######## design 1 ########
design_1/m3.png
Drawn at 4 px/µm. Cells faint in the background.
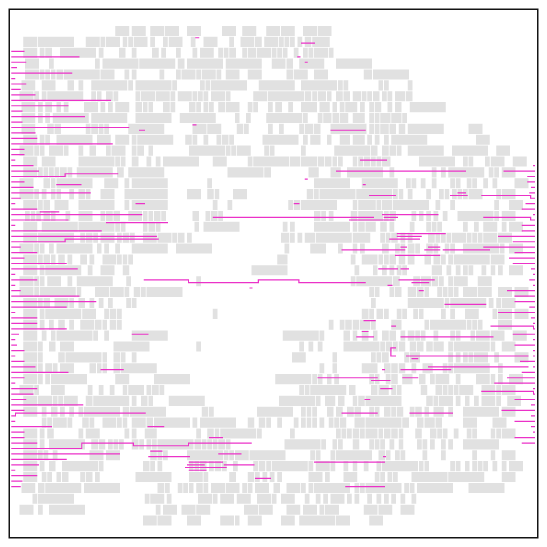
design_1/route_heat.png
Drawn at 3 px/µm. 26 x 26 tiles, from dark blue (low) to red (high), scaled to the fullest tile. Values are wire area over tile area, all layers added.
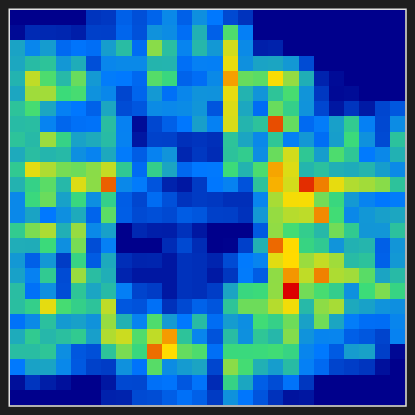
`config.mk`:
```
export PLATFORM = sky130hd
export DESIGN_NAME = lsu_bus_ctrl_flat
export DESIGN_NICKNAME = d
export VERILOG_FILES = /design/src/rtl/mips_pkg.sv /design/src/rtl/lsu_bus_ctrl_if.sv /design/src/rtl/lsu_lane_align.sv /design/src/rtl/lsu_bus_ctrl.sv /design/src/flat_wrapper.sv
export SDC_FILE = /design/constraint.sdc
export NUM_CORES = 1
export LEC_CHECK = 0
export ABC_AREA = 1
export CAP_MARGIN = 5
export CORE_MARGIN = 2
export CORE_UTILIZATION = 40
export DETAILED_ROUTE_END_ITERATION = 12
export HOLD_SLACK_MARGIN = 0.12
export PLACE_DENSITY = 0.79
export REMOVE_ABC_BUFFERS = 1
export SYNTH_ARGS = -nofsm -noshare
export SYNTH_HDL_FRONTEND = slang
export SYNTH_SLANG_ARGS = --single-unit
```
`constraint.sdc`:
```
create_clock -name clk -period 6.5 [get_ports clk]
set_input_delay 0.65 -clock clk [delete_from_list [all_inputs] [get_ports clk]]
set_output_delay 0.65 -clock clk [all_outputs]
set_load 0.01 [all_outputs]
```
`src/rtl/mips_pkg.sv`:
```
// mips_pkg: shared load/store types, byte-enable patterns and alignment helper.
// No ports; imported by the LSU interface, lane aligner and controller.
package mips_pkg;

  typedef enum logic [1:0] {
    SZ_BYTE = 2'b00,
    SZ_HALF = 2'b01,
    SZ_WORD = 2'b10,
    SZ_ILL  = 2'b11
  } lsu_size_t;

  typedef enum logic [1:0] {
    IDLE = 2'b00,
    WAIT = 2'b01,
    DONE = 2'b10
  } lsu_state_t;

  localparam logic [3:0] BE_BYTE = 4'b0001;
  localparam logic [3:0] BE_HALF = 4'b0011;
  localparam logic [3:0] BE_WORD = 4'b1111;

  // size=11 is treated as misaligned so one test covers both errors
  function automatic logic lsu_misaligned(
    input lsu_size_t  sz,
    input logic [1:0] off
  );
    case (sz)
      SZ_BYTE: return 1'b0;
      SZ_HALF: return off[0];
      SZ_WORD: return |off;
      default: return 1'b1;
    endcase
  endfunction

endpackage

```
`src/rtl/lsu_bus_ctrl_if.sv`:
```
// lsu_bus_ctrl_if: req/ack data-memory bus between LSU (master) and memory (slave).
// Signals: bus_req/we/addr/be/wdata from master; bus_ack/rdata from slave.
interface lsu_bus_ctrl_if;
  logic        bus_req;
  logic        bus_we;
  logic [31:0] bus_addr;
  logic [3:0]  bus_be;
  logic [31:0] bus_wdata;
  logic        bus_ack;
  logic [31:0] bus_rdata;

  modport master (
    output bus_req, bus_we, bus_addr,
    output bus_be, bus_wdata,
    input  bus_ack, bus_rdata
  );

  modport slave (
    input  bus_req, bus_we, bus_addr,
    input  bus_be, bus_wdata,
    output bus_ack, bus_rdata
  );
endinterface

```
`src/rtl/lsu_lane_align.sv`:
```
// lsu_lane_align: combinational byte-lane steering for loads and stores.
// In: i_size/i_off/i_signed/i_wdata/i_rword. Out: o_be, o_wdata, o_rdata.
module lsu_lane_align
  import mips_pkg::*;
(
  input  lsu_size_t   i_size,
  input  logic [1:0]  i_off,
  input  logic        i_signed,
  input  logic [31:0] i_wdata,
  input  logic [31:0] i_rword,
  output logic [3:0]  o_be,
  output logic [31:0] o_wdata,
  output logic [31:0] o_rdata
);

  logic [7:0]  w_byte;
  logic [15:0] w_half;

  always_comb begin
    w_byte = i_rword[7:0];
    case (i_off)
      2'd1:    w_byte = i_rword[15:8];
      2'd2:    w_byte = i_rword[23:16];
      2'd3:    w_byte = i_rword[31:24];
      default: w_byte = i_rword[7:0];
    endcase
    w_half = i_off[1] ? i_rword[31:16]
                      : i_rword[15:0];
  end

  always_comb begin
    o_be    = '0;
    o_wdata = '0;
    o_rdata = '0;
    case (i_size)
      SZ_BYTE: begin
        o_be    = BE_BYTE << i_off;
        o_wdata = {4{i_wdata[7:0]}};
        o_rdata = {{24{i_signed & w_byte[7]}},
                   w_byte};
      end
      SZ_HALF: begin
        o_be    = BE_HALF << i_off;
        o_wdata = {2{i_wdata[15:0]}};
        o_rdata = {{16{i_signed & w_half[15]}},
                   w_half};
      end
      SZ_WORD: begin
        o_be    = BE_WORD;
        o_wdata = i_wdata;
        o_rdata = i_rword;
      end
      default: begin
        o_be    = '0;
        o_wdata = '0;
        o_rdata = '0;
      end
    endcase
  end

endmodule

```
`src/rtl/lsu_bus_ctrl.sv`:
```
// lsu_bus_ctrl: load/store stage; runs one access over the req/ack bus, stalls the core.
// Core side: mem_read/mem_write/size/load_signed/addr/wdata -> stall/rdata/addr_err/bus_err; bus: master modport.
module lsu_bus_ctrl
  import mips_pkg::*;
#(
  parameter int TIMEOUT_CYCLES = 16,
  parameter int CNT_W          = 8
) (
  input  logic        clk,
  input  logic        reset,
  input  logic        mem_read,
  input  logic        mem_write,
  input  logic [1:0]  size,
  input  logic        load_signed,
  input  logic [31:0] addr,
  input  logic [31:0] wdata,
  output logic        stall,
  output logic [31:0] rdata,
  output logic        addr_err,
  output logic        bus_err,
  lsu_bus_ctrl_if.master bus
);

  lsu_state_t       r_state;
  logic [CNT_W-1:0] r_cnt;
  logic             r_req;
  logic             r_we;
  logic             r_signed;
  lsu_size_t        r_size;
  logic [31:0]      r_addr;
  logic [31:0]      r_wdata;
  logic [31:0]      r_rdata;
  logic             r_abort;

  logic        w_req;
  logic        w_bad;
  logic        w_go;
  logic        w_tmo;
  logic [3:0]  w_be;
  logic [31:0] w_wdata;
  logic [31:0] w_rd;

  assign w_req = mem_read | mem_write;
  assign w_bad = w_req &
                 ((mem_read & mem_write) |
                  lsu_misaligned(lsu_size_t'(size),
                                 addr[1:0]));
  assign w_go  = (r_state == IDLE) &
                 w_req & ~w_bad;
  assign w_tmo = (r_cnt ==
                  CNT_W'(TIMEOUT_CYCLES - 1));

  lsu_lane_align u_align (
    .i_size   (r_size),
    .i_off    (r_addr[1:0]),
    .i_signed (r_signed),
    .i_wdata  (r_wdata),
    .i_rword  (bus.bus_rdata),
    .o_be     (w_be),
    .o_wdata  (w_wdata),
    .o_rdata  (w_rd)
  );

  // IDLE-cycle stall/addr_err are combinational; gate with reset
  // so every output is 0 while reset is held
  assign stall    = ~reset &
                    ((r_state == WAIT) | w_go);
  assign addr_err = ~reset &
                    (r_state == IDLE) & w_bad;
  assign rdata    = (r_state == DONE) ? r_rdata
                                      : '0;
  assign bus_err  = (r_state == DONE) & r_abort;

  assign bus.bus_req   = r_req;
  assign bus.bus_we    = r_req & r_we;
  assign bus.bus_addr  = r_req ? {r_addr[31:2], 2'b00}
                               : '0;
  assign bus.bus_be    = r_req ? w_be    : '0;
  assign bus.bus_wdata = r_req ? w_wdata : '0;

  always_ff @(posedge clk or posedge reset) begin
    if (reset) begin
      r_state  <= IDLE;
      r_cnt    <= '0;
      r_req    <= 1'b0;
      r_we     <= 1'b0;
      r_signed <= 1'b0;
      r_size   <= SZ_BYTE;
      r_addr   <= '0;
      r_wdata  <= '0;
      r_rdata  <= '0;
      r_abort  <= 1'b0;
    end else begin
      unique case (r_state)
        IDLE: begin
          r_cnt   <= '0;
          r_abort <= 1'b0;
          r_rdata <= '0;
          if (w_go) begin
            r_state  <= WAIT;
            r_req    <= 1'b1;
            r_we     <= mem_write;
            r_signed <= load_signed;
            r_size   <= lsu_size_t'(size);
            r_addr   <= addr;
            r_wdata  <= wdata;
          end
        end
        WAIT: begin
          // ack has priority over a same-cycle timeout
          if (bus.bus_ack) begin
            r_state <= DONE;
            r_req   <= 1'b0;
            r_rdata <= r_we ? '0 : w_rd;
          end else if (w_tmo) begin
            r_state <= DONE;
            r_req   <= 1'b0;
            r_abort <= 1'b1;
            r_rdata <= '0;
          end else begin
            r_cnt <= r_cnt + 1'b1;
          end
        end
        DONE: begin
          r_state <= IDLE;
        end
        default: begin
          r_state <= IDLE;
          r_req   <= 1'b0;
        end
      endcase
    end
  end

endmodule

```
`src/flat_wrapper.sv`:
```
// flat-port wrapper written by rule: the top's interface ports become plain ports
module lsu_bus_ctrl_flat import mips_pkg::*;
#(
  parameter int TIMEOUT_CYCLES = 16,
  parameter int CNT_W          = 8
)
  (clk, reset, mem_read, mem_write, size, load_signed, addr, wdata, stall, rdata, addr_err, bus_err, bus_bus_req, bus_bus_we, bus_bus_addr, bus_bus_be, bus_bus_wdata, bus_bus_ack, bus_bus_rdata);
  lsu_bus_ctrl_if bus_i ();
  input  logic clk;
  input  logic reset;
  input  logic mem_read;
  input  logic mem_write;
  input  logic [1:0] size;
  input  logic load_signed;
  input  logic [31:0] addr;
  input  logic [31:0] wdata;
  output logic stall;
  output logic [31:0] rdata;
  output logic addr_err;
  output logic bus_err;
  output wire logic [$bits(bus_i.bus_req)-1:0] bus_bus_req;
  output wire logic [$bits(bus_i.bus_we)-1:0] bus_bus_we;
  output wire logic [$bits(bus_i.bus_addr)-1:0] bus_bus_addr;
  output wire logic [$bits(bus_i.bus_be)-1:0] bus_bus_be;
  output wire logic [$bits(bus_i.bus_wdata)-1:0] bus_bus_wdata;
  input wire logic [$bits(bus_i.bus_ack)-1:0] bus_bus_ack;
  input wire logic [$bits(bus_i.bus_rdata)-1:0] bus_bus_rdata;
  assign bus_bus_req = bus_i.bus_req;
  assign bus_bus_we = bus_i.bus_we;
  assign bus_bus_addr = bus_i.bus_addr;
  assign bus_bus_be = bus_i.bus_be;
  assign bus_bus_wdata = bus_i.bus_wdata;
  assign bus_i.bus_ack = bus_bus_ack;
  assign bus_i.bus_rdata = bus_bus_rdata;
  lsu_bus_ctrl #(.TIMEOUT_CYCLES(TIMEOUT_CYCLES), .CNT_W(CNT_W)) u_core (.clk(clk), .reset(reset), .mem_read(mem_read), .mem_write(mem_write), .size(size), .load_signed(load_signed), .addr(addr), .wdata(wdata), .stall(stall), .rdata(rdata), .addr_err(addr_err), .bus_err(bus_err), .bus(bus_i));
endmodule
```
==> results.py <==
# Generated from Yosys and OpenROAD reports
metrics = {
    "synthesis": {
        "simple_gate_share_pct": 26.48,
        "yosysMostFrequentCell": "nand2_1",
        "synthArstFlopShare_pct": 100.0,
        "synth_area_mm2": 0.006525,
        "xor_share_pct": 0.2685,
        "ys_seq_share_pct": 42.95,
        "ys_cells": 977,
        "synth.area.mux_share_pct": 0,
    },
    "worst_setup_path": {
        "cp_data_required_time_ns": 5.85,
        "path_cells": "clkdlybuf4s50_1 > nor2_1 > nor3_1 > nand3_4 > a21oi_1 > clkdlybuf4s50_1",
        "r2r_cells": 5,
        "crit_family": "buffers and inverters",
        "crit_type": "in -> out",
    },
    "finish": {
        "largestRegisters": "u_core.r_addr (32), u_core.r_rdata (32), u_core.r_wdata (32)",
    },
    "routing": {
        "antenna_left": 0,
        "drtPass1Iterations": 5,
        "wl_met1_um": 8001,
    },
    "clock_network": {
        "post-cts-setup-buffers": 0,
        "htree_levels": 3,
    },
    "timing": {
        "hold_ws_ns": 0.4798,
    },
    "power": {
        "seq_power_share_pct": 32.9,
        "p_per_area_mw_per_mm2": 383.4,
    },
    "place": {
        "portBuffers": 206,
    },
    "outcome": {
        "status": "completed",
    },
}
Notes on design_1/m3.png above:
The layer holds 8.5% of the routed length. The wires run mostly horizontal. The longest straight run is 40.0 µm. The layer carries 1570 µm of wire. 183 nets have wire on it.
DR vias: 6487
grt met3 use: 5.594%
DRT Wirelength: 18390 µm

Notes on design_1/route_heat.png above:
12% of the tiles are nearly empty. 17% of the tiles are over half the peak. The mean over all tiles is 0.17.
Total GRT Usage: 21.31%
wire per inst: 13.41 µm

## layout make-up
| cell class | instances | area (µm²) | share of cell area [%] |
|---|---|---|---|
| Clock buffer | 9 | 225.2 | 2.512 |
| Timing Repair Buffer | 212 | 2107 | 23.50 |
| Sequential cell | 112 | 2803 | 31.25 |
| Clock inverter | 7 | 86.33 | 0.9627 |
| Multi-Input combinational cell | 612 | 2705 | 30.17 |
| Inverter | 204 | 770.7 | 8.595 |
| Tap cell | 216 | 270.3 | 3.014 |
## layout by cell type, fill, tap and decap left out, types with 2 or more instances in the layout
cell / instances
a21oi_1: 37
a22oi_1: 14
buf_4: 6
clkbuf_16: 9
clkdlybuf4s50_1: 206
conb_1: 2
dfrtp_1: 112
inv_1: 197
inv_2: 5
inv_4: 2
inv_6: 2
inv_8: 2
nand2_1: 338
nand3_1: 20
nand3_4: 2
nand4_1: 2
nor2_1: 57
nor2_2: 2
nor2_4: 3
nor3_1: 2
o21ai_0: 59
o21ai_1: 58
o21bai_1: 2
or2_2: 3
## power groups by stage
stage               clock network (µW)  logic (µW)  registers, µW
CTS                                605        1740           1130
detailed placement                   0        1720           1140
global route                       633        1920           1160
floorplan                            0         958           1110
finish                             591        1720           1130
global placement                     0        1690           1130

######## design 2 ########
design_2/m2.png
Drawn at 6 px/µm. Cells faint in the background.
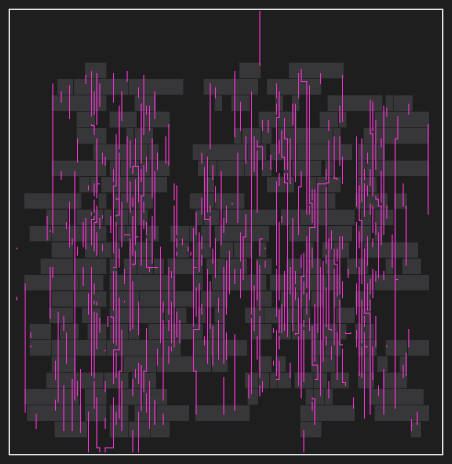
design_2/m3.png
Drawn at 6 px/µm. Cells faint in the background.
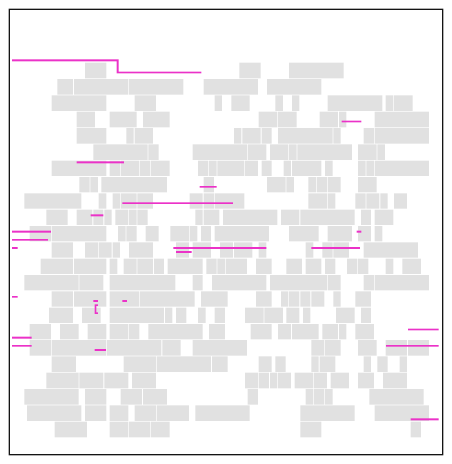
design_2/pinout.png
Drawn at 6 px/µm. Pins as bars across the die edge, other pins in gray.
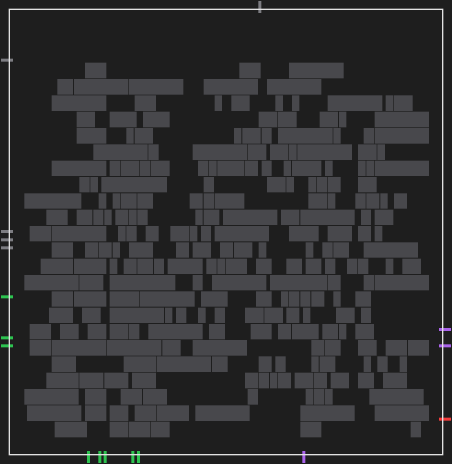
**src/rtl/uart_transmitter.sv**
```systemverilog
// rtl/uart_transmitter.sv - UART transmitter: start, 8 data bits LSB-first, even parity, stop
// Built-in baud controller derives the 16x oversample tick from CLK_FREQ and baud_select.
module uart_transmitter #(
  parameter int CLK_FREQ   = 50000000,
  parameter int OVERSAMPLE = 16
) (
  input  logic       clk,
  input  logic       reset,
  input  logic [7:0] Tx_DATA,
  input  logic [2:0] baud_select,
  input  logic       Tx_EN,
  input  logic       Tx_WR,
  output logic       TxD,
  output logic       Tx_BUSY
);

  typedef enum logic [2:0] {
    IDLE,
    START,
    DATA,
    PARITY,
    STOP
  } state_t;

  // Divisor = round(CLK_FREQ / (OVERSAMPLE * baud))
  localparam int DIV_300    = (CLK_FREQ + (OVERSAMPLE * 300) / 2) / (OVERSAMPLE * 300);
  localparam int DIV_1200   = (CLK_FREQ + (OVERSAMPLE * 1200) / 2) / (OVERSAMPLE * 1200);
  localparam int DIV_4800   = (CLK_FREQ + (OVERSAMPLE * 4800) / 2) / (OVERSAMPLE * 4800);
  localparam int DIV_9600   = (CLK_FREQ + (OVERSAMPLE * 9600) / 2) / (OVERSAMPLE * 9600);
  localparam int DIV_19200  = (CLK_FREQ + (OVERSAMPLE * 19200) / 2) / (OVERSAMPLE * 19200);
  localparam int DIV_38400  = (CLK_FREQ + (OVERSAMPLE * 38400) / 2) / (OVERSAMPLE * 38400);
  localparam int DIV_57600  = (CLK_FREQ + (OVERSAMPLE * 57600) / 2) / (OVERSAMPLE * 57600);
  localparam int DIV_115200 = (CLK_FREQ + (OVERSAMPLE * 115200) / 2) / (OVERSAMPLE * 115200);

  state_t      state_q, state_d;
  logic [13:0] baud_cnt_q, baud_cnt_d;
  logic [3:0]  tick_cnt_q, tick_cnt_d;
  logic [2:0]  bit_idx_q, bit_idx_d;
  logic [7:0]  shift_q, shift_d;
  logic        parity_q, parity_d;
  logic [2:0]  sel_q, sel_d;
  logic        txd_q, txd_d;

  logic [13:0] div;
  logic        accept;
  logic        tick;
  logic        bit_end;

  // Divisor is decoded from the latched code so mid-frame baud_select changes have no effect.
  always_comb begin
    div = 14'(DIV_115200);
    case (sel_q)
      3'b000:  div = 14'(DIV_300);
      3'b001:  div = 14'(DIV_1200);
      3'b010:  div = 14'(DIV_4800);
      3'b011:  div = 14'(DIV_9600);
      3'b100:  div = 14'(DIV_19200);
      3'b101:  div = 14'(DIV_38400);
      3'b110:  div = 14'(DIV_57600);
      default: div = 14'(DIV_115200);
    endcase
  end

  assign accept  = Tx_WR && Tx_EN && (state_q == IDLE);
  assign tick    = (state_q != IDLE) && (baud_cnt_q == div - 14'd1);
  assign bit_end = tick && (tick_cnt_q == 4'(OVERSAMPLE - 1));

  always_comb begin
    state_d    = state_q;
    baud_cnt_d = baud_cnt_q;
    tick_cnt_d = tick_cnt_q;
    bit_idx_d  = bit_idx_q;
    shift_d    = shift_q;
    parity_d   = parity_q;
    sel_d      = sel_q;
    txd_d      = txd_q;

    if (state_q != IDLE) begin
      baud_cnt_d = tick ? 14'd0 : baud_cnt_q + 14'd1;
      if (tick) begin
        tick_cnt_d = tick_cnt_q + 4'd1;
      end
    end

    case (state_q)
      IDLE: begin
        txd_d = 1'b1;
        if (accept) begin
          shift_d    = Tx_DATA;
          parity_d   = ^Tx_DATA;
          sel_d      = baud_select;
          baud_cnt_d = 14'd0;
          tick_cnt_d = 4'd0;
          bit_idx_d  = 3'd0;
          txd_d      = 1'b0;
          state_d    = START;
        end
      end
      START: begin
        if (bit_end) begin
          txd_d     = shift_q[0];
          bit_idx_d = 3'd0;
          state_d   = DATA;
        end
      end
      DATA: begin
        if (bit_end) begin
          shift_d = shift_q >> 1;
          if (bit_idx_q == 3'd7) begin
            txd_d   = parity_q;
            state_d = PARITY;
          end else begin
            txd_d     = shift_q[1];
            bit_idx_d = bit_idx_q + 3'd1;
          end
        end
      end
      PARITY: begin
        if (bit_end) begin
          txd_d   = 1'b1;
          state_d = STOP;
        end
      end
      STOP: begin
        if (bit_end) begin
          txd_d   = 1'b1;
          state_d = IDLE;
        end
      end
      default: begin
        txd_d   = 1'b1;
        state_d = IDLE;
      end
    endcase
  end

  always_ff @(posedge clk or negedge reset) begin
    if (!reset) begin
      state_q    <= IDLE;
      baud_cnt_q <= 14'd0;
      tick_cnt_q <= 4'd0;
      bit_idx_q  <= 3'd0;
      shift_q    <= 8'd0;
      parity_q   <= 1'b0;
      sel_q      <= 3'd0;
      txd_q      <= 1'b1;
    end else begin
      state_q    <= state_d;
      baud_cnt_q <= baud_cnt_d;
      tick_cnt_q <= tick_cnt_d;
      bit_idx_q  <= bit_idx_d;
      shift_q    <= shift_d;
      parity_q   <= parity_d;
      sel_q      <= sel_d;
      txd_q      <= txd_d;
    end
  end

  assign TxD     = txd_q;
  assign Tx_BUSY = (state_q != IDLE);

endmodule

```
**config.mk**
```make
export PLATFORM = sky130hd
export DESIGN_NAME = uart_transmitter
export DESIGN_NICKNAME = d
export VERILOG_FILES = /design/src/rtl/uart_transmitter.sv
export SDC_FILE = /design/constraint.sdc
export NUM_CORES = 1
export LEC_CHECK = 0
export ABC_CLOCK_PERIOD_IN_PS = 6400
export CORE_AREA = 2 2 70 72
export CTS_CLUSTER_DIAMETER = 80
export DETAILED_ROUTE_END_ITERATION = 8
export DIE_AREA = 0 0 72 74
export PLACE_DENSITY = 0.7
export SETUP_SLACK_MARGIN = 0.02
export SYNTH_ARGS = -nofsm -noshare
export SYNTH_HDL_FRONTEND = slang
export SYNTH_SLANG_ARGS = --single-unit
```
**constraint.sdc**
```tcl
create_clock -name clk -period 6.4 [get_ports clk]
set_input_delay 1.92 -clock clk [delete_from_list [all_inputs] [get_ports clk]]
set_output_delay 1.92 -clock clk [all_outputs]
set_load 0.01 [all_outputs]
```
==> results.py <==
# Generated from Yosys and OpenROAD reports
metrics = {
    "synthesis": {
        "simple_gate_share_pct": 20.65,
        "logic_family": "simple AND/OR/NAND/NOR gates",
        "fp_nets": 253,
        "ys_cells": 233,
    },
    "clock_network": {
        "cts-resized-gates": 0,
    },
    "place": {
        "post_dp_cell_area_mm2": 0.002457,
    },
    "timing": {
        "hold_violations": 0,
        "worst_slack_ns": 2.077,
    },
    "finish": {
        "signal_buffers": 16,
        "area.sequential_um2": 927.1,
        "clkCellAreaFrac_pct": 5.167,
    },
    "outcome": {
        "status": "completed",
    },
    "power": {
        "p_per_area_mw_per_mm2": 330.9,
    },
    "worst_setup_path": {
        "cp_data_required_time_ns": 4.48,
        "r2r_cells": 10,
    },
    "min_path": {
        "worst_hold_path_type": "reg -> reg",
    },
}
About design_2/m2.png:
217 nets have wire on it. The layer holds 49% of the routed length. The layer carries 2200 µm of wire.
GR Util met2: 32.41%
DR vias: 1739
DRT Wirelength: 4500 µm

About design_2/m3.png:
The layer holds 2.9% of the routed length. 17 nets have wire on it. The wires run mostly horizontal.
grt met3 use: 3.930%

About design_2/pinout.png:
Key: red = `reset` [pins 1, direction input, edge right]; purple = `baud_select` [pins 3, direction input, edge 2 right, 1 bottom]; green = `Tx_DATA` [pins 8, direction input, edge 5 bottom, 3 left]
All pins by edge: 7 left, 6 bottom, 3 right, 1 top.
width of the die: 72 µm
Die H: 74 µm

==> routing by layer <==
layer | up-vias | GRT usage [%] | wire length [µm]
met5 | - | 0 | 0
met4 | 0 | 7.547 | 68
met3 | 9 | 3.930 | 132
met2 | 27 | 32.41 | 2202
met1 | 839 | 23.85 | 2096
li1 | 864 | - | -
==> worst max-delay path, stage by stage (launching register included) <==
cell and delay, ns:
dfrtp_1 0.51, nor3_1 0.61, clkinv_1 0.42, clkdlybuf4s50_1 0.58
==> synthesized netlist by cell type (5+ instances only) <==
cell,count,area share (%)
o21ai_0,11,2.4
dfrtp_1,36,39
nand2_1,15,2.5
ha_1,5,2.7
nor2b_1,6,1.6
nand3_1,14,3.1
mux2_2,10,4.9
nor2_1,26,4.3
xnor2_1,15,5.8
mux2_4,7,4.6
nor3_1,8,1.8
xor2_1,10,3.8
nand4_1,5,1.4
==> registers in the layout, indices dropped and copies added (netlist names) <==
signal	flops
sel_q	3
baud_cnt_q	14
state_q	3
parity_q	1
TxD	1
shift_q	8
tick_cnt_q	4
bit_idx_q	3

######## design 3 ########
**config.mk**
```make
export PLATFORM = sky130hd
export DESIGN_NAME = m72_bus_initiator
export DESIGN_NICKNAME = d
export VERILOG_FILES = /design/src/rtl/m72_bus_pkg.sv /design/src/rtl/m72_addr_decode.sv /design/src/rtl/m72_bus_initiator.sv
export SDC_FILE = /design/constraint.sdc
export NUM_CORES = 1
export LEC_CHECK = 0
export CORE_ASPECT_RATIO = 0.75
export CORE_MARGIN = 2
export CORE_UTILIZATION = 45
export DETAILED_ROUTE_END_ITERATION = 10
export PLACE_DENSITY_LB_ADDON = 0.1
export SYNTH_ARGS = -nofsm -noshare
export SYNTH_HDL_FRONTEND = slang
export SYNTH_HIERARCHICAL = 1
export SYNTH_SLANG_ARGS = --single-unit
```
**constraint.sdc**
```tcl
create_clock -name CLK_32M -period 2.6 [get_ports CLK_32M]
set_clock_uncertainty 0.15 [all_clocks]
set_input_delay 0.52 -clock CLK_32M [delete_from_list [all_inputs] [get_ports CLK_32M]]
set_output_delay 0.52 -clock CLK_32M [all_outputs]
set_load 0.01 [all_outputs]
```
**src/rtl/m72_bus_pkg.sv**
```systemverilog
// Shared types and constants for the M72 video-board bus initiator and its
// address decoder.
package m72_bus_pkg;

    typedef enum logic [1:0] {
        IDLE,
        SETUP,
        STROBE,
        HOLD
    } state_t;

    localparam logic [3:0]  CHARA_HI_DEF   = 4'hD;
    localparam logic [4:0]  CHARA_P_HI_DEF = 5'b11001;
    // Value returned when nothing on the bus answers a read.
    localparam logic [15:0] BUS_IDLE_DATA  = 16'hFFFF;

endpackage

```
**src/rtl/m72_addr_decode.sv**
```systemverilog
// Region decode of a word address A[19:1] into the tilemap (CHARA) and
// palette (CHARA_P) selects; IO cycles never select memory regions.
module m72_addr_decode
    import m72_bus_pkg::*;
#(
    parameter logic [3:0] CHARA_HI   = CHARA_HI_DEF,
    parameter logic [4:0] CHARA_P_HI = CHARA_P_HI_DEF
) (
    input  logic [18:0] addr_i,
    input  logic        io_i,
    output logic        chara_o,
    output logic        chara_p_o
);

    logic [13:0] unusedAddrLow;
    assign unusedAddrLow = addr_i[13:0];

    // addr_i[18:15] is A[19:16], addr_i[18:14] is A[19:15].
    assign chara_o   = !io_i && (addr_i[18:15] == CHARA_HI);
    assign chara_p_o = !io_i && (addr_i[18:14] == CHARA_P_HI);

endmodule

```
**src/rtl/m72_bus_initiator.sv**
```systemverilog
// Bus master issuing strobed memory/IO cycles toward the M72 video board,
// fronted by a single-outstanding request/response port.
module m72_bus_initiator
    import m72_bus_pkg::*;
#(
    parameter int          STROBE_CYCLES  = 2,
    parameter int          TIMEOUT_CYCLES = 16,
    parameter logic [3:0]  CHARA_HI       = CHARA_HI_DEF,
    parameter logic [4:0]  CHARA_P_HI     = CHARA_P_HI_DEF
) (
    input  logic        CLK_32M,
    input  logic        reset,
    input  logic        req,
    output logic        req_ready,
    input  logic        req_we,
    input  logic        req_io,
    input  logic [19:0] req_addr,
    input  logic [1:0]  req_be,
    input  logic [15:0] req_wdata,
    output logic        rsp_valid,
    output logic [15:0] rsp_rdata,
    output logic        rsp_timeout,
    output logic        MRD,
    output logic        MWR,
    output logic        IORD,
    output logic        IOWR,
    output logic [18:0] A,
    output logic [1:0]  BYTE_SEL,
    output logic [15:0] DIN,
    output logic        CHARA,
    output logic        CHARA_P,
    input  logic [15:0] DOUT,
    input  logic        DOUT_VALID
);

    localparam int             CW           = $clog2(TIMEOUT_CYCLES) + 1;
    localparam logic [CW-1:0]  STROBE_LAST  = CW'(STROBE_CYCLES - 1);
    localparam logic [CW-1:0]  TIMEOUT_LAST = CW'(TIMEOUT_CYCLES - 1);

    state_t        state_q;
    logic [CW-1:0] cnt_q, cnt_d;
    logic          we_q, io_q;
    logic [18:0]   addr_q;
    logic [1:0]    be_q;
    logic [15:0]   din_q;
    logic          chara_q, charaP_q;
    logic          mrd_q, mwr_q, iord_q, iowr_q;
    logic          captured_q;
    logic [15:0]   capData_q;
    logic          rspValid_q, rspTimeout_q;
    logic [15:0]   rspRdata_q;

    logic          decChara, decCharaP;
    logic          dataSeen, readDone, writeDone;
    logic [15:0]   readResult;
    logic          unusedByteAddr;

    assign unusedByteAddr = req_addr[0];

    m72_addr_decode #(
        .CHARA_HI   (CHARA_HI),
        .CHARA_P_HI (CHARA_P_HI)
    ) u_decode (
        .addr_i    (req_addr[19:1]),
        .io_i      (req_io),
        .chara_o   (decChara),
        .chara_p_o (decCharaP)
    );

    assign cnt_d = (cnt_q == '1) ? cnt_q : cnt_q + 1'b1;

    // Data arriving in the final strobe cycle still counts as captured.
    assign dataSeen   = captured_q || DOUT_VALID;
    assign readResult = captured_q ? capData_q : (DOUT_VALID ? DOUT : BUS_IDLE_DATA);
    assign writeDone  = we_q && (cnt_q >= STROBE_LAST);
    assign readDone   = !we_q && (((cnt_q >= STROBE_LAST) && dataSeen) || (cnt_q == TIMEOUT_LAST));

    always_ff @(posedge CLK_32M) begin
        if (reset) begin
            state_q      <= IDLE;
            cnt_q        <= '0;
            we_q         <= 1'b0;
            io_q         <= 1'b0;
            addr_q       <= '0;
            be_q         <= '0;
            din_q        <= '0;
            chara_q      <= 1'b0;
            charaP_q     <= 1'b0;
            mrd_q        <= 1'b0;
            mwr_q        <= 1'b0;
            iord_q       <= 1'b0;
            iowr_q       <= 1'b0;
            captured_q   <= 1'b0;
            capData_q    <= '0;
            rspValid_q   <= 1'b0;
            rspRdata_q   <= '0;
            rspTimeout_q <= 1'b0;
        end else begin
            rspValid_q <= 1'b0;
            case (state_q)
                IDLE: begin
                    if (req) begin
                        addr_q     <= req_addr[19:1];
                        be_q       <= req_be;
                        din_q      <= req_wdata;
                        we_q       <= req_we;
                        io_q       <= req_io;
                        chara_q    <= decChara;
                        charaP_q   <= decCharaP;
                        captured_q <= 1'b0;
                        cnt_q      <= '0;
                        // No byte lanes enabled: complete without touching the bus.
                        if (req_be == 2'b00) begin
                            state_q      <= HOLD;
                            rspValid_q   <= 1'b1;
                            rspRdata_q   <= BUS_IDLE_DATA;
                            rspTimeout_q <= 1'b0;
                        end else begin
                            state_q <= SETUP;
                        end
                    end
                end
                SETUP: begin
                    state_q <= STROBE;
                    cnt_q   <= '0;
                    mrd_q   <= !we_q && !io_q;
                    mwr_q   <=  we_q && !io_q;
                    iord_q  <= !we_q &&  io_q;
                    iowr_q  <=  we_q &&  io_q;
                end
                STROBE: begin
                    cnt_q <= cnt_d;
                    if (!we_q && DOUT_VALID && !captured_q) begin
                        captured_q <= 1'b1;
                        capData_q  <= DOUT;
                    end
                    if (writeDone || readDone) begin
                        state_q      <= HOLD;
                        mrd_q        <= 1'b0;
                        mwr_q        <= 1'b0;
                        iord_q       <= 1'b0;
                        iowr_q       <= 1'b0;
                        rspValid_q   <= 1'b1;
                        rspRdata_q   <= we_q ? 16'h0000 : readResult;
                        rspTimeout_q <= !we_q && !dataSeen;
                    end
                end
                HOLD: begin
                    state_q      <= IDLE;
                    chara_q      <= 1'b0;
                    charaP_q     <= 1'b0;
                    rspRdata_q   <= '0;
                    rspTimeout_q <= 1'b0;
                end
                default: state_q <= IDLE;
            endcase
        end
    end

    assign req_ready   = (state_q == IDLE);
    assign rsp_valid   = rspValid_q;
    assign rsp_rdata   = rspRdata_q;
    assign rsp_timeout = rspTimeout_q;
    assign MRD         = mrd_q;
    assign MWR         = mwr_q;
    assign IORD        = iord_q;
    assign IOWR        = iowr_q;
    assign A           = addr_q;
    assign BYTE_SEL    = be_q;
    assign DIN         = din_q;
    assign CHARA       = chara_q;
    assign CHARA_P     = charaP_q;

endmodule

```
design_3/pinout.png
Drawn at 4 px/µm. Pins as bars across the die edge, other pins in gray.
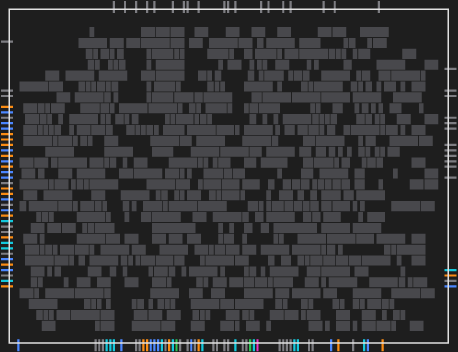
Key: green = `BYTE_SEL` [pins 2, direction output, edge bottom]; blue = `req_addr` [pins 20, direction input, edge 11 left, 8 bottom, 1 right]; magenta = `CHARA_P` [pins 1, direction output, edge bottom]; cyan = `DIN` [pins 16, direction output, edge 11 bottom, 4 left, 1 right]; orange = `A` [pins 19, direction output, edge 12 left, 6 bottom, 1 right]
All pins by edge: 50 bottom, 37 left, 19 top, 16 right.
width of the die: 109.4 µm
Die H: 83.04 µm

==> results.py <==
# Generated from Yosys and OpenROAD reports
metrics = {
    "outcome": {
        "status": "completed",
    },
    "worst_setup_path": {
        "crit_type": "reg -> out",
        "reg2reg_slack_ns": 0.26,
        "cp-start-kind": "flip-flop",
        "cp_data_required_time_ns": 1.93,
    },
    "place": {
        "portBuffers": 120,
        "dpl.cell_count": 676,
    },
    "finish": {
        "mostFrequentLayoutCell": "nand2_1",
        "n_antenna_cell": 0,
        "final_cell_count_no_fill": 692,
        "final_cell_mix": "nand2_1 (146), clkdlybuf4s50_1 (119), dfxtp_1 (87)",
        "flops": 87,
    },
    "clock_network": {
        "path_clk_slew_ns": 0.08,
        "post-cts-setup-buffers": 0,
    },
    "global_routing": {
        "grtUsageMet3_pct": 8.163,
        "grt_pass1_wl_um": 16060,
    },
    "routing": {
        "routed-via-count": 3500,
        "wl_met3_um": 677,
        "antenna_left": 0,
    },
    "power": {
        "seq_power_share_pct": 37.1,
        "p_int_uw": 3104,
        "p_sw_uw": 1632,
    },
    "timing": {
        "period_needed_ns": 2.430,
        "max_slew.worst_pin.slew_ns": 0.6477,
    },
    "die": {
        "core_area_mm2": 0.007988,
    },
    "synthesis": {
        "yosys_warnings": 6,
        "edf_count": 0,
    },
}
-- flip-flops by register name, indices dropped and copies added (netlist names), 2 cells and up --
| register | flops |
|---|---|
| A | 19 |
| capData_q | 16 |
| DIN | 16 |
| BYTE_SEL | 2 |
| rsp_rdata | 16 |
| state_q | 2 |
| cnt_q | 5 |
-- logic make-up (layout without fill, tap and decap cells) --
| kind of cell | after synthesis | in the layout | synth area share [%] |
|---|---|---|---|
| AND-OR/OR-AND | 114 | 114 | 20.56 |
| XOR/XNOR | 3 | 3 | 0.7011 |
| adder cells (fa/ha/maj) | 8 | 8 | 2.670 |
| buffers and inverters | 58 | 176 | 6.275 |
| flip-flops | 87 | 87 | 46.46 |
| multiplexers | 2 | 2 | 0.5341 |
| AND/OR/NAND/NOR | 197 | 197 | 22.80 |
-- metrics by stage --
| stage | setup slack, ns | hold slack, ns | utilization, % |
|---|---|---|---|
| after floorplan | 0.4777 | 0.2866 | - |
| after global placement | 0.1536 | 0.2913 | 63.97 |
| after detailed placement | 0.1197 | 0.2964 | 63.97 |
| after CTS | 0.1528 | 0.3086 | 66.56 |
| after global routing | 0.09668 | 0.3273 | 66.56 |
| final | 0.1698 | 0.3043 | 66.56 |

######## design 4 ########
design_4/pinout.png
Drawn at 4 px/µm. Pins as bars across the die edge, other pins in gray.
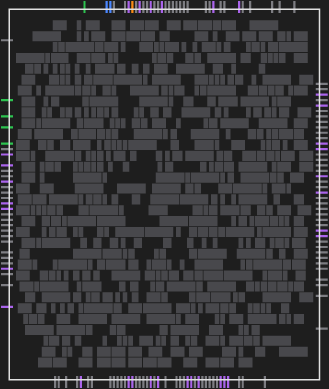
design_4/congestion_map.png
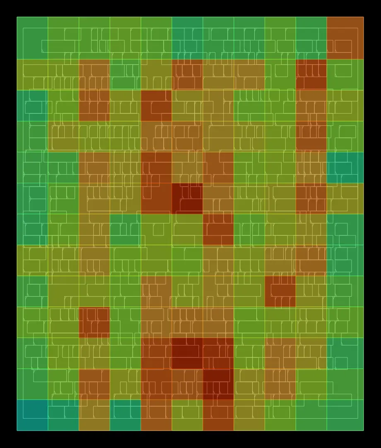
--- config.mk ---
export PLATFORM = sky130hd
export DESIGN_NAME = shift_sequencer
export DESIGN_NICKNAME = d
export VERILOG_FILES = /design/src/rtl/shift_sequencer.sv
export SDC_FILE = /design/constraint.sdc
export NUM_CORES = 1
export LEC_CHECK = 0
export ABC_AREA = 1
export CORE_ASPECT_RATIO = 1.2
export CORE_MARGIN = 1
export CORE_UTILIZATION = 46
export CTS_BUF_LIST = sky130_fd_sc_hd__clkbuf_8
export DETAILED_ROUTE_END_ITERATION = 8
export PLACE_DENSITY_LB_ADDON = 0.05
export SYNTH_ARGS = -nofsm -noshare
export SYNTH_HDL_FRONTEND = slang
export SYNTH_SLANG_ARGS = --single-unit
export TNS_END_PERCENT = 30
--- constraint.sdc ---
create_clock -name clk -period 2.93 [get_ports clk]
set_input_delay 0.293 -clock clk [delete_from_list [all_inputs] [get_ports clk]]
set_output_delay 0.293 -clock clk [all_outputs]
set_load 0.05 [all_outputs]
--- src/rtl/shift_sequencer.sv ---
`default_nettype none
// ============================================================================
// Module   : shift_sequencer
// Brief    : Iterates a single-bit shifter to perform multi-bit logical shifts.
// Revision : 1.0 - initial release
// ============================================================================
module shift_sequencer #(
    parameter int WIDTH = 32,
    parameter int CNT_W = 5
) (
    input  logic             clk,
    input  logic             rst,
    input  logic             start,
    input  logic             dir,
    input  logic [CNT_W-1:0] amount,
    input  logic [WIDTH-1:0] operand,
    output logic [WIDTH-1:0] sh_B,
    output logic [1:0]       Hselect,
    input  logic [WIDTH-1:0] sh_H,
    output logic             busy,
    output logic             done,
    output logic [WIDTH-1:0] result
);

    typedef enum logic [1:0] {
        S_IDLE  = 2'd0,
        S_SHIFT = 2'd1,
        S_DONE  = 2'd2
    } state_t;

    localparam logic [1:0] c_HSEL_PASS  = 2'b00;
    localparam logic [1:0] c_HSEL_RIGHT = 2'b01;
    localparam logic [1:0] c_HSEL_LEFT  = 2'b10;

    state_t           r_state;
    state_t           w_next;
    logic [WIDTH-1:0] r_acc;
    logic [WIDTH-1:0] r_result;
    logic [CNT_W-1:0] r_cnt;
    logic             r_dir;

    always_ff @(posedge clk) begin
        if (rst) begin
            r_state <= S_IDLE;
        end else begin
            r_state <= w_next;
        end
    end

    always_comb begin
        w_next = r_state;
        case (r_state)
            S_IDLE: begin
                if (start) begin
                    w_next = (amount != '0) ? S_SHIFT : S_DONE;
                end
            end
            S_SHIFT: begin
                if (r_cnt == CNT_W'(1)) begin
                    w_next = S_DONE;
                end
            end
            S_DONE:  w_next = S_IDLE;
            default: w_next = S_IDLE;
        endcase
    end

    // Request fields are captured once at start; later input changes are ignored.
    always_ff @(posedge clk) begin
        if (rst) begin
            r_acc    <= '0;
            r_cnt    <= '0;
            r_dir    <= 1'b0;
            r_result <= '0;
        end else begin
            case (r_state)
                S_IDLE: begin
                    if (start) begin
                        r_acc <= operand;
                        r_cnt <= amount;
                        r_dir <= dir;
                    end
                end
                S_SHIFT: begin
                    r_acc <= sh_H;
                    r_cnt <= r_cnt - CNT_W'(1);
                end
                S_DONE:  r_result <= r_acc;
                default: ;
            endcase
        end
    end

    // The DONE cycle forwards the accumulator so the result is valid with the pulse.
    always_comb begin
        busy    = (r_state != S_IDLE);
        done    = (r_state == S_DONE);
        Hselect = c_HSEL_PASS;
        if (r_state == S_SHIFT) begin
            Hselect = r_dir ? c_HSEL_LEFT : c_HSEL_RIGHT;
        end
        result  = (r_state == S_DONE) ? r_acc : r_result;
        sh_B    = r_acc;
    end

endmodule
`default_nettype wire

==> results.py <==
# Generated from Yosys and OpenROAD reports
metrics = {
    "routing": {
        "highest_layer": "met4",
        "dr.first_iter.drc_count": 163,
        "drc": 0,
    },
    "worst_setup_path": {
        "slowest_delay_ns": 0.50,
        "r2r-end": "sh_B[16]",
        "reg2reg_slack_ns": 0.97,
    },
    "min_path": {
        "min_to": "r_cnt[4]",
    },
    "timing": {
        "slew_violations": 0,
        "setup_viol": 0,
    },
    "clock_network": {
        "numCtsBuffers": 9,
        "cts_sinks": 72,
    },
    "finish": {
        "final_nets": 627,
        "comb-cell-share_pct": 29.22,
        "comb_cells": 277,
    },
    "outcome": {
        "status": "completed",
    },
}
Notes on design_4/pinout.png above:
Key: green = `amount` [pins 5, direction input, edge 4 left, 1 top]; orange = `start` [pins 1, direction input, edge top]; purple = `operand` [pins 32, direction input, edge 11 bottom, 8 right, 7 left, 6 top]; blue = `Hselect` [pins 2, direction output, edge top]
width of the die: 77.19 µm
number of port buffers: 140
Die H: 92.23 µm

Notes on design_4/congestion_map.png above:
wire per inst: 13.44 µm
GRT met1 Usage: 28.91%
fin util: 71.37%

[synthesized netlist by cell type]
cell type  instances
nor2_2             1
nand2_2            3
or2_1             23
or2_0              6
nand2_1           78
or2_2              3
buf_4              8
nand4_1            1
nor3b_2            1
nor3_1             1
dfxtp_1           72
inv_2              4
clkbuf_1           6
buf_1              1
buf_2             12
inv_1             44
o21a_1             1
ha_1               2
a31oi_1           33
xor2_1             1
a21oi_1            4
nor2_1            42
o21ai_0           21
nand3_1            4
o21ai_1           52
[state kept, by name (all words and copies together), names as in the netlist]
register / flops
sh_B: 32
r_state: 2
r_result: 32
r_dir: 1
r_cnt: 5
[power groups by stage]
stage	combinational [µW]	sequential, µW	clock, µW
finish	1010	1130	727
global route	1070	1140	782
CTS	1010	1130	736
floorplan	480	1330	0
global placement	1000	1150	0
detailed placement	1010	1150	0
[worst max-delay path, delay by kind of cell, from the launching register on]
family                 cells  cell delay (ns)
AND/OR/NAND/NOR            1             0.50
flip-flops                 1             0.34
AND-OR/OR-AND              1             0.33
buffers and inverters      4             0.78
[through the flow]
stage	cells	hold slack [ns]
final	642	0.4896
after global routing	642	0.5061
after CTS	642	0.4855
after detailed placement	626	0.4749
after global placement	626	0.4716
after floorplan	424	0.4351

######## design 5 ########
design_5/m3.png
Drawn at 3 px/µm. Cells faint in the background.
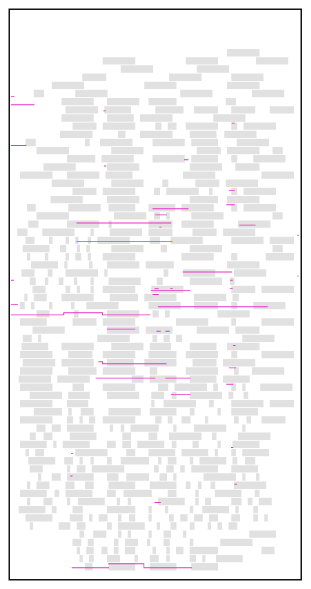
### src/rtl/uart_pkg.sv
// Shared UART definitions: FSM state encodings, data width and the default baud divider.
// Used by both the transmitter and the matching receiver.
package uart_pkg;

  localparam int UART_DATA_W      = 8;
  localparam int UART_DEF_CLK_DIV = 434;  // 50 MHz / 115200

  typedef enum logic [2:0] {
    ST_IDLE   = 3'd0,
    ST_START  = 3'd1,
    ST_DATA   = 3'd2,
    ST_PARITY = 3'd3,
    ST_STOP   = 3'd4
  } uart_state_t;

endpackage

### src/rtl/uart_tx_fifo_if.sv
// Byte-push handshake and status bundle between the core and the buffered UART transmitter.
// master = byte source in the core, slave = uart_tx_fifo.
interface uart_tx_fifo_if
  import uart_pkg::*;
#(
  parameter int FIFO_DEPTH = 16
);

  logic [UART_DATA_W-1:0]      i_Data;
  logic                        i_Valid;
  logic                        o_Ready;
  logic                        o_TXD;
  logic                        o_Busy;
  logic                        o_Full;
  logic                        o_Empty;
  logic [$clog2(FIFO_DEPTH):0] o_Count;

  modport master (
    output i_Data, i_Valid,
    input  o_Ready, o_TXD, o_Busy, o_Full, o_Empty, o_Count
  );

  modport slave (
    input  i_Data, i_Valid,
    output o_Ready, o_TXD, o_Busy, o_Full, o_Empty, o_Count
  );

endinterface

### src/rtl/sync_fifo.sv
// Generic synchronous FIFO with exact occupancy count (0..DEPTH).
// Latency: written entry readable the cycle after the push; read data is show-ahead.
// Backpressure: writes refused while full (even with a same-cycle read), reads ignored while empty.
module sync_fifo #(
  parameter int WIDTH = 8,
  parameter int DEPTH = 16
) (
  input  logic                     clk,
  input  logic                     rst_n,
  input  logic                     wr_en,
  input  logic [WIDTH-1:0]         wr_data,
  input  logic                     rd_en,
  output logic [WIDTH-1:0]         rd_data,
  output logic                     full,
  output logic                     empty,
  output logic [$clog2(DEPTH):0]   count
);

  localparam int AW = $clog2(DEPTH);
  localparam int CW = AW + 1;

  logic [WIDTH-1:0] mem [DEPTH];
  logic [AW-1:0]    wr_ptr;
  logic [AW-1:0]    rd_ptr;
  logic             wr_acc;
  logic             rd_acc;

  assign full    = (count == CW'(DEPTH));
  assign empty   = (count == '0);
  assign wr_acc  = wr_en && !full;
  assign rd_acc  = rd_en && !empty;
  assign rd_data = mem[rd_ptr];

  always_ff @(posedge clk) begin
    if (wr_acc) begin
      mem[wr_ptr] <= wr_data;
    end
  end

  // DEPTH is a power of two, so pointers wrap by natural overflow.
  always_ff @(posedge clk or negedge rst_n) begin
    if (!rst_n) begin
      wr_ptr <= '0;
      rd_ptr <= '0;
      count  <= '0;
    end else begin
      if (wr_acc) wr_ptr <= wr_ptr + AW'(1);
      if (rd_acc) rd_ptr <= rd_ptr + AW'(1);
      case ({wr_acc, rd_acc})
        2'b10:   count <= count + CW'(1);
        2'b01:   count <= count - CW'(1);
        default: count <= count;
      endcase
    end
  end

endmodule

### src/rtl/uart_tx_fifo.sv
// Buffered 8N1 UART transmitter; even parity bit added when UART_TX_PARITY_EN is defined.
// Latency: byte pushed into an empty FIFO with the FSM idle drives the start bit from the next edge.
// Backpressure: o_Ready = !o_Full; a byte presented while full is dropped, so hold i_Valid until ready.
module uart_tx_fifo
  import uart_pkg::*;
#(
  parameter int CLK_DIV    = UART_DEF_CLK_DIV,
  parameter int FIFO_DEPTH = 16,
  parameter int STOP_BITS  = 1
) (
  input  logic          i_CLK,
  input  logic          i_RST_N,
  uart_tx_fifo_if.slave tx
);

  localparam int STOP_LEN = STOP_BITS * CLK_DIV;
  localparam int BW       = $clog2(STOP_LEN);
  localparam int CW       = $clog2(FIFO_DEPTH) + 1;

  uart_state_t            state_q, state_d;
  logic [BW-1:0]          baud_q, baud_d;
  logic [2:0]             bit_q, bit_d;
  logic [UART_DATA_W-1:0] shift_q, shift_d;
  logic                   txd_q, txd_d;
  logic                   pop;
  logic                   bit_done;
  logic                   stop_done;

  logic [UART_DATA_W-1:0] fifo_rd_data;
  logic                   fifo_full;
  logic                   fifo_empty;
  logic [CW-1:0]          fifo_count;

`ifdef UART_TX_PARITY_EN
  logic par_q, par_d;
`endif

  sync_fifo #(
    .WIDTH (UART_DATA_W),
    .DEPTH (FIFO_DEPTH)
  ) u_fifo (
    .clk     (i_CLK),
    .rst_n   (i_RST_N),
    .wr_en   (tx.i_Valid),
    .wr_data (tx.i_Data),
    .rd_en   (pop),
    .rd_data (fifo_rd_data),
    .full    (fifo_full),
    .empty   (fifo_empty),
    .count   (fifo_count)
  );

  assign bit_done  = (baud_q == BW'(CLK_DIV - 1));
  assign stop_done = (baud_q == BW'(STOP_LEN - 1));

  // txd_d is the line value for the state being entered, so the line is a clean register output.
  always_comb begin
    state_d = state_q;
    baud_d  = baud_q + BW'(1);
    bit_d   = bit_q;
    shift_d = shift_q;
    txd_d   = txd_q;
    pop     = 1'b0;
`ifdef UART_TX_PARITY_EN
    par_d   = par_q;
`endif
    case (state_q)
      ST_IDLE: begin
        baud_d = '0;
        txd_d  = 1'b1;
        if (!fifo_empty) begin
          pop     = 1'b1;
          shift_d = fifo_rd_data;
          bit_d   = '0;
          txd_d   = 1'b0;
          state_d = ST_START;
`ifdef UART_TX_PARITY_EN
          par_d   = ^fifo_rd_data;
`endif
        end
      end
      ST_START: begin
        if (bit_done) begin
          baud_d  = '0;
          txd_d   = shift_q[0];
          state_d = ST_DATA;
        end
      end
      ST_DATA: begin
        if (bit_done) begin
          baud_d = '0;
          if (bit_q == 3'(UART_DATA_W - 1)) begin
`ifdef UART_TX_PARITY_EN
            txd_d   = par_q;
            state_d = ST_PARITY;
`else
            txd_d   = 1'b1;
            state_d = ST_STOP;
`endif
          end else begin
            bit_d   = bit_q + 3'd1;
            shift_d = {1'b0, shift_q[UART_DATA_W-1:1]};
            txd_d   = shift_q[1];
          end
        end
      end
`ifdef UART_TX_PARITY_EN
      ST_PARITY: begin
        if (bit_done) begin
          baud_d  = '0;
          txd_d   = 1'b1;
          state_d = ST_STOP;
        end
      end
`endif
      ST_STOP: begin
        if (stop_done) begin
          baud_d  = '0;
          txd_d   = 1'b1;
          state_d = ST_IDLE;
        end
      end
      default: begin
        baud_d  = '0;
        txd_d   = 1'b1;
        state_d = ST_IDLE;
      end
    endcase
  end

  always_ff @(posedge i_CLK or negedge i_RST_N) begin
    if (!i_RST_N) begin
      state_q <= ST_IDLE;
      baud_q  <= '0;
      bit_q   <= '0;
      shift_q <= '0;
      txd_q   <= 1'b1;
`ifdef UART_TX_PARITY_EN
      par_q   <= 1'b0;
`endif
    end else begin
      state_q <= state_d;
      baud_q  <= baud_d;
      bit_q   <= bit_d;
      shift_q <= shift_d;
      txd_q   <= txd_d;
`ifdef UART_TX_PARITY_EN
      par_q   <= par_d;
`endif
    end
  end

  assign tx.o_TXD   = txd_q;
  assign tx.o_Busy  = (state_q != ST_IDLE) || !fifo_empty;
  assign tx.o_Full  = fifo_full;
  assign tx.o_Empty = fifo_empty;
  assign tx.o_Ready = !fifo_full;
  assign tx.o_Count = fifo_count;

endmodule

### src/flat_wrapper.sv
// flat-port wrapper written by rule: the top's interface ports become plain ports
module uart_tx_fifo_flat import uart_pkg::*;
#(
  parameter int CLK_DIV    = UART_DEF_CLK_DIV,
  parameter int FIFO_DEPTH = 16,
  parameter int STOP_BITS  = 1
)
  (i_CLK, i_RST_N, tx_i_Data, tx_i_Valid, tx_o_Ready, tx_o_TXD, tx_o_Busy, tx_o_Full, tx_o_Empty, tx_o_Count);
  uart_tx_fifo_if #(.FIFO_DEPTH(FIFO_DEPTH)) tx_i ();
  input  logic i_CLK;
  input  logic i_RST_N;
  input wire logic [$bits(tx_i.i_Data)-1:0] tx_i_Data;
  input wire logic [$bits(tx_i.i_Valid)-1:0] tx_i_Valid;
  output wire logic [$bits(tx_i.o_Ready)-1:0] tx_o_Ready;
  output wire logic [$bits(tx_i.o_TXD)-1:0] tx_o_TXD;
  output wire logic [$bits(tx_i.o_Busy)-1:0] tx_o_Busy;
  output wire logic [$bits(tx_i.o_Full)-1:0] tx_o_Full;
  output wire logic [$bits(tx_i.o_Empty)-1:0] tx_o_Empty;
  output wire logic [$bits(tx_i.o_Count)-1:0] tx_o_Count;
  assign tx_i.i_Data = tx_i_Data;
  assign tx_i.i_Valid = tx_i_Valid;
  assign tx_o_Ready = tx_i.o_Ready;
  assign tx_o_TXD = tx_i.o_TXD;
  assign tx_o_Busy = tx_i.o_Busy;
  assign tx_o_Full = tx_i.o_Full;
  assign tx_o_Empty = tx_i.o_Empty;
  assign tx_o_Count = tx_i.o_Count;
  uart_tx_fifo #(.CLK_DIV(CLK_DIV), .FIFO_DEPTH(FIFO_DEPTH), .STOP_BITS(STOP_BITS)) u_core (.i_CLK(i_CLK), .i_RST_N(i_RST_N), .tx(tx_i));
endmodule
### config.mk
export PLATFORM = sky130hd
export DESIGN_NAME = uart_tx_fifo_flat
export DESIGN_NICKNAME = d
export VERILOG_FILES = /design/src/rtl/uart_pkg.sv /design/src/rtl/uart_tx_fifo_if.sv /design/src/rtl/sync_fifo.sv /design/src/rtl/uart_tx_fifo.sv /design/src/flat_wrapper.sv
export SDC_FILE = /design/constraint.sdc
export NUM_CORES = 1
export LEC_CHECK = 0
export ABC_AREA = 0
export CAP_MARGIN = 20
export CELL_PAD_IN_SITES_DETAIL_PLACEMENT = 2
export CELL_PAD_IN_SITES_GLOBAL_PLACEMENT = 2
export CORE_ASPECT_RATIO = 2
export CORE_MARGIN = 2
export CORE_UTILIZATION = 40
export CTS_BUF_LIST = sky130_fd_sc_hd__clkbuf_16
export CTS_CLUSTER_DIAMETER = 50
export DETAILED_ROUTE_END_ITERATION = 16
export DONT_BUFFER_PORTS = 1
export PLACE_DENSITY = 0.75
export RECOVER_POWER = 100
export SLEW_MARGIN = 20
export SYNTH_ARGS = -nofsm -noshare
export SYNTH_HDL_FRONTEND = slang
export SYNTH_SLANG_ARGS = --single-unit
export TNS_END_PERCENT = 100
### constraint.sdc
create_clock -name i_CLK -period 3.2 [get_ports i_CLK]
set_clock_uncertainty 0.15 [all_clocks]
set_input_delay 0.48 -clock i_CLK [delete_from_list [all_inputs] [get_ports i_CLK]]
set_output_delay 0.48 -clock i_CLK [all_outputs]
set_load 0.05 [all_outputs]
==> results.py <==
# Generated from Yosys and OpenROAD reports
metrics = {
    "finish": {
        "regMostFlops": "u_core.u_fifo.mem",
        "comb_cells": 218,
        "clkbuf_count": 17,
        "buffer_area_share_pct": 2.844,
    },
    "clock_network": {
        "path_clk_slew_ns": 0.06,
        "cts_hold_buf": 10,
        "htree_levels": 4,
    },
    "synthesis": {
        "ys_sh_adder_pct": 2.359,
        "avgSynthCellArea_um2": 16.42,
        "ys_sh_aoi_pct": 4.428,
    },
    "routing": {
        "drc": 0,
    },
    "flow_run": {
        "cap_viol_max_count": 0,
    },
    "outcome": {
        "status": "completed",
    },
    "worst_setup_path": {
        "critPathSlowestCell": "dfrtp_2",
        "cp-endpoint": "u_core.u_fifo.count[4]",
    },
    "timing": {
        "finalSetupTns_ns": 0,
        "setup_viol": 0,
    },
}
## Picture notes: design_5/m3.png
25 nets have wire on it. The wires run mostly horizontal. The layer carries 340 µm of wire. The longest straight run is 36.3 µm. The layer holds 2.0% of the routed length.
grt met3 use: 2.498%
DR vias: 3716
DRT Wirelength: 16930 µm

## cell usage in the layout (no fill, tap or decap), types with 3 or more instances in the layout
cell           synthesis  final
nand2b_1               4      4
nor2b_1                4      4
nand4_1                3      3
nor2_1                38     38
mux4_1                11     11
xor2_1                 8      8
clkbuf_16              0     17
a31oi_1                3      3
inv_1                 11     14
clkinv_4               0      3
dfrtp_2                0      3
buf_12                 1      3
nor3_1                13     13
ha_1                  13     13
dfrtp_1               36     33
dlygate4sd3_1          0      9
mux2i_1                4      4
mux4_2                21     21
nand3_1                4      4
buf_4                  2      3
clkbuf_1              10     14
xnor2_1               12     12
o22ai_1               13     13
a21oi_1               19     19
nand2_1               16     16
edfxtp_1             128    128
o21ai_0                7      8
bufinv_16              0      6
## power by group through the flow
| stage | Clock (µW) | Combinational (µW) | Sequential [µW] |
|---|---|---|---|
| after global routing | 2420 | 813 | 2680 |
| final | 2300 | 741 | 2660 |
| after floorplan | 0 | 432 | 2760 |
| after CTS | 2350 | 789 | 2660 |
| after detailed placement | 0 | 734 | 2700 |
| after global placement | 0 | 713 | 2670 |

######## design 6 ########
design_6/m2.png
Drawn at 4 px/µm. Cells faint in the background.
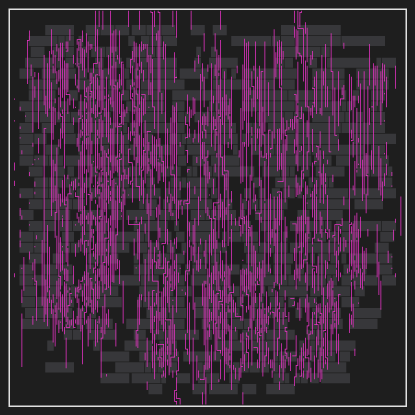
design_6/route_heat.png
Drawn at 4 px/µm. 20 x 20 tiles, from dark blue (low) to red (high), scaled to the fullest tile. Values are wire area over tile area, all layers added.
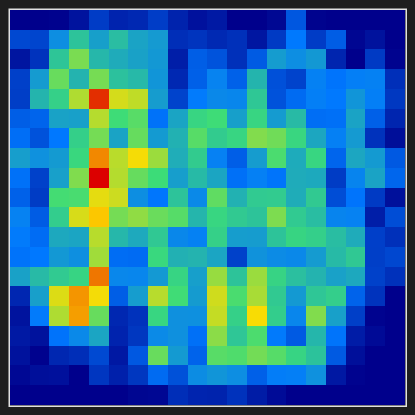
===== src/rtl/pattern_game_ctrl.sv =====
// Pattern-matching game engine: countdown timer, entry register, level-weighted scoring, per-user high scores.
// Optional build macro MISMATCH_PENALTY_EN: a full-length wrong entry costs one point and clears the entry.

module pattern_game_ctrl #(
    parameter int unsigned SYM_W         = 3,
    parameter int unsigned NUM_SYM       = 7,
    parameter int unsigned TIMER_DIGITS  = 2,
    parameter int unsigned TICKS_PER_SEC = 50000000,
    parameter int unsigned NUM_USERS     = 4,
    parameter int unsigned SCORE_W       = 4,
    localparam int unsigned PW = SYM_W * NUM_SYM,
    localparam int unsigned UW = (NUM_USERS > 1) ? $clog2(NUM_USERS) : 1,
    localparam int unsigned TW = 4 * TIMER_DIGITS
) (
    input  logic               clk,
    input  logic               rst,
    input  logic               i_start,
    input  logic [UW-1:0]      i_user_id,
    input  logic [1:0]         i_level,
    input  logic [PW-1:0]      i_target,
    input  logic               i_target_valid,
    input  logic               i_load,
    input  logic               i_shift,
    input  logic [SYM_W-1:0]   i_sym_in,
    output logic [PW-1:0]      o_entry,
    output logic [TW-1:0]      o_timer_bcd,
    output logic [SCORE_W-1:0] o_score,
    output logic [SCORE_W-1:0] o_score_max,
    output logic               o_busy,
    output logic               o_timeout,
    output logic               o_match_pulse,
    output logic               o_new_target_req
);

    localparam int unsigned PRE_W = (TICKS_PER_SEC > 1) ? $clog2(TICKS_PER_SEC) : 1;
    localparam int unsigned SUM_W = ((SCORE_W > 3) ? SCORE_W : 3) + 1;
    localparam logic [PRE_W-1:0]   PRE_LAST   = PRE_W'(TICKS_PER_SEC - 1);
    localparam logic [SCORE_W-1:0] SCORE_SAT  = '1;
    localparam logic [TW-1:0]      TIMER_FULL = {TIMER_DIGITS{4'h9}};

    typedef enum logic [2:0] {
        S_IDLE,
        S_WAIT_TGT,
        S_PLAY,
        S_CHECK,
        S_DONE
    } state_t;

    state_t               r_state,   w_state_nxt;
    logic [UW-1:0]        r_user,    w_user_nxt;
    logic [1:0]           r_level,   w_level_nxt;
    logic [PW-1:0]        r_entry,   w_entry_nxt;
    logic [TW-1:0]        r_timer,   w_timer_nxt;
    logic [PRE_W-1:0]     r_pre,     w_pre_nxt;
    logic [SCORE_W-1:0]   r_score,   w_score_nxt;
    logic                 r_busy,    w_busy_nxt;
    logic                 r_timeout, w_timeout_nxt;
    logic                 r_match,   w_match_nxt;
    logic                 r_ntr,     w_ntr_nxt;
    logic [SCORE_W-1:0]   r_table [NUM_USERS];

    logic [TW-1:0]        w_dec;
    logic                 w_borrow;
    logic                 w_run;
    logic [SUM_W-1:0]     w_sum;
    logic [SCORE_W-1:0]   w_score_inc;

`ifdef MISMATCH_PENALTY_EN
    localparam int unsigned CNT_W = $clog2(NUM_SYM + 1);
    logic [CNT_W-1:0]     r_lcnt, w_lcnt_nxt;
`endif

    // BCD countdown by one, borrowing 0 -> 9 into the next digit
    always_comb begin
        w_dec    = r_timer;
        w_borrow = 1'b1;
        for (int unsigned d = 0; d < TIMER_DIGITS; d++) begin
            if (w_borrow) begin
                if (r_timer[4*d +: 4] == 4'd0) begin
                    w_dec[4*d +: 4] = 4'h9;
                end else begin
                    w_dec[4*d +: 4] = r_timer[4*d +: 4] - 4'd1;
                    w_borrow        = 1'b0;
                end
            end
        end
    end

    assign w_run       = (r_state == S_WAIT_TGT) || (r_state == S_PLAY) || (r_state == S_CHECK);
    assign w_sum       = SUM_W'(r_score) + SUM_W'(r_level) + SUM_W'(1);
    assign w_score_inc = (w_sum > SUM_W'(SCORE_SAT)) ? SCORE_SAT : SCORE_W'(w_sum);

    // Next-state and next-output logic
    always_comb begin
        w_state_nxt   = r_state;
        w_user_nxt    = r_user;
        w_level_nxt   = r_level;
        w_entry_nxt   = r_entry;
        w_timer_nxt   = r_timer;
        w_pre_nxt     = r_pre;
        w_score_nxt   = r_score;
        w_timeout_nxt = 1'b0;
        w_match_nxt   = 1'b0;
        w_ntr_nxt     = 1'b0;
`ifdef MISMATCH_PENALTY_EN
        w_lcnt_nxt    = r_lcnt;
`endif

        case (r_state)
            S_IDLE, S_DONE: begin
                if (i_start) begin
                    w_user_nxt  = i_user_id;
                    w_level_nxt = i_level;
                    w_score_nxt = '0;
                    w_entry_nxt = '0;
                    w_timer_nxt = TIMER_FULL;
                    w_pre_nxt   = '0;
                    w_ntr_nxt   = 1'b1;
                    w_state_nxt = S_WAIT_TGT;
`ifdef MISMATCH_PENALTY_EN
                    w_lcnt_nxt  = '0;
`endif
                end
            end
            S_WAIT_TGT: begin
                if (i_target_valid) begin
                    w_state_nxt = S_PLAY;
                end
            end
            S_PLAY: begin
                if (i_load) begin
                    w_entry_nxt = {r_entry[PW-SYM_W-1:0], i_sym_in};
                    w_state_nxt = S_CHECK;
`ifdef MISMATCH_PENALTY_EN
                    if (r_lcnt != CNT_W'(NUM_SYM)) begin
                        w_lcnt_nxt = r_lcnt + CNT_W'(1);
                    end
`endif
                end else if (i_shift) begin
                    w_entry_nxt = {r_entry[PW-SYM_W-1:0], r_entry[PW-1:PW-SYM_W]};
                    w_state_nxt = S_CHECK;
                end
            end
            S_CHECK: begin
                if (r_entry == i_target) begin
                    w_score_nxt = w_score_inc;
                    w_match_nxt = 1'b1;
                    w_ntr_nxt   = 1'b1;
                    w_entry_nxt = '0;
                    w_state_nxt = S_WAIT_TGT;
`ifdef MISMATCH_PENALTY_EN
                    w_lcnt_nxt  = '0;
`endif
                end else begin
                    w_state_nxt = S_PLAY;
`ifdef MISMATCH_PENALTY_EN
                    if (r_lcnt == CNT_W'(NUM_SYM)) begin
                        w_score_nxt = (r_score != '0) ? (r_score - SCORE_W'(1)) : '0;
                        w_entry_nxt = '0;
                        w_lcnt_nxt  = '0;
                    end
`endif
                end
            end
            default: w_state_nxt = S_IDLE;
        endcase

        // Timer overrides the game flow: expiry ends the game after any match is scored
        if (w_run) begin
            if (r_pre == PRE_LAST) begin
                w_pre_nxt   = '0;
                w_timer_nxt = w_dec;
                if (w_dec == '0) begin
                    w_timeout_nxt = 1'b1;
                    w_state_nxt   = S_DONE;
                end
            end else begin
                w_pre_nxt = r_pre + PRE_W'(1);
            end
        end

        w_busy_nxt = (w_state_nxt == S_WAIT_TGT) || (w_state_nxt == S_PLAY) ||
                     (w_state_nxt == S_CHECK);
    end

    always_ff @(posedge clk) begin
        if (rst) begin
            r_state   <= S_IDLE;
            r_user    <= '0;
            r_level   <= '0;
            r_entry   <= '0;
            r_timer   <= '0;
            r_pre     <= '0;
            r_score   <= '0;
            r_busy    <= 1'b0;
            r_timeout <= 1'b0;
            r_match   <= 1'b0;
            r_ntr     <= 1'b0;
            for (int unsigned u = 0; u < NUM_USERS; u++) begin
                r_table[u] <= '0;
            end
        end else begin
            r_state   <= w_state_nxt;
            r_user    <= w_user_nxt;
            r_level   <= w_level_nxt;
            r_entry   <= w_entry_nxt;
            r_timer   <= w_timer_nxt;
            r_pre     <= w_pre_nxt;
            r_score   <= w_score_nxt;
            r_busy    <= w_busy_nxt;
            r_timeout <= w_timeout_nxt;
            r_match   <= w_match_nxt;
            r_ntr     <= w_ntr_nxt;
            // Score is frozen in DONE, so writing on every DONE cycle equals writing on entry
            if ((r_state == S_DONE) && (r_score > r_table[r_user])) begin
                r_table[r_user] <= r_score;
            end
        end
    end

`ifdef MISMATCH_PENALTY_EN
    always_ff @(posedge clk) begin
        if (rst) begin
            r_lcnt <= '0;
        end else begin
            r_lcnt <= w_lcnt_nxt;
        end
    end
`endif

    assign o_entry          = r_entry;
    assign o_timer_bcd      = r_timer;
    assign o_score          = r_score;
    assign o_busy           = r_busy;
    assign o_timeout        = r_timeout;
    assign o_match_pulse    = r_match;
    assign o_new_target_req = r_ntr;
    // High-score lookup follows the live user_id only while idle
    assign o_score_max      = (r_state == S_IDLE) ? r_table[i_user_id] : r_table[r_user];

endmodule

===== config.mk =====
export PLATFORM = sky130hd
export DESIGN_NAME = pattern_game_ctrl
export DESIGN_NICKNAME = d
export VERILOG_FILES = /design/src/rtl/pattern_game_ctrl.sv
export SDC_FILE = /design/constraint.sdc
export NUM_CORES = 1
export LEC_CHECK = 0
export CORE_MARGIN = 2
export CORE_UTILIZATION = 55
export CTS_CLUSTER_SIZE = 25
export DETAILED_ROUTE_END_ITERATION = 16
export GPL_TIMING_DRIVEN = 0
export PLACE_DENSITY_LB_ADDON = 0.3
export SYNTH_ARGS = -nofsm -noshare
export SYNTH_HDL_FRONTEND = slang
export SYNTH_SLANG_ARGS = --single-unit

===== constraint.sdc =====
create_clock -name clk -period 3.6 [get_ports clk]
set_clock_uncertainty 0.15 [all_clocks]
set_input_delay 0.72 -clock clk [delete_from_list [all_inputs] [get_ports clk]]
set_output_delay 0.72 -clock clk [all_outputs]
set_load 0.02 [all_outputs]

==> results.py <==
# Generated from Yosys and OpenROAD reports
metrics = {
    "outcome": {
        "status": "completed",
    },
    "clock_network": {
        "clock_path_buffers": 2,
        "htree_levels": 3,
    },
    "finish": {
        "largest_class": "logic gates",
        "flops": 88,
    },
    "global_routing": {
        "grt_pass1_vias": 4670,
        "grt_pass1_wl_um": 22170,
        "grtUsageMet3_pct": 3.617,
    },
    "synthesis": {
        "yosys_warnings": 0,
        "syn_inst": 573,
        "synth_area_mm2": 0.004950,
    },
    "place": {
        "dp_hpwl_um": 9722,
        "gp_congestion": 0.9960,
    },
    "worst_setup_path": {
        "r2r-end": "r_table[1][0]",
    },
    "timing": {
        "fin_crit_sh_pct": 95.89,
    },
    "die": {
        "fp.dieW_um": 98.87,
        "chip_area_mm2": 0.009774,
    },
}
## Picture notes: design_6/m2.png
The wires run mostly vertical. 586 nets have wire on it. The longest straight run is 49.8 µm. The layer carries 6530 µm of wire. The layer holds 48% of the routed length.
GR Util met2: 46.21%
DRT Wirelength: 13500 µm
DR vias: 4872

## Picture notes: design_6/route_heat.png
10% of the tiles are nearly empty. The densest ninth of the die: left middle. The mean over all tiles is 0.23. The fullest tile reaches 0.75. 16% of the tiles are over half the peak.
wire per inst: 17.54 µm
Total GRT Usage: 27.79%

==> through the flow <==
stage	cells	util [%]
floorplan	573	-
global placement	754	66.69
detailed placement	754	66.69
CTS	770	69.04
global route	770	69.18
finish	770	69.18
==> state kept, by name, summed over array words and instances, names as in the netlist, 2 cells and up, named ones only <==
name and count:
o_entry 21, o_timer_bcd 8, r_state 3, r_level 2, r_table 16, r_pre 26
o_score 4, r_user 2
==> kinds of logic after synthesis <==
kind of cell | count (synthesis) | synth area share (%)
AND/OR/NAND/NOR | 287 | 32.66
flip-flops | 88 | 38.83
AND-OR/OR-AND | 85 | 10.74
buffers and inverters | 59 | 4.803
XOR/XNOR | 28 | 4.955
multiplexers | 18 | 5.839
adder cells (fa/ha/maj) | 8 | 2.174
==> worst max-delay path by stage <==
stage,from,end,cells past startpoint
final,r_state[0],o_score_max[0],4
after global routing,flip-flop,r_table[1][0],9
after detailed placement,flip-flop,r_table[1][1],9
after global placement,flip-flop,r_table[1][2],9
after CTS,r_state[0],o_score_max[0],4
after floorplan,flip-flop,r_table[1][0],9
==> repair_timing <==
item | in CTS | in global routing
gates cloned | 0 | 0
setup endpoints to repair | 4 | 4
resized | 1 | 1
endpoints found under the hold margin | 0 | 0

######## design 7 ########
design_7/congestion_map.png
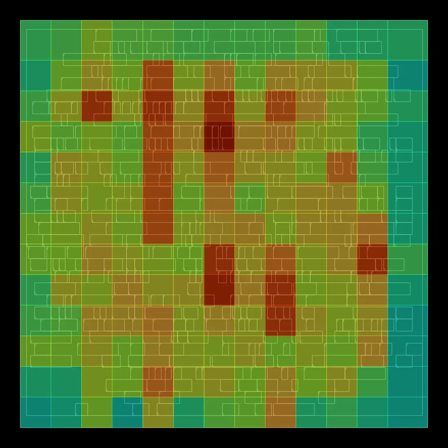
design_7/pinout.png
Drawn at 4 px/µm. Pins as bars across the die edge, other pins in gray.
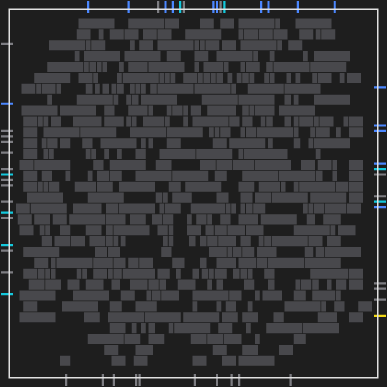
[src/rtl/div_pkg.sv]
// Shared widths, FSM encoding and constants for the sequential 16/8 divider.
package div_pkg;

    localparam int DIVIDEND_W = 16;
    localparam int DIVISOR_W  = 8;
    localparam int CNT_W      = 5;
    localparam int PR_W       = DIVISOR_W + 1;

    typedef enum logic [1:0] {
        IDLE = 2'd0,
        CALC = 2'd1,
        DONE = 2'd2
    } state_t;

    localparam logic [DIVIDEND_W-1:0] DBZ_QUOTIENT = 16'hFFFF;

endpackage

[src/rtl/div_step.sv]
// One combinational restoring-division step: shift in a dividend bit, conditionally subtract.
module div_step
    import div_pkg::*;
(
    input  logic [PR_W-1:0]      pr,
    input  logic                 din,
    input  logic [DIVISOR_W-1:0] divisor,
    output logic [PR_W-1:0]      pr_next,
    output logic                 q_bit
);

    logic [PR_W:0] shifted_s;
    logic [PR_W:0] diff_s;

    assign shifted_s = {pr, din};
    assign diff_s    = shifted_s - {2'b00, divisor};

    // pr < divisor on entry, so the kept result always fits in PR_W bits
    always_comb begin
        pr_next = shifted_s[PR_W-1:0];
        q_bit   = 1'b0;
        if (shifted_s >= {2'b00, divisor}) begin
            pr_next = diff_s[PR_W-1:0];
            q_bit   = 1'b1;
        end else begin
            pr_next = shifted_s[PR_W-1:0];
            q_bit   = 1'b0;
        end
    end

endmodule

[src/rtl/div_16x8_seq.sv]
// Sequential restoring divider, one quotient bit per cycle, valid/ready on both sides.
// Define APPROX_DIV_EN to skip the TRUNC_BITS low quotient bits (saturating remainder).
module div_16x8_seq
    import div_pkg::*;
#(
    parameter int TRUNC_BITS = 4
) (
    input  logic                  clk,
    input  logic                  rst_n,
    input  logic                  in_valid,
    output logic                  in_ready,
    input  logic [DIVIDEND_W-1:0] dividend,
    input  logic [DIVISOR_W-1:0]  divisor,
    output logic                  out_valid,
    input  logic                  out_ready,
    output logic [DIVIDEND_W-1:0] quotient,
    output logic [DIVISOR_W-1:0]  remainder,
    output logic                  div_by_zero
);

`ifdef APPROX_DIV_EN
    localparam int APPROX_ON = 1;
`else
    localparam int APPROX_ON = 0;
`endif
    localparam int EFF_TRUNC = (APPROX_ON != 0) ? TRUNC_BITS : 0;
    localparam logic [CNT_W-1:0] ITER = CNT_W'(DIVIDEND_W - EFF_TRUNC);

    state_t                  state_r, state_nxt_s;
    logic                    in_ready_r, out_valid_r;
    logic [DIVIDEND_W-1:0]   dvd_r;
    logic [DIVISOR_W-1:0]    dvs_r;
    logic [PR_W-1:0]         pr_r, pr_next_s;
    logic [DIVIDEND_W-2:0]   quo_r;
    logic [CNT_W-1:0]        cnt_r;
    logic [DIVIDEND_W-1:0]   quotient_r;
    logic [DIVISOR_W-1:0]    remainder_r;
    logic                    dbz_r;
    logic                    q_bit_s, accept_s, last_s;
    logic [DIVIDEND_W-1:0]   quo_nxt_s, quo_final_s;
    logic [DIVISOR_W-1:0]    rem_final_s;

    div_step u_step (
        .pr      (pr_r),
        .din     (dvd_r[DIVIDEND_W-1]),
        .divisor (dvs_r),
        .pr_next (pr_next_s),
        .q_bit   (q_bit_s)
    );

    assign accept_s    = in_valid && in_ready_r;
    assign last_s      = (cnt_r == CNT_W'(1));
    assign quo_nxt_s   = {quo_r, q_bit_s};
    assign quo_final_s = quo_nxt_s << EFF_TRUNC;

`ifdef APPROX_DIV_EN
    // Skipped dividend bits are still at the top of dvd_r just below the bit being consumed
    logic [DIVISOR_W+DIVIDEND_W-2:0] rem_wide_s;
    assign rem_wide_s = {pr_next_s[DIVISOR_W-1:0], dvd_r[DIVIDEND_W-2:0]} >> (DIVIDEND_W - 1 - EFF_TRUNC);
    assign rem_final_s = (rem_wide_s > (DIVISOR_W+DIVIDEND_W-1)'(255)) ? 8'hFF : rem_wide_s[DIVISOR_W-1:0];
`else
    assign rem_final_s = pr_next_s[DIVISOR_W-1:0];
`endif

    // Next-state decode
    always_comb begin
        state_nxt_s = state_r;
        case (state_r)
            IDLE: begin
                if (accept_s) begin
                    state_nxt_s = (divisor == 8'd0) ? DONE : CALC;
                end else begin
                    state_nxt_s = IDLE;
                end
            end
            CALC: begin
                if (last_s) begin
                    state_nxt_s = DONE;
                end else begin
                    state_nxt_s = CALC;
                end
            end
            DONE: begin
                if (out_valid_r && out_ready) begin
                    state_nxt_s = IDLE;
                end else begin
                    state_nxt_s = DONE;
                end
            end
            default: state_nxt_s = IDLE;
        endcase
    end

    // State register with handshake flags registered from the next state
    always_ff @(posedge clk or negedge rst_n) begin
        if (!rst_n) begin
            state_r     <= IDLE;
            in_ready_r  <= 1'b1;
            out_valid_r <= 1'b0;
        end else begin
            state_r     <= state_nxt_s;
            in_ready_r  <= (state_nxt_s == IDLE);
            out_valid_r <= (state_nxt_s == DONE);
        end
    end

    // Operand capture, iteration datapath and result registers
    always_ff @(posedge clk or negedge rst_n) begin
        if (!rst_n) begin
            dvd_r       <= 16'd0;
            dvs_r       <= 8'd0;
            pr_r        <= 9'd0;
            quo_r       <= 15'd0;
            cnt_r       <= 5'd0;
            quotient_r  <= 16'd0;
            remainder_r <= 8'd0;
            dbz_r       <= 1'b0;
        end else begin
            case (state_r)
                IDLE: begin
                    if (accept_s) begin
                        dvd_r <= dividend;
                        dvs_r <= divisor;
                        pr_r  <= 9'd0;
                        quo_r <= 15'd0;
                        cnt_r <= ITER;
                        if (divisor == 8'd0) begin
                            quotient_r  <= DBZ_QUOTIENT;
                            remainder_r <= dividend[DIVISOR_W-1:0];
                            dbz_r       <= 1'b1;
                        end
                    end
                end
                CALC: begin
                    dvd_r <= {dvd_r[DIVIDEND_W-2:0], 1'b0};
                    pr_r  <= pr_next_s;
                    quo_r <= quo_nxt_s[DIVIDEND_W-2:0];
                    cnt_r <= cnt_r - CNT_W'(1);
                    if (last_s) begin
                        quotient_r  <= quo_final_s;
                        remainder_r <= rem_final_s;
                        dbz_r       <= 1'b0;
                    end
                end
                default: begin
                end
            endcase
        end
    end

    assign in_ready    = in_ready_r;
    assign out_valid   = out_valid_r;
    assign quotient    = quotient_r;
    assign remainder   = remainder_r;
    assign div_by_zero = dbz_r;

endmodule

[config.mk]
export PLATFORM = sky130hd
export DESIGN_NAME = div_16x8_seq
export DESIGN_NICKNAME = d
export VERILOG_FILES = /design/src/rtl/div_pkg.sv /design/src/rtl/div_step.sv /design/src/rtl/div_16x8_seq.sv
export SDC_FILE = /design/constraint.sdc
export NUM_CORES = 1
export LEC_CHECK = 0
export CAP_MARGIN = 20
export CORE_UTILIZATION = 50
export DETAILED_ROUTE_END_ITERATION = 8
export PLACE_DENSITY = 0.76
export REMOVE_ABC_BUFFERS = 1
export SYNTH_ARGS = -nofsm -noshare
export SYNTH_HDL_FRONTEND = slang
export SYNTH_HIERARCHICAL = 1
export SYNTH_SLANG_ARGS = --single-unit
[constraint.sdc]
create_clock -name clk -period 2.6 [get_ports clk]
set_input_delay 0.52 -clock clk [delete_from_list [all_inputs] [get_ports clk]]
set_output_delay 0.52 -clock clk [all_outputs]
set_load 0.05 [all_outputs]
==> results.py <==
# Generated from Yosys and OpenROAD reports
metrics = {
    "die": {
        "fp-utilization_pct": 51.88,
        "std_cell_rows": 32,
    },
    "power": {
        "p_per_area_mw_per_mm2": 1499,
        "ir_worst_vdd_mv": 0.7368,
        "pwr-share-comb_pct": 56.5,
    },
    "routing": {
        "drc": 0,
    },
    "timing": {
        "max_slew.worst_pin.slew_ns": 0.6511,
    },
    "clock_network": {
        "cts_hold_buf": 0,
        "path_clk_slew_ns": 0.08,
        "cts_root_buffer": "clkbuf_8",
    },
    "synthesis": {
        "ys_seq_elements": 82,
        "yosys.area.top_type": "dfrtp_1",
    },
    "worst_setup_path": {
        "crit_type": "reg -> reg",
        "critPathSlowestCell": "dfrtp_1",
    },
    "outcome": {
        "status": "completed",
    },
    "place": {
        "place_ws_ns": -0.03484,
    },
    "global_routing": {
        "grt_pass1_wl_um": 14280,
    },
}
Notes on design_7/congestion_map.png above:
fin util: 63.74%
busiest metal layer after global routing: met2
GRT met1 Usage: 30.10%

Notes on design_7/pinout.png above:
Key: yellow = `out_valid` [pins 1, direction output, edge right]; blue = `quotient` [pins 16, direction output, edge 10 top, 5 right, 1 left]; cyan = `remainder` [pins 8, direction output, edge 4 left, 2 top, 2 right]
All pins by edge: 17 left, 15 top, 13 right, 10 bottom.
Die H: 91.78 µm
number of port buffers: 54
width of the die: 91.78 µm

per-layer routing:
metal / up-vias / share of wire, % / wire [µm] / track usage [%]
li1: 1432 / - / - / -
met1: 1447 / 47 / 3860 / 30.10
met2: 58 / 49 / 4000 / 34.96
met3: 7 / 3.5 / 292 / 4.146
met4: 0 / 1.0 / 84 / 5.599
met5: - / 0 / 0 / 0
cell families after synthesis:
| kind of cell | synth area share, % |
|---|---|
| muxes | 12.33 |
| and+or+nand+nor | 15.52 |
| DFF | 50.95 |
| buffers and inverters | 5.930 |
| AOI/OAI and AO/OA | 11.02 |
| xor gates and xnor gates | 0.6521 |
| adders and majority gates | 3.601 |
cell type report:
cell class / instances / area (µm²)
clock buffers: 10 / 137.6
clock inverters: 6 / 71.32
fillers: 651 / 2816
inverters: 30 / 112.6
multi-input cells: 256 / 1775
flip-flops and latches: 82 / 2053
well taps: 102 / 127.6
repair buffers: 67 / 673.1
critical path, delay by kind of cell, from the launching register on:
kind | cells | cell delay (ns)
fa+ha+maj | 2 | 0.48
mux | 3 | 0.91
flops | 1 | 0.39
compound gates | 1 | 0.08
buf+inv | 2 | 0.11
simple gates | 2 | 0.41

######## design 8 ########
design_8/route_heat.png
Drawn at 4 px/µm. 13 x 22 tiles, from dark blue (low) to red (high), scaled to the fullest tile. Values are wire area over tile area, all layers added.
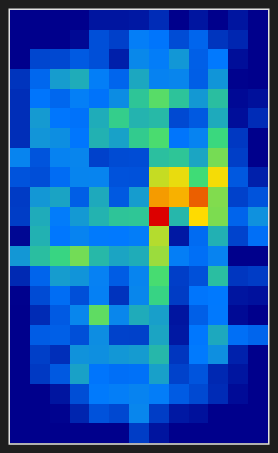
design_8/m2.png
Drawn at 6 px/µm. Cells faint in the background.
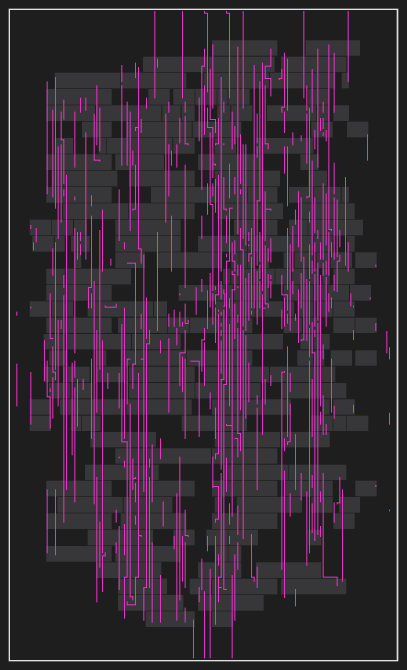
==> src/rtl/call_stack_if.sv <==
// Bundle of the call/return control and status signals exchanged between the
// sequencer (master) and the return-address stack (slave).
interface call_stack_if #(
  parameter int DEPTH = 8,
  parameter int AW    = 8
);
  localparam int CW = $clog2(DEPTH) + 1;

  logic [AW-1:0] pc_cur;
  logic          call;
  logic          ret;
  logic [AW-1:0] target;
  logic          err_clr;
  logic [AW-1:0] pc_next;
  logic          pc_load;
  logic          full;
  logic          empty;
  logic [CW-1:0] count;
  logic          err;

  // Requests are single-cycle strobes sampled at the rising edge; the stack
  // answers combinationally in the same cycle through pc_load/pc_next.
  modport master (
    output pc_cur, call, ret, target, err_clr,
    input  pc_next, pc_load, full, empty, count, err
  );

  modport slave (
    input  pc_cur, call, ret, target, err_clr,
    output pc_next, pc_load, full, empty, count, err
  );
endinterface

==> src/rtl/call_stack.sv <==
// Return-address stack driving a program counter's parallel-load port.
// Optional sticky overflow/underflow flag is built when CALL_STACK_ERR_EN is defined.
module call_stack #(
  parameter int DEPTH = 8,
  parameter int AW    = 8
) (
  input  logic         clk,
  input  logic         reset,
  call_stack_if.slave  cs
);
  localparam int IW = $clog2(DEPTH);
  localparam int CW = IW + 1;

  logic [AW-1:0] entry_q [DEPTH];
  logic [AW-1:0] entry_d [DEPTH];
  logic [CW-1:0] count_q;
  logic [CW-1:0] count_d;
  logic [CW-1:0] count_m1;
  logic [IW-1:0] top_idx;
  logic [IW-1:0] push_idx;
  logic [AW-1:0] top;
  logic          full_w;
  logic          empty_w;
  logic          push;
  logic          pop;
  logic          overflow;
  logic          underflow;

  // Call always wins over a simultaneous ret, so ret only acts when call is low.
  always_comb begin
    full_w    = (count_q == CW'(DEPTH));
    empty_w   = (count_q == '0);
    push      = cs.call && !full_w;
    overflow  = cs.call && full_w;
    pop       = cs.ret && !cs.call && !empty_w;
    underflow = cs.ret && !cs.call && empty_w;
  end

  always_comb begin
    count_m1 = count_q - CW'(1);
    top_idx  = count_m1[IW-1:0];
    push_idx = count_q[IW-1:0];
    top      = empty_w ? '0 : entry_q[top_idx];
  end

  // Zero-latency redirect: the PC loads on the same edge the stack updates.
  assign cs.pc_load = cs.call || pop;
  assign cs.pc_next = cs.call ? cs.target : top;
  assign cs.full    = full_w;
  assign cs.empty   = empty_w;
  assign cs.count   = count_q;

  always_comb begin
    count_d = count_q;
    if (push) begin
      count_d = count_q + CW'(1);
    end else if (pop) begin
      count_d = count_m1;
    end
  end

  always_comb begin
    for (int i = 0; i < DEPTH; i++) begin
      entry_d[i] = entry_q[i];
    end
    if (push) begin
      entry_d[push_idx] = cs.pc_cur + AW'(1);
    end
  end

  always_ff @(posedge clk or posedge reset) begin
    if (reset) begin
      count_q <= '0;
    end else begin
      count_q <= count_d;
    end
  end

  // Entries beyond count are don't-care, so the array carries no reset.
  always_ff @(posedge clk) begin
    for (int i = 0; i < DEPTH; i++) begin
      entry_q[i] <= entry_d[i];
    end
  end

`ifdef CALL_STACK_ERR_EN
  logic err_q;
  logic err_d;

  // A new event in the same cycle as err_clr keeps the flag set.
  always_comb begin
    err_d = err_q;
    if (overflow || underflow) begin
      err_d = 1'b1;
    end else if (cs.err_clr) begin
      err_d = 1'b0;
    end
  end

  always_ff @(posedge clk or posedge reset) begin
    if (reset) begin
      err_q <= 1'b0;
    end else begin
      err_q <= err_d;
    end
  end

  assign cs.err = err_q;
`else
  logic unused_err;
  assign unused_err = ^{cs.err_clr, overflow, underflow};
  assign cs.err     = 1'b0;
`endif
endmodule
==> src/flat_wrapper.sv <==
// flat-port wrapper written by rule: the top's interface ports become plain ports
module call_stack_flat 
#(
  parameter int DEPTH = 8,
  parameter int AW    = 8
)
  (clk, reset, cs_pc_cur, cs_call, cs_ret, cs_target, cs_err_clr, cs_pc_next, cs_pc_load, cs_full, cs_empty, cs_count, cs_err);
  call_stack_if #(.DEPTH(DEPTH), .AW(AW)) cs_i ();
  input  logic clk;
  input  logic reset;
  input wire logic [$bits(cs_i.pc_cur)-1:0] cs_pc_cur;
  input wire logic [$bits(cs_i.call)-1:0] cs_call;
  input wire logic [$bits(cs_i.ret)-1:0] cs_ret;
  input wire logic [$bits(cs_i.target)-1:0] cs_target;
  input wire logic [$bits(cs_i.err_clr)-1:0] cs_err_clr;
  output wire logic [$bits(cs_i.pc_next)-1:0] cs_pc_next;
  output wire logic [$bits(cs_i.pc_load)-1:0] cs_pc_load;
  output wire logic [$bits(cs_i.full)-1:0] cs_full;
  output wire logic [$bits(cs_i.empty)-1:0] cs_empty;
  output wire logic [$bits(cs_i.count)-1:0] cs_count;
  output wire logic [$bits(cs_i.err)-1:0] cs_err;
  assign cs_i.pc_cur = cs_pc_cur;
  assign cs_i.call = cs_call;
  assign cs_i.ret = cs_ret;
  assign cs_i.target = cs_target;
  assign cs_i.err_clr = cs_err_clr;
  assign cs_pc_next = cs_i.pc_next;
  assign cs_pc_load = cs_i.pc_load;
  assign cs_full = cs_i.full;
  assign cs_empty = cs_i.empty;
  assign cs_count = cs_i.count;
  assign cs_err = cs_i.err;
  call_stack #(.DEPTH(DEPTH), .AW(AW)) u_core (.clk(clk), .reset(reset), .cs(cs_i));
endmodule
==> config.mk <==
export PLATFORM = sky130hd
export DESIGN_NAME = call_stack_flat
export DESIGN_NICKNAME = d
export VERILOG_FILES = /design/src/rtl/call_stack_if.sv /design/src/rtl/call_stack.sv /design/src/flat_wrapper.sv
export SDC_FILE = /design/constraint.sdc
export NUM_CORES = 1
export LEC_CHECK = 0
export ABC_CLOCK_PERIOD_IN_PS = 7700
export CORE_ASPECT_RATIO = 1.75
export CORE_MARGIN = 3
export CORE_UTILIZATION = 50
export CTS_CLUSTER_SIZE = 30
export DETAILED_ROUTE_END_ITERATION = 10
export MAX_ROUTING_LAYER = met4
export PLACE_DENSITY = 0.73
export SLEW_MARGIN = 25
export SYNTH_ARGS = -nofsm -noshare
export SYNTH_HDL_FRONTEND = slang
export SYNTH_SLANG_ARGS = --single-unit
==> constraint.sdc <==
create_clock -name clk -period 7.7 [get_ports clk]
set_input_delay 2.31 -clock clk [delete_from_list [all_inputs] [get_ports clk]]
set_output_delay 2.31 -clock clk [all_outputs]
set_load 0.05 [all_outputs]
==> results.py <==
# Generated from Yosys and OpenROAD reports
metrics = {
    "outcome": {
        "status": "completed",
    },
    "die": {
        "die_h_um": 108.3,
    },
    "timing": {
        "fin_crit_sh_pct": 91.16,
        "worst_slack_ns": 0.6805,
        "rsz0062_at_grt": "no",
        "period_needed_ns": 7.019,
        "skew_ns": 0.004759,
    },
    "finish": {
        "final_nets": 235,
        "mostFrequentLayoutCell": "edfxtp_1",
        "n_fill_cell": 439,
    },
    "synthesis": {
        "yosysTopAreaCellShare_pct": 64.24,
        "yosys.area.top_type": "edfxtp_1",
        "ys_chip_area_mm2": 0.002992,
    },
    "routing": {
        "drc": 0,
        "dr.first_iter.drc_count": 160,
    },
    "power": {
        "p_leak_uw": 0.001209,
        "p_int_uw": 862.1,
        "p_clk_share_pct": 19.8,
        "p_sw_uw": 517.8,
    },
    "worst_setup_path": {
        "slowest_delay_ns": 0.81,
        "reg2reg_slack_ns": 5.10,
    },
    "min_path": {
        "min_to": "u_core.cs.count[3]",
    },
    "global_routing": {
        "grt_pass1_wl_um": 9349,
        "grt_util_met1_pct": 21.69,
    },
}
About design_8/route_heat.png:
18% of the tiles are nearly empty. The mean over all tiles is 0.14. The fullest tile reaches 0.64. The densest ninth of the die: middle. 6.6% of the tiles are over half the peak.
DR vias: 1683
DRT Wirelength: 6076 µm
Total GRT Usage: 19.89%
wire per inst: 20.81 µm

About design_8/m2.png:
The layer carries 3300 µm of wire. The layer holds 54% of the routed length.
GR Util met2: 33.65%

[sequential cells by signal, summed over array words and instances, names as in the netlist]
signal	cells
u_core.entry_q	64
u_core.cs.count	4
[kinds of logic after synthesis]
family	Yosys count	synth area share, %
XOR/XNOR	9	2.635
multiplexers	18	13.01
adder cells (fa/ha/maj)	3	1.255
flip-flops	68	67.59
AND-OR/OR-AND	19	5.312
AND/OR/NAND/NOR	40	7.319
buffers and inverters	18	2.760
other	1	0.1254
[cell type report]
class	count	area (µm²)	share of cell area, %
Clock buffer	11	131.4	3.674
Clock inverter	5	52.55	1.470
Inverter	6	22.52	0.6298
Multi-Input combinational cell	90	897.1	25.09
Sequential cell	68	2022	56.54
Tap cell	76	95.09	2.659
Timing Repair Buffer	36	355.3	9.937
[per-stage QoR]
| stage | hold slack (ns) | instance area [µm²] | util (%) | total power (µW) |
|---|---|---|---|---|
| final | 0.6502 | 3576 | 63.01 | 1380 |
| after global routing | 0.6933 | 3576 | 63.01 | 1443 |
| after CTS | 0.6550 | 3576 | 63.01 | 1386 |
| after detailed placement | 0.6409 | 3392 | 59.77 | 1115 |
| after global placement | 0.6245 | 3392 | 59.77 | 1099 |
| after floorplan | 0.9597 | 2992 | - | 950.2 |

######## design 9 ########
design_9/m3.png
Drawn at 4 px/µm. Cells faint in the background.
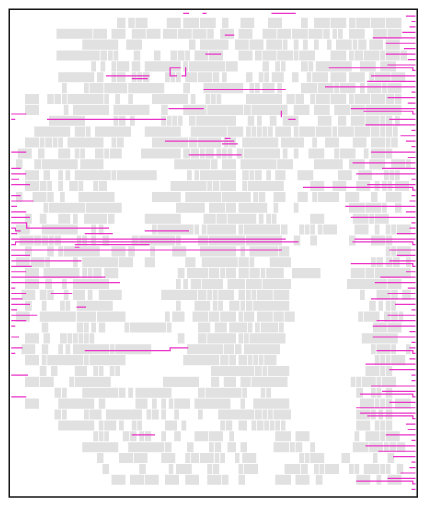
design_9/pinout.png
Drawn at 4 px/µm. Pins as bars across the die edge, other pins in gray.
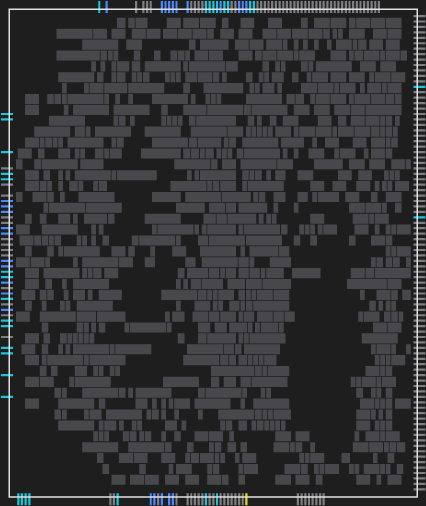
<file path="config.mk">
export PLATFORM = sky130hd
export DESIGN_NAME = line_transfer
export DESIGN_NICKNAME = d
export VERILOG_FILES = /design/src/rtl/cache_pkg.sv /design/src/rtl/word_counter.sv /design/src/rtl/line_transfer.sv
export SDC_FILE = /design/constraint.sdc
export NUM_CORES = 1
export LEC_CHECK = 0
export ABC_AREA = 1
export CORE_ASPECT_RATIO = 1.2
export CORE_UTILIZATION = 30
export CTS_BUF_LIST = sky130_fd_sc_hd__clkbuf_8 sky130_fd_sc_hd__clkbuf_16
export DETAILED_ROUTE_END_ITERATION = 10
export PLACE_DENSITY = 0.68
export SYNTH_ARGS = -nofsm -noshare
export SYNTH_HDL_FRONTEND = slang
export SYNTH_SLANG_ARGS = --single-unit
</file>
<file path="constraint.sdc">
create_clock -name clk_i -period 2.1 [get_ports clk_i]
set_input_delay 0.525 -clock clk_i [delete_from_list [all_inputs] [get_ports clk_i]]
set_output_delay 0.525 -clock clk_i [all_outputs]
set_load 0.01 [all_outputs]
</file>
<file path="src/rtl/cache_pkg.sv">
// Shared FSM state type and geometry helpers for the cache line-transfer engine.
// Supplies default cache geometry (CACHE_T / CACHE_S / CACHE_B) when the build does not set it.
`ifndef CACHE_T
`define CACHE_T 26
`endif
`ifndef CACHE_S
`define CACHE_S 2
`endif
`ifndef CACHE_B
`define CACHE_B 4
`endif

package cache_pkg;

    typedef enum logic [1:0] {
        StIdle      = 2'd0,
        StWriteback = 2'd1,
        StRefill    = 2'd2,
        StDone      = 2'd3
    } xfer_state_e;

    localparam int unsigned DefaultOffsetWidth = `CACHE_B;

    // Word-index width for a byte-offset width; kept at least one bit wide.
    function automatic int unsigned cnt_width(input int unsigned offset_width);
        return (offset_width > 3) ? offset_width - 2 : 1;
    endfunction

    localparam int unsigned DefaultCntWidth = cnt_width(DefaultOffsetWidth);
    localparam int unsigned DefaultWords    = 2 ** (DefaultOffsetWidth - 2);

endpackage

</file>
<file path="src/rtl/word_counter.sv">
// Word index (CNT) and completed-transfer count (XFER) for one line burst.
// Load restarts a burst at an arbitrary word; o_last marks the final word of the burst.
module word_counter
    import cache_pkg::*;
#(
    parameter int unsigned CntWidth = DefaultCntWidth,
    parameter int unsigned Words    = DefaultWords
) (
    input  logic                i_clk,
    input  logic                i_rst_n,
    input  logic                i_load,
    input  logic [CntWidth-1:0] i_load_val,
    input  logic                i_inc,
    output logic [CntWidth-1:0] o_cnt,
    output logic                o_last
);

    localparam logic [CntWidth-1:0] LastCnt  = CntWidth'(Words - 1);
    localparam logic [CntWidth:0]   LastXfer = (CntWidth + 1)'(Words - 1);

    logic [CntWidth-1:0] r_cnt;
    logic [CntWidth-1:0] w_cnt_next;
    logic [CntWidth:0]   r_xfer;
    logic [CntWidth:0]   w_xfer_next;

    always_comb begin
        w_cnt_next  = r_cnt;
        w_xfer_next = r_xfer;
        if (i_load) begin
            w_cnt_next  = i_load_val;
            w_xfer_next = '0;
        end else if (i_inc) begin
            w_cnt_next  = (r_cnt == LastCnt) ? '0 : r_cnt + 1'b1;
            w_xfer_next = r_xfer + 1'b1;
        end
    end

    always_ff @(posedge i_clk or negedge i_rst_n) begin
        if (!i_rst_n) begin
            r_cnt  <= '0;
            r_xfer <= '0;
        end else begin
            r_cnt  <= w_cnt_next;
            r_xfer <= w_xfer_next;
        end
    end

    assign o_cnt  = r_cnt;
    assign o_last = (r_xfer == LastXfer);

endmodule

</file>
<file path="src/rtl/line_transfer.sv">
// Cache miss service: optional dirty-victim writeback, then line refill from main memory.
// Define LINE_TRANSFER_CRITICAL_WORD_FIRST_EN to start the refill at the missing word.
module line_transfer
    import cache_pkg::*;
#(
    parameter int unsigned TAG_WIDTH    = `CACHE_T,
    parameter int unsigned SET_WIDTH    = `CACHE_S,
    parameter int unsigned OFFSET_WIDTH = `CACHE_B
) (
    input  logic                 clk_i,
    input  logic                 rst_i,
    input  logic                 start_i,
    input  logic                 writeback_i,
    input  logic [31:0]          addr_i,
    input  logic [TAG_WIDTH-1:0] victim_tag_i,
    input  logic [31:0]          line_data_i,
    input  logic [31:0]          mem_rdata_i,
    input  logic                 mem_ready_i,
    output logic                 mem_req_o,
    output logic                 mem_we_o,
    output logic [31:0]          mem_addr_o,
    output logic [31:0]          mem_wdata_o,
    output logic                 fill_we_o,
    output logic [31:0]          fill_data_o,
    output logic                 busy_o,
    output logic                 done_o
);

    localparam int unsigned Words = 2 ** (OFFSET_WIDTH - 2);
    localparam int unsigned CntW  = cnt_width(OFFSET_WIDTH);

    xfer_state_e          r_state;
    xfer_state_e          w_state_next;
    logic [TAG_WIDTH-1:0] r_tag;
    logic [TAG_WIDTH-1:0] r_victim_tag;
    logic [SET_WIDTH-1:0] r_index;
    logic [CntW-1:0]      w_cnt;
    logic [CntW-1:0]      w_cnt_load_val;
    logic [CntW-1:0]      w_refill_start;
    logic                 w_last;
    logic                 w_start;
    logic                 w_complete;
    logic                 w_cnt_load;
    logic                 w_cnt_inc;
    logic                 w_unused_addr;

    assign w_start    = (r_state == StIdle) && start_i;
    assign w_complete = mem_req_o && mem_ready_i;

`ifdef LINE_TRANSFER_CRITICAL_WORD_FIRST_EN
    logic [CntW-1:0] r_crit_word;

    always_ff @(posedge clk_i or negedge rst_i) begin
        if (!rst_i) begin
            r_crit_word <= '0;
        end else if (w_start) begin
            r_crit_word <= addr_i[OFFSET_WIDTH-1:2];
        end
    end

    // In IDLE the latch is not loaded yet, so take the critical word straight from addr_i.
    assign w_refill_start = (r_state == StIdle) ? addr_i[OFFSET_WIDTH-1:2] : r_crit_word;
    assign w_unused_addr  = ^addr_i[1:0];
`else
    assign w_refill_start = '0;
    assign w_unused_addr  = ^addr_i[OFFSET_WIDTH-1:0];
`endif

    always_ff @(posedge clk_i or negedge rst_i) begin
        if (!rst_i) begin
            r_tag        <= '0;
            r_index      <= '0;
            r_victim_tag <= '0;
        end else if (w_start) begin
            r_tag        <= addr_i[OFFSET_WIDTH+SET_WIDTH +: TAG_WIDTH];
            r_index      <= addr_i[OFFSET_WIDTH +: SET_WIDTH];
            r_victim_tag <= victim_tag_i;
        end
    end

    // Writeback always walks the line from word 0; refill may start elsewhere.
    always_comb begin
        w_cnt_load     = 1'b0;
        w_cnt_load_val = '0;
        if (w_start) begin
            w_cnt_load     = 1'b1;
            w_cnt_load_val = writeback_i ? '0 : w_refill_start;
        end else if ((r_state == StWriteback) && w_complete && w_last) begin
            w_cnt_load     = 1'b1;
            w_cnt_load_val = w_refill_start;
        end
    end

    assign w_cnt_inc = w_complete && !w_cnt_load;

    word_counter #(
        .CntWidth (CntW),
        .Words    (Words)
    ) u_word_counter (
        .i_clk      (clk_i),
        .i_rst_n    (rst_i),
        .i_load     (w_cnt_load),
        .i_load_val (w_cnt_load_val),
        .i_inc      (w_cnt_inc),
        .o_cnt      (w_cnt),
        .o_last     (w_last)
    );

    always_ff @(posedge clk_i or negedge rst_i) begin
        if (!rst_i) begin
            r_state <= StIdle;
        end else begin
            r_state <= w_state_next;
        end
    end

    always_comb begin
        w_state_next = r_state;
        unique case (r_state)
            StIdle: begin
                if (start_i) begin
                    w_state_next = writeback_i ? StWriteback : StRefill;
                end
            end
            StWriteback: begin
                if (w_complete && w_last) begin
                    w_state_next = StRefill;
                end
            end
            StRefill: begin
                if (w_complete && w_last) begin
                    w_state_next = StDone;
                end
            end
            StDone:  w_state_next = StIdle;
            default: w_state_next = StIdle;
        endcase
    end

    always_comb begin
        mem_req_o   = 1'b0;
        mem_we_o    = 1'b0;
        mem_addr_o  = '0;
        mem_wdata_o = '0;
        fill_we_o   = 1'b0;
        fill_data_o = '0;
        busy_o      = (r_state != StIdle);
        done_o      = 1'b0;
        unique case (r_state)
            StWriteback: begin
                mem_req_o   = 1'b1;
                mem_we_o    = 1'b1;
                mem_addr_o  = {r_victim_tag, r_index, w_cnt, 2'b00};
                mem_wdata_o = line_data_i;
            end
            StRefill: begin
                mem_req_o   = 1'b1;
                mem_addr_o  = {r_tag, r_index, w_cnt, 2'b00};
                fill_we_o   = mem_ready_i;
                fill_data_o = mem_rdata_i;
            end
            StDone:  done_o = 1'b1;
            default: ;
        endcase
    end

endmodule

</file>
==> results.py <==
# Generated from Yosys and OpenROAD reports
metrics = {
    "clock_network": {
        "clock_latency_ns": 0.32,
        "clock_path_buffers": 2,
    },
    "global_routing": {
        "grtUsageTotal_pct": 21.30,
    },
    "worst_setup_path": {
        "cp_data_required_time_ns": 1.57,
        "reg2reg_slack_ns": 0.25,
        "path_cells": "inv_2 > buf_6 > ha_4 > inv_8 > buf_12 > a21oi_2 > buf_2",
        "cp-start-kind": "flip-flop",
    },
    "timing": {
        "setup_viol": 52,
        "skew_ns": 0.005052,
        "hold_violations": 0,
        "worst_slack_ns": -0.1472,
    },
    "synthesis": {
        "synthArstFlopShare_pct": 100.0,
        "syn_inst": 529,
        "ys_seq_elements": 61,
        "ys_chip_area_mm2": 0.003572,
    },
    "finish": {
        "mostFrequentLayoutCell": "nand2_1",
        "final_nets": 913,
        "fin_util_pct": 60.70,
    },
    "routing": {
        "antenna_left": 0,
        "drt-vias-per-instance": 4.596,
        "wl_met1_um": 5150,
    },
    "outcome": {
        "status": "finished with violations",
        "violations": "negative setup slack",
    },
    "die": {
        "core_area_mm2": 0.01157,
    },
    "power": {
        "pwr-share-comb_pct": 61.8,
    },
}
## Picture notes: design_9/m3.png
The longest straight run is 70.6 µm. The layer holds 8.8% of the routed length. 142 nets have wire on it. The wires run mostly horizontal. The layer carries 1230 µm of wire.
grt met3 use: 6.598%
DRT Wirelength: 13970 µm

## Picture notes: design_9/pinout.png
Key: blue = `victim_tag_i` [pins 26, direction input, edge 11 top, 10 left, 5 bottom]; cyan = `addr_i` [pins 32, direction input, edge 14 left, 9 top, 7 bottom, 2 right]; yellow = `writeback_i` [pins 1, direction input, edge bottom]
All pins by edge: 88 right, 64 top, 39 bottom, 37 left.
width of the die: 101.6 µm
Die H: 121.5 µm

-- layout make-up --
class / instances / area share [%]
tap: 157 / 2.798
clock inverter: 6 / 1.230
multi-input combinational: 354 / 28.28
timing repair buffer: 273 / 38.22
sequential: 61 / 21.74
inverter: 79 / 4.330
clock buffer: 10 / 3.403
-- cell families (layout without fill, tap and decap cells) --
group,after synthesis,in the layout,synth area share [%]
AOI/OAI and AO/OA,32,32,4.589
xor gates and xnor gates,1,1,0.2452
adders and majority gates,8,8,2.802
buffers and inverters,115,368,14.54
DFF,61,61,42.73
other,1,2,0.1050
and+or+nand+nor,311,311,34.99
-- what timing repair did --
action | 4_1_cts | 5_1_grt
pin swaps | 19 | 29
setup buffers | 14 | 5
setup endpoints to repair | 98 | 75
gates cloned | 6 | 4
gates resized | 459 | 133
-- state kept, by name (all words and copies together), names as in the netlist --
register,count
r_index,2
r_victim_tag,26
u_word_counter.r_xfer,3
u_word_counter.o_cnt,2
r_state,2
r_tag,26
-- power groups by stage --
stage	registers, µW	logic (µW)	clock network, µW
after floorplan	1960	2260	0
after global placement	2000	4390	0
after detailed placement	2020	4470	0
after CTS	2040	5200	1620
after global routing	2130	6370	1680
final	2060	5910	1600

######## design 10 ########
design_10/m3.png
Drawn at 8 px/µm. Cells faint in the background.
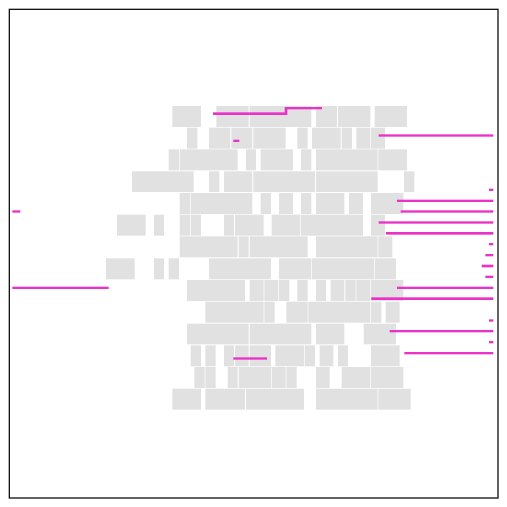
design_10/congestion_map.png
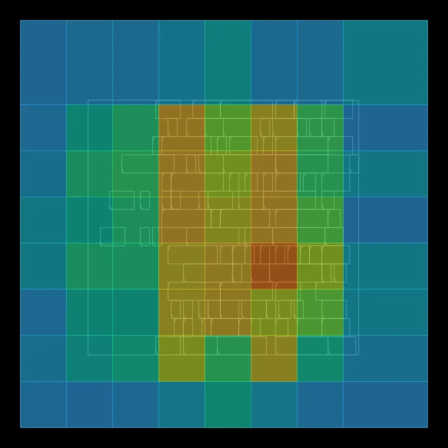
===== config.mk =====
export PLATFORM = sky130hd
export DESIGN_NAME = sync_edge_tracker
export DESIGN_NICKNAME = d
export VERILOG_FILES = /design/src/rtl/sync_edge_tracker.sv
export SDC_FILE = /design/constraint.sdc
export NUM_CORES = 1
export LEC_CHECK = 0
export ABC_AREA = 1
export CORE_MARGIN = 10
export CORE_UTILIZATION = 38
export DETAILED_ROUTE_END_ITERATION = 8
export GPL_ROUTABILITY_DRIVEN = 0
export HOLD_SLACK_MARGIN = 0.1
export PLACE_DENSITY = 0.82
export SETUP_SLACK_MARGIN = 0.1
export SYNTH_ARGS = -nofsm -noshare
export SYNTH_HDL_FRONTEND = slang
export SYNTH_SLANG_ARGS = --single-unit

===== constraint.sdc =====
create_clock -name clk -period 0.8 [get_ports clk]
set_input_delay 0.08 -clock clk [delete_from_list [all_inputs] [get_ports clk]]
set_output_delay 0.08 -clock clk [all_outputs]
set_load 0.005 [all_outputs]

===== src/rtl/sync_edge_tracker.sv =====
// Multi-channel input synchronizer with registered rise/fall/event pulses and sticky pending flags.
// Defining SYNC_DEBOUNCE_EN adds a per-channel debounce filter in front of q.
module sync_edge_tracker #(
    parameter int WIDTH           = 4,
    parameter int STAGES          = 2,
    parameter int EDGE_MODE       = 0,
    parameter int DEBOUNCE_CYCLES = 4
) (
    input  logic             clk,
    input  logic             reset,
    input  logic [WIDTH-1:0] d,
    input  logic [WIDTH-1:0] clear,
    output logic [WIDTH-1:0] q,
    output logic [WIDTH-1:0] rise_pulse,
    output logic [WIDTH-1:0] fall_pulse,
    output logic [WIDTH-1:0] event_pulse,
    output logic [WIDTH-1:0] event_pending
);

    if (STAGES < 2) begin : g_bad_stages
        $error("sync_edge_tracker: STAGES must be >= 2");
    end
    if (EDGE_MODE < 0 || EDGE_MODE > 2) begin : g_bad_edge_mode
        $error("sync_edge_tracker: EDGE_MODE must be 0, 1 or 2");
    end
    if (DEBOUNCE_CYCLES < 1) begin : g_bad_debounce
        $error("sync_edge_tracker: DEBOUNCE_CYCLES must be >= 1");
    end

    // q is the last flop of the chain, so only STAGES-1 plain stages sit in front of it.
    localparam int SYNC_N = (STAGES < 2) ? 1 : STAGES - 1;

    logic [WIDTH-1:0] sync_q [SYNC_N];
    logic [WIDTH-1:0] sync_last;
    logic [WIDTH-1:0] q_q,    q_d;
    logic [WIDTH-1:0] rise_q, rise_d;
    logic [WIDTH-1:0] fall_q, fall_d;
    logic [WIDTH-1:0] evt_q,  evt_d;
    logic [WIDTH-1:0] pend_q, pend_d;

    assign sync_last = sync_q[SYNC_N-1];

`ifdef SYNC_DEBOUNCE_EN
    localparam int               CNT_W    = $clog2(DEBOUNCE_CYCLES + 1);
    localparam logic [CNT_W-1:0] CNT_LAST = CNT_W'(DEBOUNCE_CYCLES - 1);

    logic [CNT_W-1:0] cnt_q [WIDTH];
    logic [CNT_W-1:0] cnt_d [WIDTH];

    // The counter only runs while the synchronized level disagrees with q and
    // is cleared on the cycle q accepts the new level, so it can never wrap.
    always_comb begin
        // NOTE: every combinational output gets a default first so no path leaves it unassigned (no latch).
        q_d = q_q;
        for (int i = 0; i < WIDTH; i++) begin
            cnt_d[i] = '0;
            if (sync_last[i] != q_q[i]) begin
                if (cnt_q[i] == CNT_LAST) begin
                    q_d[i] = sync_last[i];
                end else begin
                    cnt_d[i] = cnt_q[i] + 1'b1;
                end
            end
        end
    end

    always_ff @(posedge clk) begin
        if (reset) begin
            for (int i = 0; i < WIDTH; i++) cnt_q[i] <= '0;
        end else begin
            for (int i = 0; i < WIDTH; i++) cnt_q[i] <= cnt_d[i];
        end
    end
`else
    assign q_d = sync_last;
`endif

    always_comb begin
        rise_d = q_d & ~q_q;
        fall_d = ~q_d & q_q;
        if (EDGE_MODE == 0) begin
            evt_d = rise_d;
        end else if (EDGE_MODE == 1) begin
            evt_d = fall_d;
        end else begin
            evt_d = rise_d | fall_d;
        end
        // A new event wins over a clear arriving in the same cycle.
        pend_d = evt_d | (pend_q & ~clear);
    end

    // NOTE: non-blocking assignments let every flop sample the pre-edge value of its neighbour.
    always_ff @(posedge clk) begin
        if (reset) begin
            // NOTE: the sync chain is reset too, so no edge captured before reset can surface afterwards.
            for (int k = 0; k < SYNC_N; k++) sync_q[k] <= '0;
            q_q    <= '0;
            rise_q <= '0;
            fall_q <= '0;
            evt_q  <= '0;
            pend_q <= '0;
        end else begin
            sync_q[0] <= d;
            for (int k = 1; k < SYNC_N; k++) sync_q[k] <= sync_q[k-1];
            q_q    <= q_d;
            rise_q <= rise_d;
            fall_q <= fall_d;
            evt_q  <= evt_d;
            pend_q <= pend_d;
        end
    end

    assign q             = q_q;
    assign rise_pulse    = rise_q;
    assign fall_pulse    = fall_q;
    assign event_pulse   = evt_q;
    assign event_pending = pend_q;

endmodule


==> results.py <==
# Generated from Yosys and OpenROAD reports
metrics = {
    "clock_network": {
        "htree_levels": 1,
        "cts-resized-gates": 100,
        "clock_latency_ns": 0.30,
    },
    "worst_setup_path": {
        "crit_type": "reg -> out",
        "cp_data_required_time_ns": 0.72,
        "path_cells": "buf_6",
    },
    "synthesis": {
        "ys_chip_area_um2": 635.6,
    },
    "timing": {
        "worst_slack_ns": -0.03157,
        "slew_violations": 0,
        "setup_viol": 20,
    },
    "finish": {
        "final_area_um2": 970.9,
    },
    "die": {
        "fp-utilization_pct": 41.23,
    },
    "outcome": {
        "violations": "negative setup slack",
        "status": "finished with violations",
    },
    "place": {
        "post_dp_cell_area_um2": 912.1,
    },
}
## Picture notes: design_10/m3.png
20 nets have wire on it. The wires run mostly horizontal. The layer carries 148 µm of wire. The longest straight run is 14.9 µm. The layer holds 10% of the routed length.
DR vias: 491
DRT Wirelength: 1453 µm
grt met3 use: 2.296%

## Picture notes: design_10/congestion_map.png
Total GRT Usage: 7.753%
fin util: 62.99%
busiest metal layer after global routing: met2
GRT met1 Usage: 7.464%
GR Util met2: 13.25%

synth_stat cells (all sizes together):
cell   number
buf         5
dfxtp      20
inv        21
nand2       4
nand3       8
nor2        8
nor3        4
routing by layer:
metal / wire length [µm] / GRT usage, % / up-vias
li1: - / - / 261
met1: 585 / 7.464 / 206
met2: 692 / 13.25 / 22
met3: 148 / 2.296 / 2
met4: 27 / 6.583 / 0
met5: 0 / 0 / -
worst paths after layout:
check,cells after the start,endpoint,slack (ns)
min,3,sync_q[0][0],0.29
min reg2reg,1,fall_pulse[0],0.45
max,1,q[3],-0.03
max reg2reg,3,event_pending[3],0.13
cells by family (layout without fill, tap and decap cells):
| group | count (synthesis) | in the layout | share of synthesized area (%) |
|---|---|---|---|
| buffers and inverters | 26 | 57 | 18.90 |
| flip-flops | 20 | 20 | 62.99 |
| AND/OR/NAND/NOR | 24 | 24 | 18.11 |
where the power goes:
part	switching, µW	leakage (µW)	total [µW]	internal [µW]
logic	74.8	0.000326	196	122
registers	27.9	0.000170	1070	1040
clock network	296	0.0000210	574	278
area by class of cell:
class,instances,area share [%]
timing repair buffer,32,29.64
sequential,20,43.04
clock buffer,4,3.737
multi-input combinational,24,13.40
tap,16,2.062
inverter,21,8.119

######## design 11 ########
--- config.mk ---
export PLATFORM = sky130hd
export DESIGN_NAME = mul_div_unit
export DESIGN_NICKNAME = d
export VERILOG_FILES = /design/src/rtl/mul_div_unit.sv
export SDC_FILE = /design/constraint.sdc
export NUM_CORES = 2
export LEC_CHECK = 0
export CORE_ASPECT_RATIO = 1.5
export CORE_UTILIZATION = 35
export CTS_BUF_LIST = sky130_fd_sc_hd__clkbuf_16
export CTS_CLUSTER_DIAMETER = 50
export DETAILED_ROUTE_END_ITERATION = 8
export SLEW_MARGIN = 20
export SYNTH_ARGS = -nofsm -noshare
export SYNTH_HDL_FRONTEND = slang
export SYNTH_SLANG_ARGS = --single-unit
--- constraint.sdc ---
create_clock -name clk -period 14.7 [get_ports clk]
set_input_delay 2.94 -clock clk [delete_from_list [all_inputs] [get_ports clk]]
set_output_delay 2.94 -clock clk [all_outputs]
set_load 0.02 [all_outputs]
--- src/rtl/mul_div_unit.sv ---
// Iterative HI/LO multiply/divide unit for the EX stage: owns the architectural HI/LO
// registers and stalls the pipeline while a MULT/DIV is in flight.
module mul_div_unit #(
    parameter int MUL_LAT = 2
) (
    input  logic        clk,
    input  logic        resetn,
    input  logic        op_valid,
    input  logic [2:0]  op,
    input  logic [31:0] src_a,
    input  logic [31:0] src_b,
    input  logic        flush,
    input  logic        ex_hold,
    output logic        stall_req,
    output logic [31:0] hi,
    output logic [31:0] lo,
    output logic        busy
);

    typedef enum logic [1:0] {S_IDLE, S_MUL, S_DIV, S_DONE} state_t;

    state_t      r_state, w_next;
    logic [4:0]  r_cnt;
    logic [31:0] r_a, r_b, r_rem, r_quo;
    logic [31:0] r_resHi, r_resLo, r_hi, r_lo;
    logic        r_signed, r_negQ, r_negR, r_noWrite;

    logic        w_mulDivOp, w_isMul, w_sgn, w_start, w_commit, w_mtWrite;
    logic [31:0] w_magA, w_magB, w_sub, w_remNext, w_quoNext;
    logic [32:0] w_shift;
    logic        w_ge;
    logic [63:0] w_prod;

    assign w_mulDivOp = op_valid & ~op[2];
    assign w_isMul    = ~op[1];
    assign w_sgn      = ~op[0];
    assign w_start    = (r_state == S_IDLE) & w_mulDivOp & ~flush;
    assign w_commit   = (r_state == S_DONE) & ~flush & ~ex_hold & ~r_noWrite;
    assign w_mtWrite  = (r_state == S_IDLE) & op_valid & ~flush & ~ex_hold;

    assign w_magA = (w_sgn & src_a[31]) ? (32'd0 - src_a) : src_a;
    assign w_magB = (w_sgn & src_b[31]) ? (32'd0 - src_b) : src_b;

    // Sign/zero-extend to 64 bits so the low 64 bits of the product suit both MULT and MULTU.
    assign w_prod = {{32{r_signed & r_a[31]}}, r_a} * {{32{r_signed & r_b[31]}}, r_b};

    // One restoring step: r_quo shifts the dividend out at the top and quotient bits in at the bottom.
    assign w_shift   = {r_rem, r_quo[31]};
    assign w_ge      = w_shift >= {1'b0, r_b};
    assign w_sub     = w_shift[31:0] - r_b;
    assign w_remNext = w_ge ? w_sub : w_shift[31:0];
    assign w_quoNext = {r_quo[30:0], w_ge};

    always_ff @(posedge clk or negedge resetn) begin
        if (!resetn) r_state <= S_IDLE;
        else         r_state <= w_next;
    end

    always_comb begin
        w_next = r_state;
        case (r_state)
            S_IDLE: if (w_start) w_next = w_isMul ? S_MUL : ((src_b == 32'd0) ? S_DONE : S_DIV);
            S_MUL, S_DIV: begin
                if (flush)                w_next = S_IDLE;
                else if (r_cnt == 5'd0)   w_next = S_DONE;
            end
            S_DONE: if (flush || !ex_hold) w_next = S_IDLE;
            default: w_next = S_IDLE;
        endcase
    end

    always_comb begin
        stall_req = ~flush & ((r_state == S_MUL) | (r_state == S_DIV) |
                              ((r_state == S_IDLE) & w_mulDivOp));
        busy      = (r_state != S_IDLE);
    end

    always_ff @(posedge clk or negedge resetn) begin
        if (!resetn) begin
            r_cnt     <= 5'd0;
            r_a       <= 32'd0;
            r_b       <= 32'd0;
            r_rem     <= 32'd0;
            r_quo     <= 32'd0;
            r_resHi   <= 32'd0;
            r_resLo   <= 32'd0;
            r_hi      <= 32'd0;
            r_lo      <= 32'd0;
            r_signed  <= 1'b0;
            r_negQ    <= 1'b0;
            r_negR    <= 1'b0;
            r_noWrite <= 1'b0;
        end else begin
            case (r_state)
                S_IDLE: begin
                    if (w_start) begin
                        r_signed  <= w_sgn;
                        r_negQ    <= w_sgn & (src_a[31] ^ src_b[31]);
                        r_negR    <= w_sgn & src_a[31];
                        r_rem     <= 32'd0;
                        if (w_isMul) begin
                            r_a       <= src_a;
                            r_b       <= src_b;
                            r_cnt     <= 5'(MUL_LAT - 1);
                            r_noWrite <= 1'b0;
                        end else begin
                            r_quo     <= w_magA;
                            r_b       <= w_magB;
                            r_cnt     <= 5'd31;
                            r_noWrite <= (src_b == 32'd0);
                        end
                    end else if (w_mtWrite && op == 3'b100) begin
                        r_hi <= src_a;
                    end else if (w_mtWrite && op == 3'b101) begin
                        r_lo <= src_a;
                    end
                end
                S_MUL: begin
                    if (!flush) begin
                        if (r_cnt != 5'd0) r_cnt <= r_cnt - 5'd1;
                        else begin
                            r_resHi <= w_prod[63:32];
                            r_resLo <= w_prod[31:0];
                        end
                    end
                end
                S_DIV: begin
                    if (!flush) begin
                        r_rem <= w_remNext;
                        r_quo <= w_quoNext;
                        if (r_cnt != 5'd0) r_cnt <= r_cnt - 5'd1;
                        else begin
                            r_resLo <= r_negQ ? (32'd0 - w_quoNext) : w_quoNext;
                            r_resHi <= r_negR ? (32'd0 - w_remNext) : w_remNext;
                        end
                    end
                end
                S_DONE: begin
                    if (w_commit) begin
                        r_hi <= r_resHi;
                        r_lo <= r_resLo;
                    end
                end
                default: ;
            endcase
        end
    end

    assign hi = r_hi;
    assign lo = r_lo;

endmodule

design_11/route_heat.png
16 x 24 tiles, from dark blue (low) to red (high), scaled to the fullest tile. Values are wire area over tile area, all layers added.
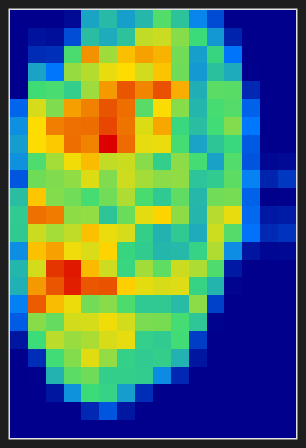
The fullest tile reaches 0.48. The emptiest ninth of the die: bottom right. 28% of the tiles are nearly empty. 41% of the tiles are over half the peak. The mean over all tiles is 0.18.
Total GRT Usage: 22.38%
DRT Wirelength: 173200 µm

design_11/m2.png
Drawn at 1 px/µm. Cells faint in the background.
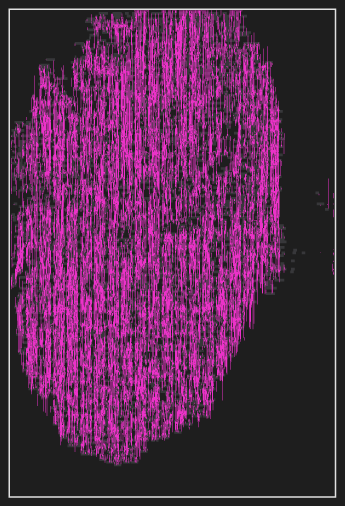
The longest straight run is 116 µm. 6616 nets have wire on it. The wires run mostly vertical. The layer holds 52% of the routed length. The layer carries 90.5 mm of wire.
DR vias: 42840
GR Util met2: 41.01%

design_11/congestion_map.png
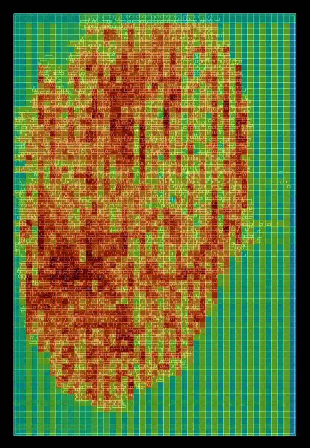
fin util: 38.43%
wire per inst: 21.09 µm

==> results.py <==
# Generated from Yosys and OpenROAD reports
metrics = {
    "outcome": {
        "status": "completed",
    },
    "routing": {
        "antenna_left": 0,
        "dr.first_iter.drc_count": 2885,
    },
    "flow_run": {
        "cap_viol_max_count": 0,
    },
    "synthesis": {
        "yosys_warnings": 0,
        "fp_nets": 7653,
        "yosysMostFrequentCell": "inv_1",
    },
    "min_path": {
        "hold_path_depth": 2,
    },
    "die": {
        "fp.dieW_um": 324.8,
        "std_cell_rows": 177,
    },
    "global_routing": {
        "grt_pass1_wl_um": 271000,
    },
    "clock_network": {
        "path_clk_slew_ns": 0.06,
        "numCtsBuffers": 46,
        "clock_path_buffers": 3,
        "post-cts-setup-buffers": 0,
    },
    "finish": {
        "final_area_mm2": 0.05957,
        "syn2layout_area_growth_pct": 8.877,
    },
    "worst_setup_path": {
        "critPathCaptureType": "flip-flop",
        "crit_family": "adder cells",
    },
    "place": {
        "gp_congestion": 0.9095,
    },
}
-- routing by layer --
metal / share of wire (%) / track usage [%]
met5: 0.020 / 0
met4: 7.7 / 14.62
met3: 4.2 / 2.198
met2: 52 / 41.01
met1: 36 / 24.52
-- layout make-up --
type                    count  area [µm²]  share of cell area (%)
diodes                      6       15.01                 0.02520
clock buffers              47        1176                   1.974
clock inverters            39       379.1                  0.6364
inverters                1190        4467                   7.498
multi-input cells        4385       42220                   70.87
flip-flops and latches    267        6703                   11.25
well taps                2058        2575                   4.322
repair buffers            222        2042                   3.428
-- cells by family (layout without fill, tap and decap cells) --
group | Yosys count | count (layout) | share of synthesized area, %
buffers and inverters | 1549 | 1498 | 10.78
and+or+nand+nor | 1892 | 1892 | 16.07
xor gates and xnor gates | 212 | 212 | 3.393
adders and majority gates | 1380 | 1380 | 47.00
DFF | 267 | 267 | 12.21
AOI/OAI and AO/OA | 831 | 831 | 9.160
muxes | 70 | 70 | 1.379
other | 0 | 6 | 0


## Gallery

Pin placement.
shot_01.png
Drawn at 4 px/µm. Pins as bars across the die edge, other pins in gray.
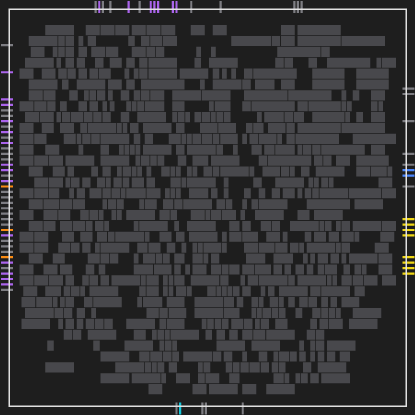
shot_02.png
Drawn at 6 px/µm. Pins as bars across the die edge, other pins in gray.
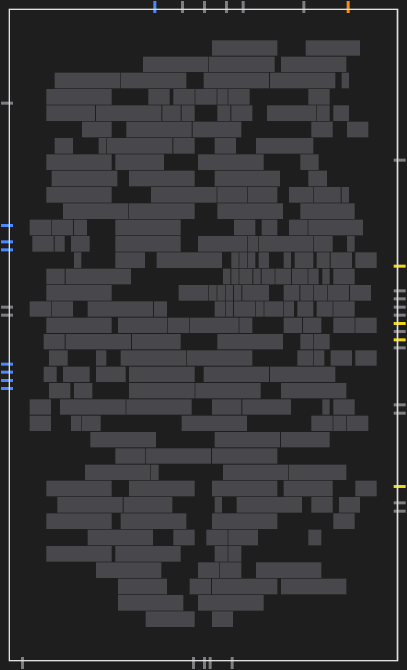
shot_03.png
Drawn at 4 px/µm. Pins as bars across the die edge, other pins in gray.
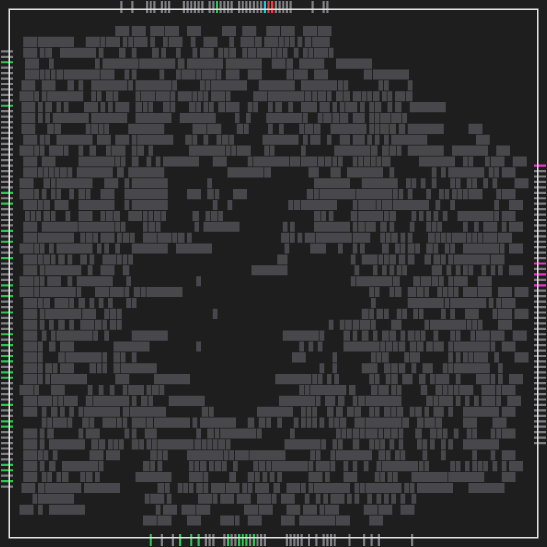
shot_04.png
Drawn at 3 px/µm. Pins as bars across the die edge, other pins in gray.
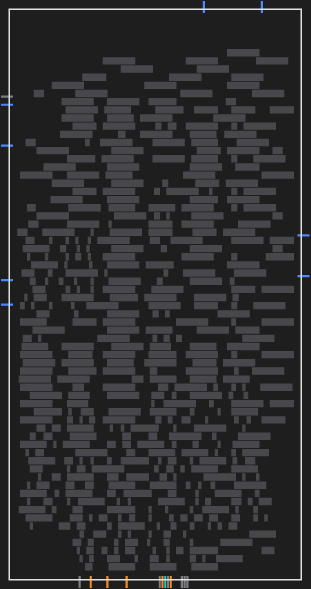
shot_05.png
Drawn at 1 px/µm. Pins as bars across the die edge, other pins in gray.
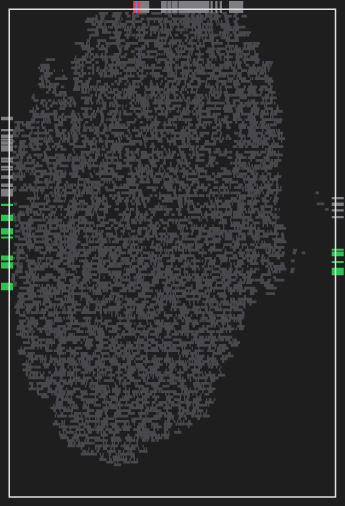
shot_06.png
Drawn at 8 px/µm. Pins as bars across the die edge, other pins in gray.
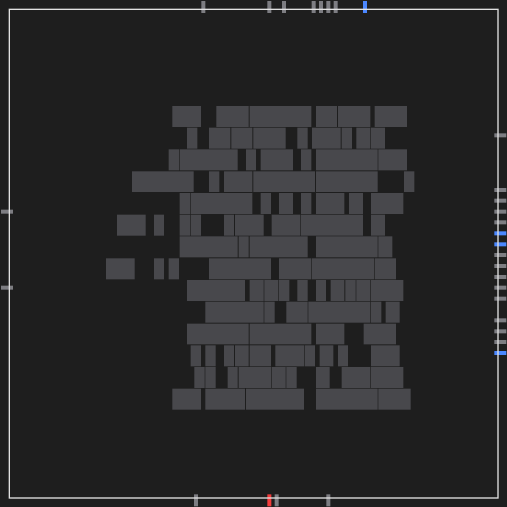
| picture | from |
|---|---|
| shot_04.png | design 5 |
| shot_05.png | design 11 |
| shot_01.png | design 6 |
| shot_02.png | design 8 |
| shot_03.png | design 1 |
| shot_06.png | design 10 |


==> gallery <==
Signal wires on met2.
panel A
Drawn at 4 px/µm. Cells faint in the background.
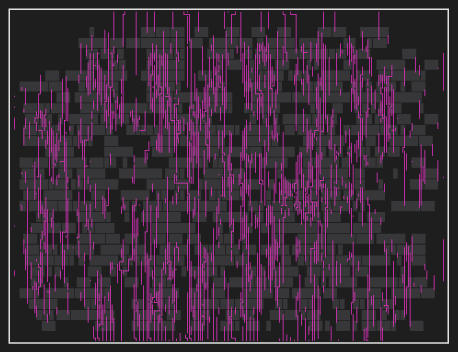
panel B
Drawn at 4 px/µm. Cells faint in the background.
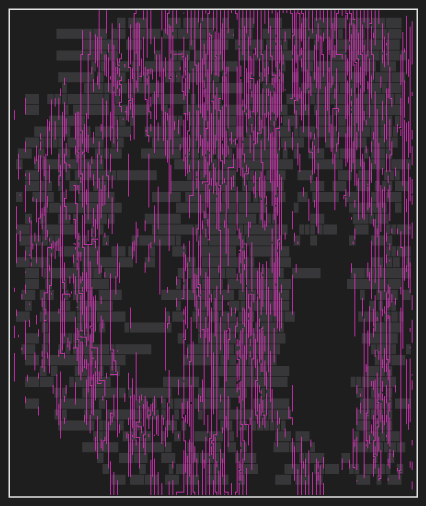
panel C
Drawn at 3 px/µm. Cells faint in the background.
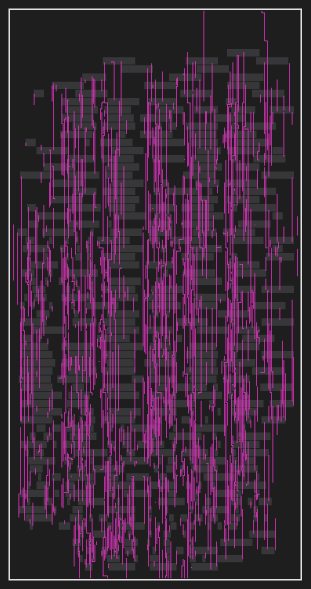
panel D
Drawn at 4 px/µm. Cells faint in the background.
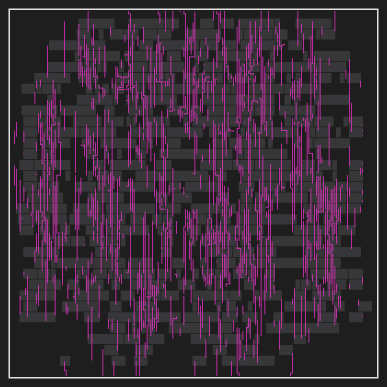
panel E
Drawn at 4 px/µm. Cells faint in the background.
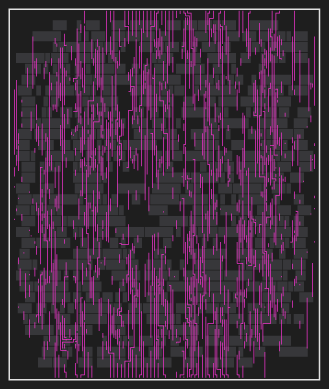
panel F
Drawn at 4 px/µm. Cells faint in the background.
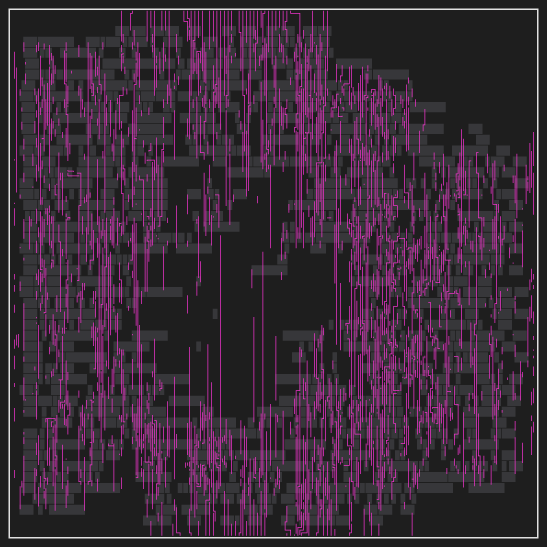
| from | picture |
|---|---|
| design 7 | panel D |
| design 9 | panel B |
| design 1 | panel F |
| design 5 | panel C |
| design 3 | panel A |
| design 4 | panel E |

Key to panel B:
The layer holds 53% of the routed length. 771 nets have wire on it.

No activity file was given, so power comes from the tool's default toggle rates.
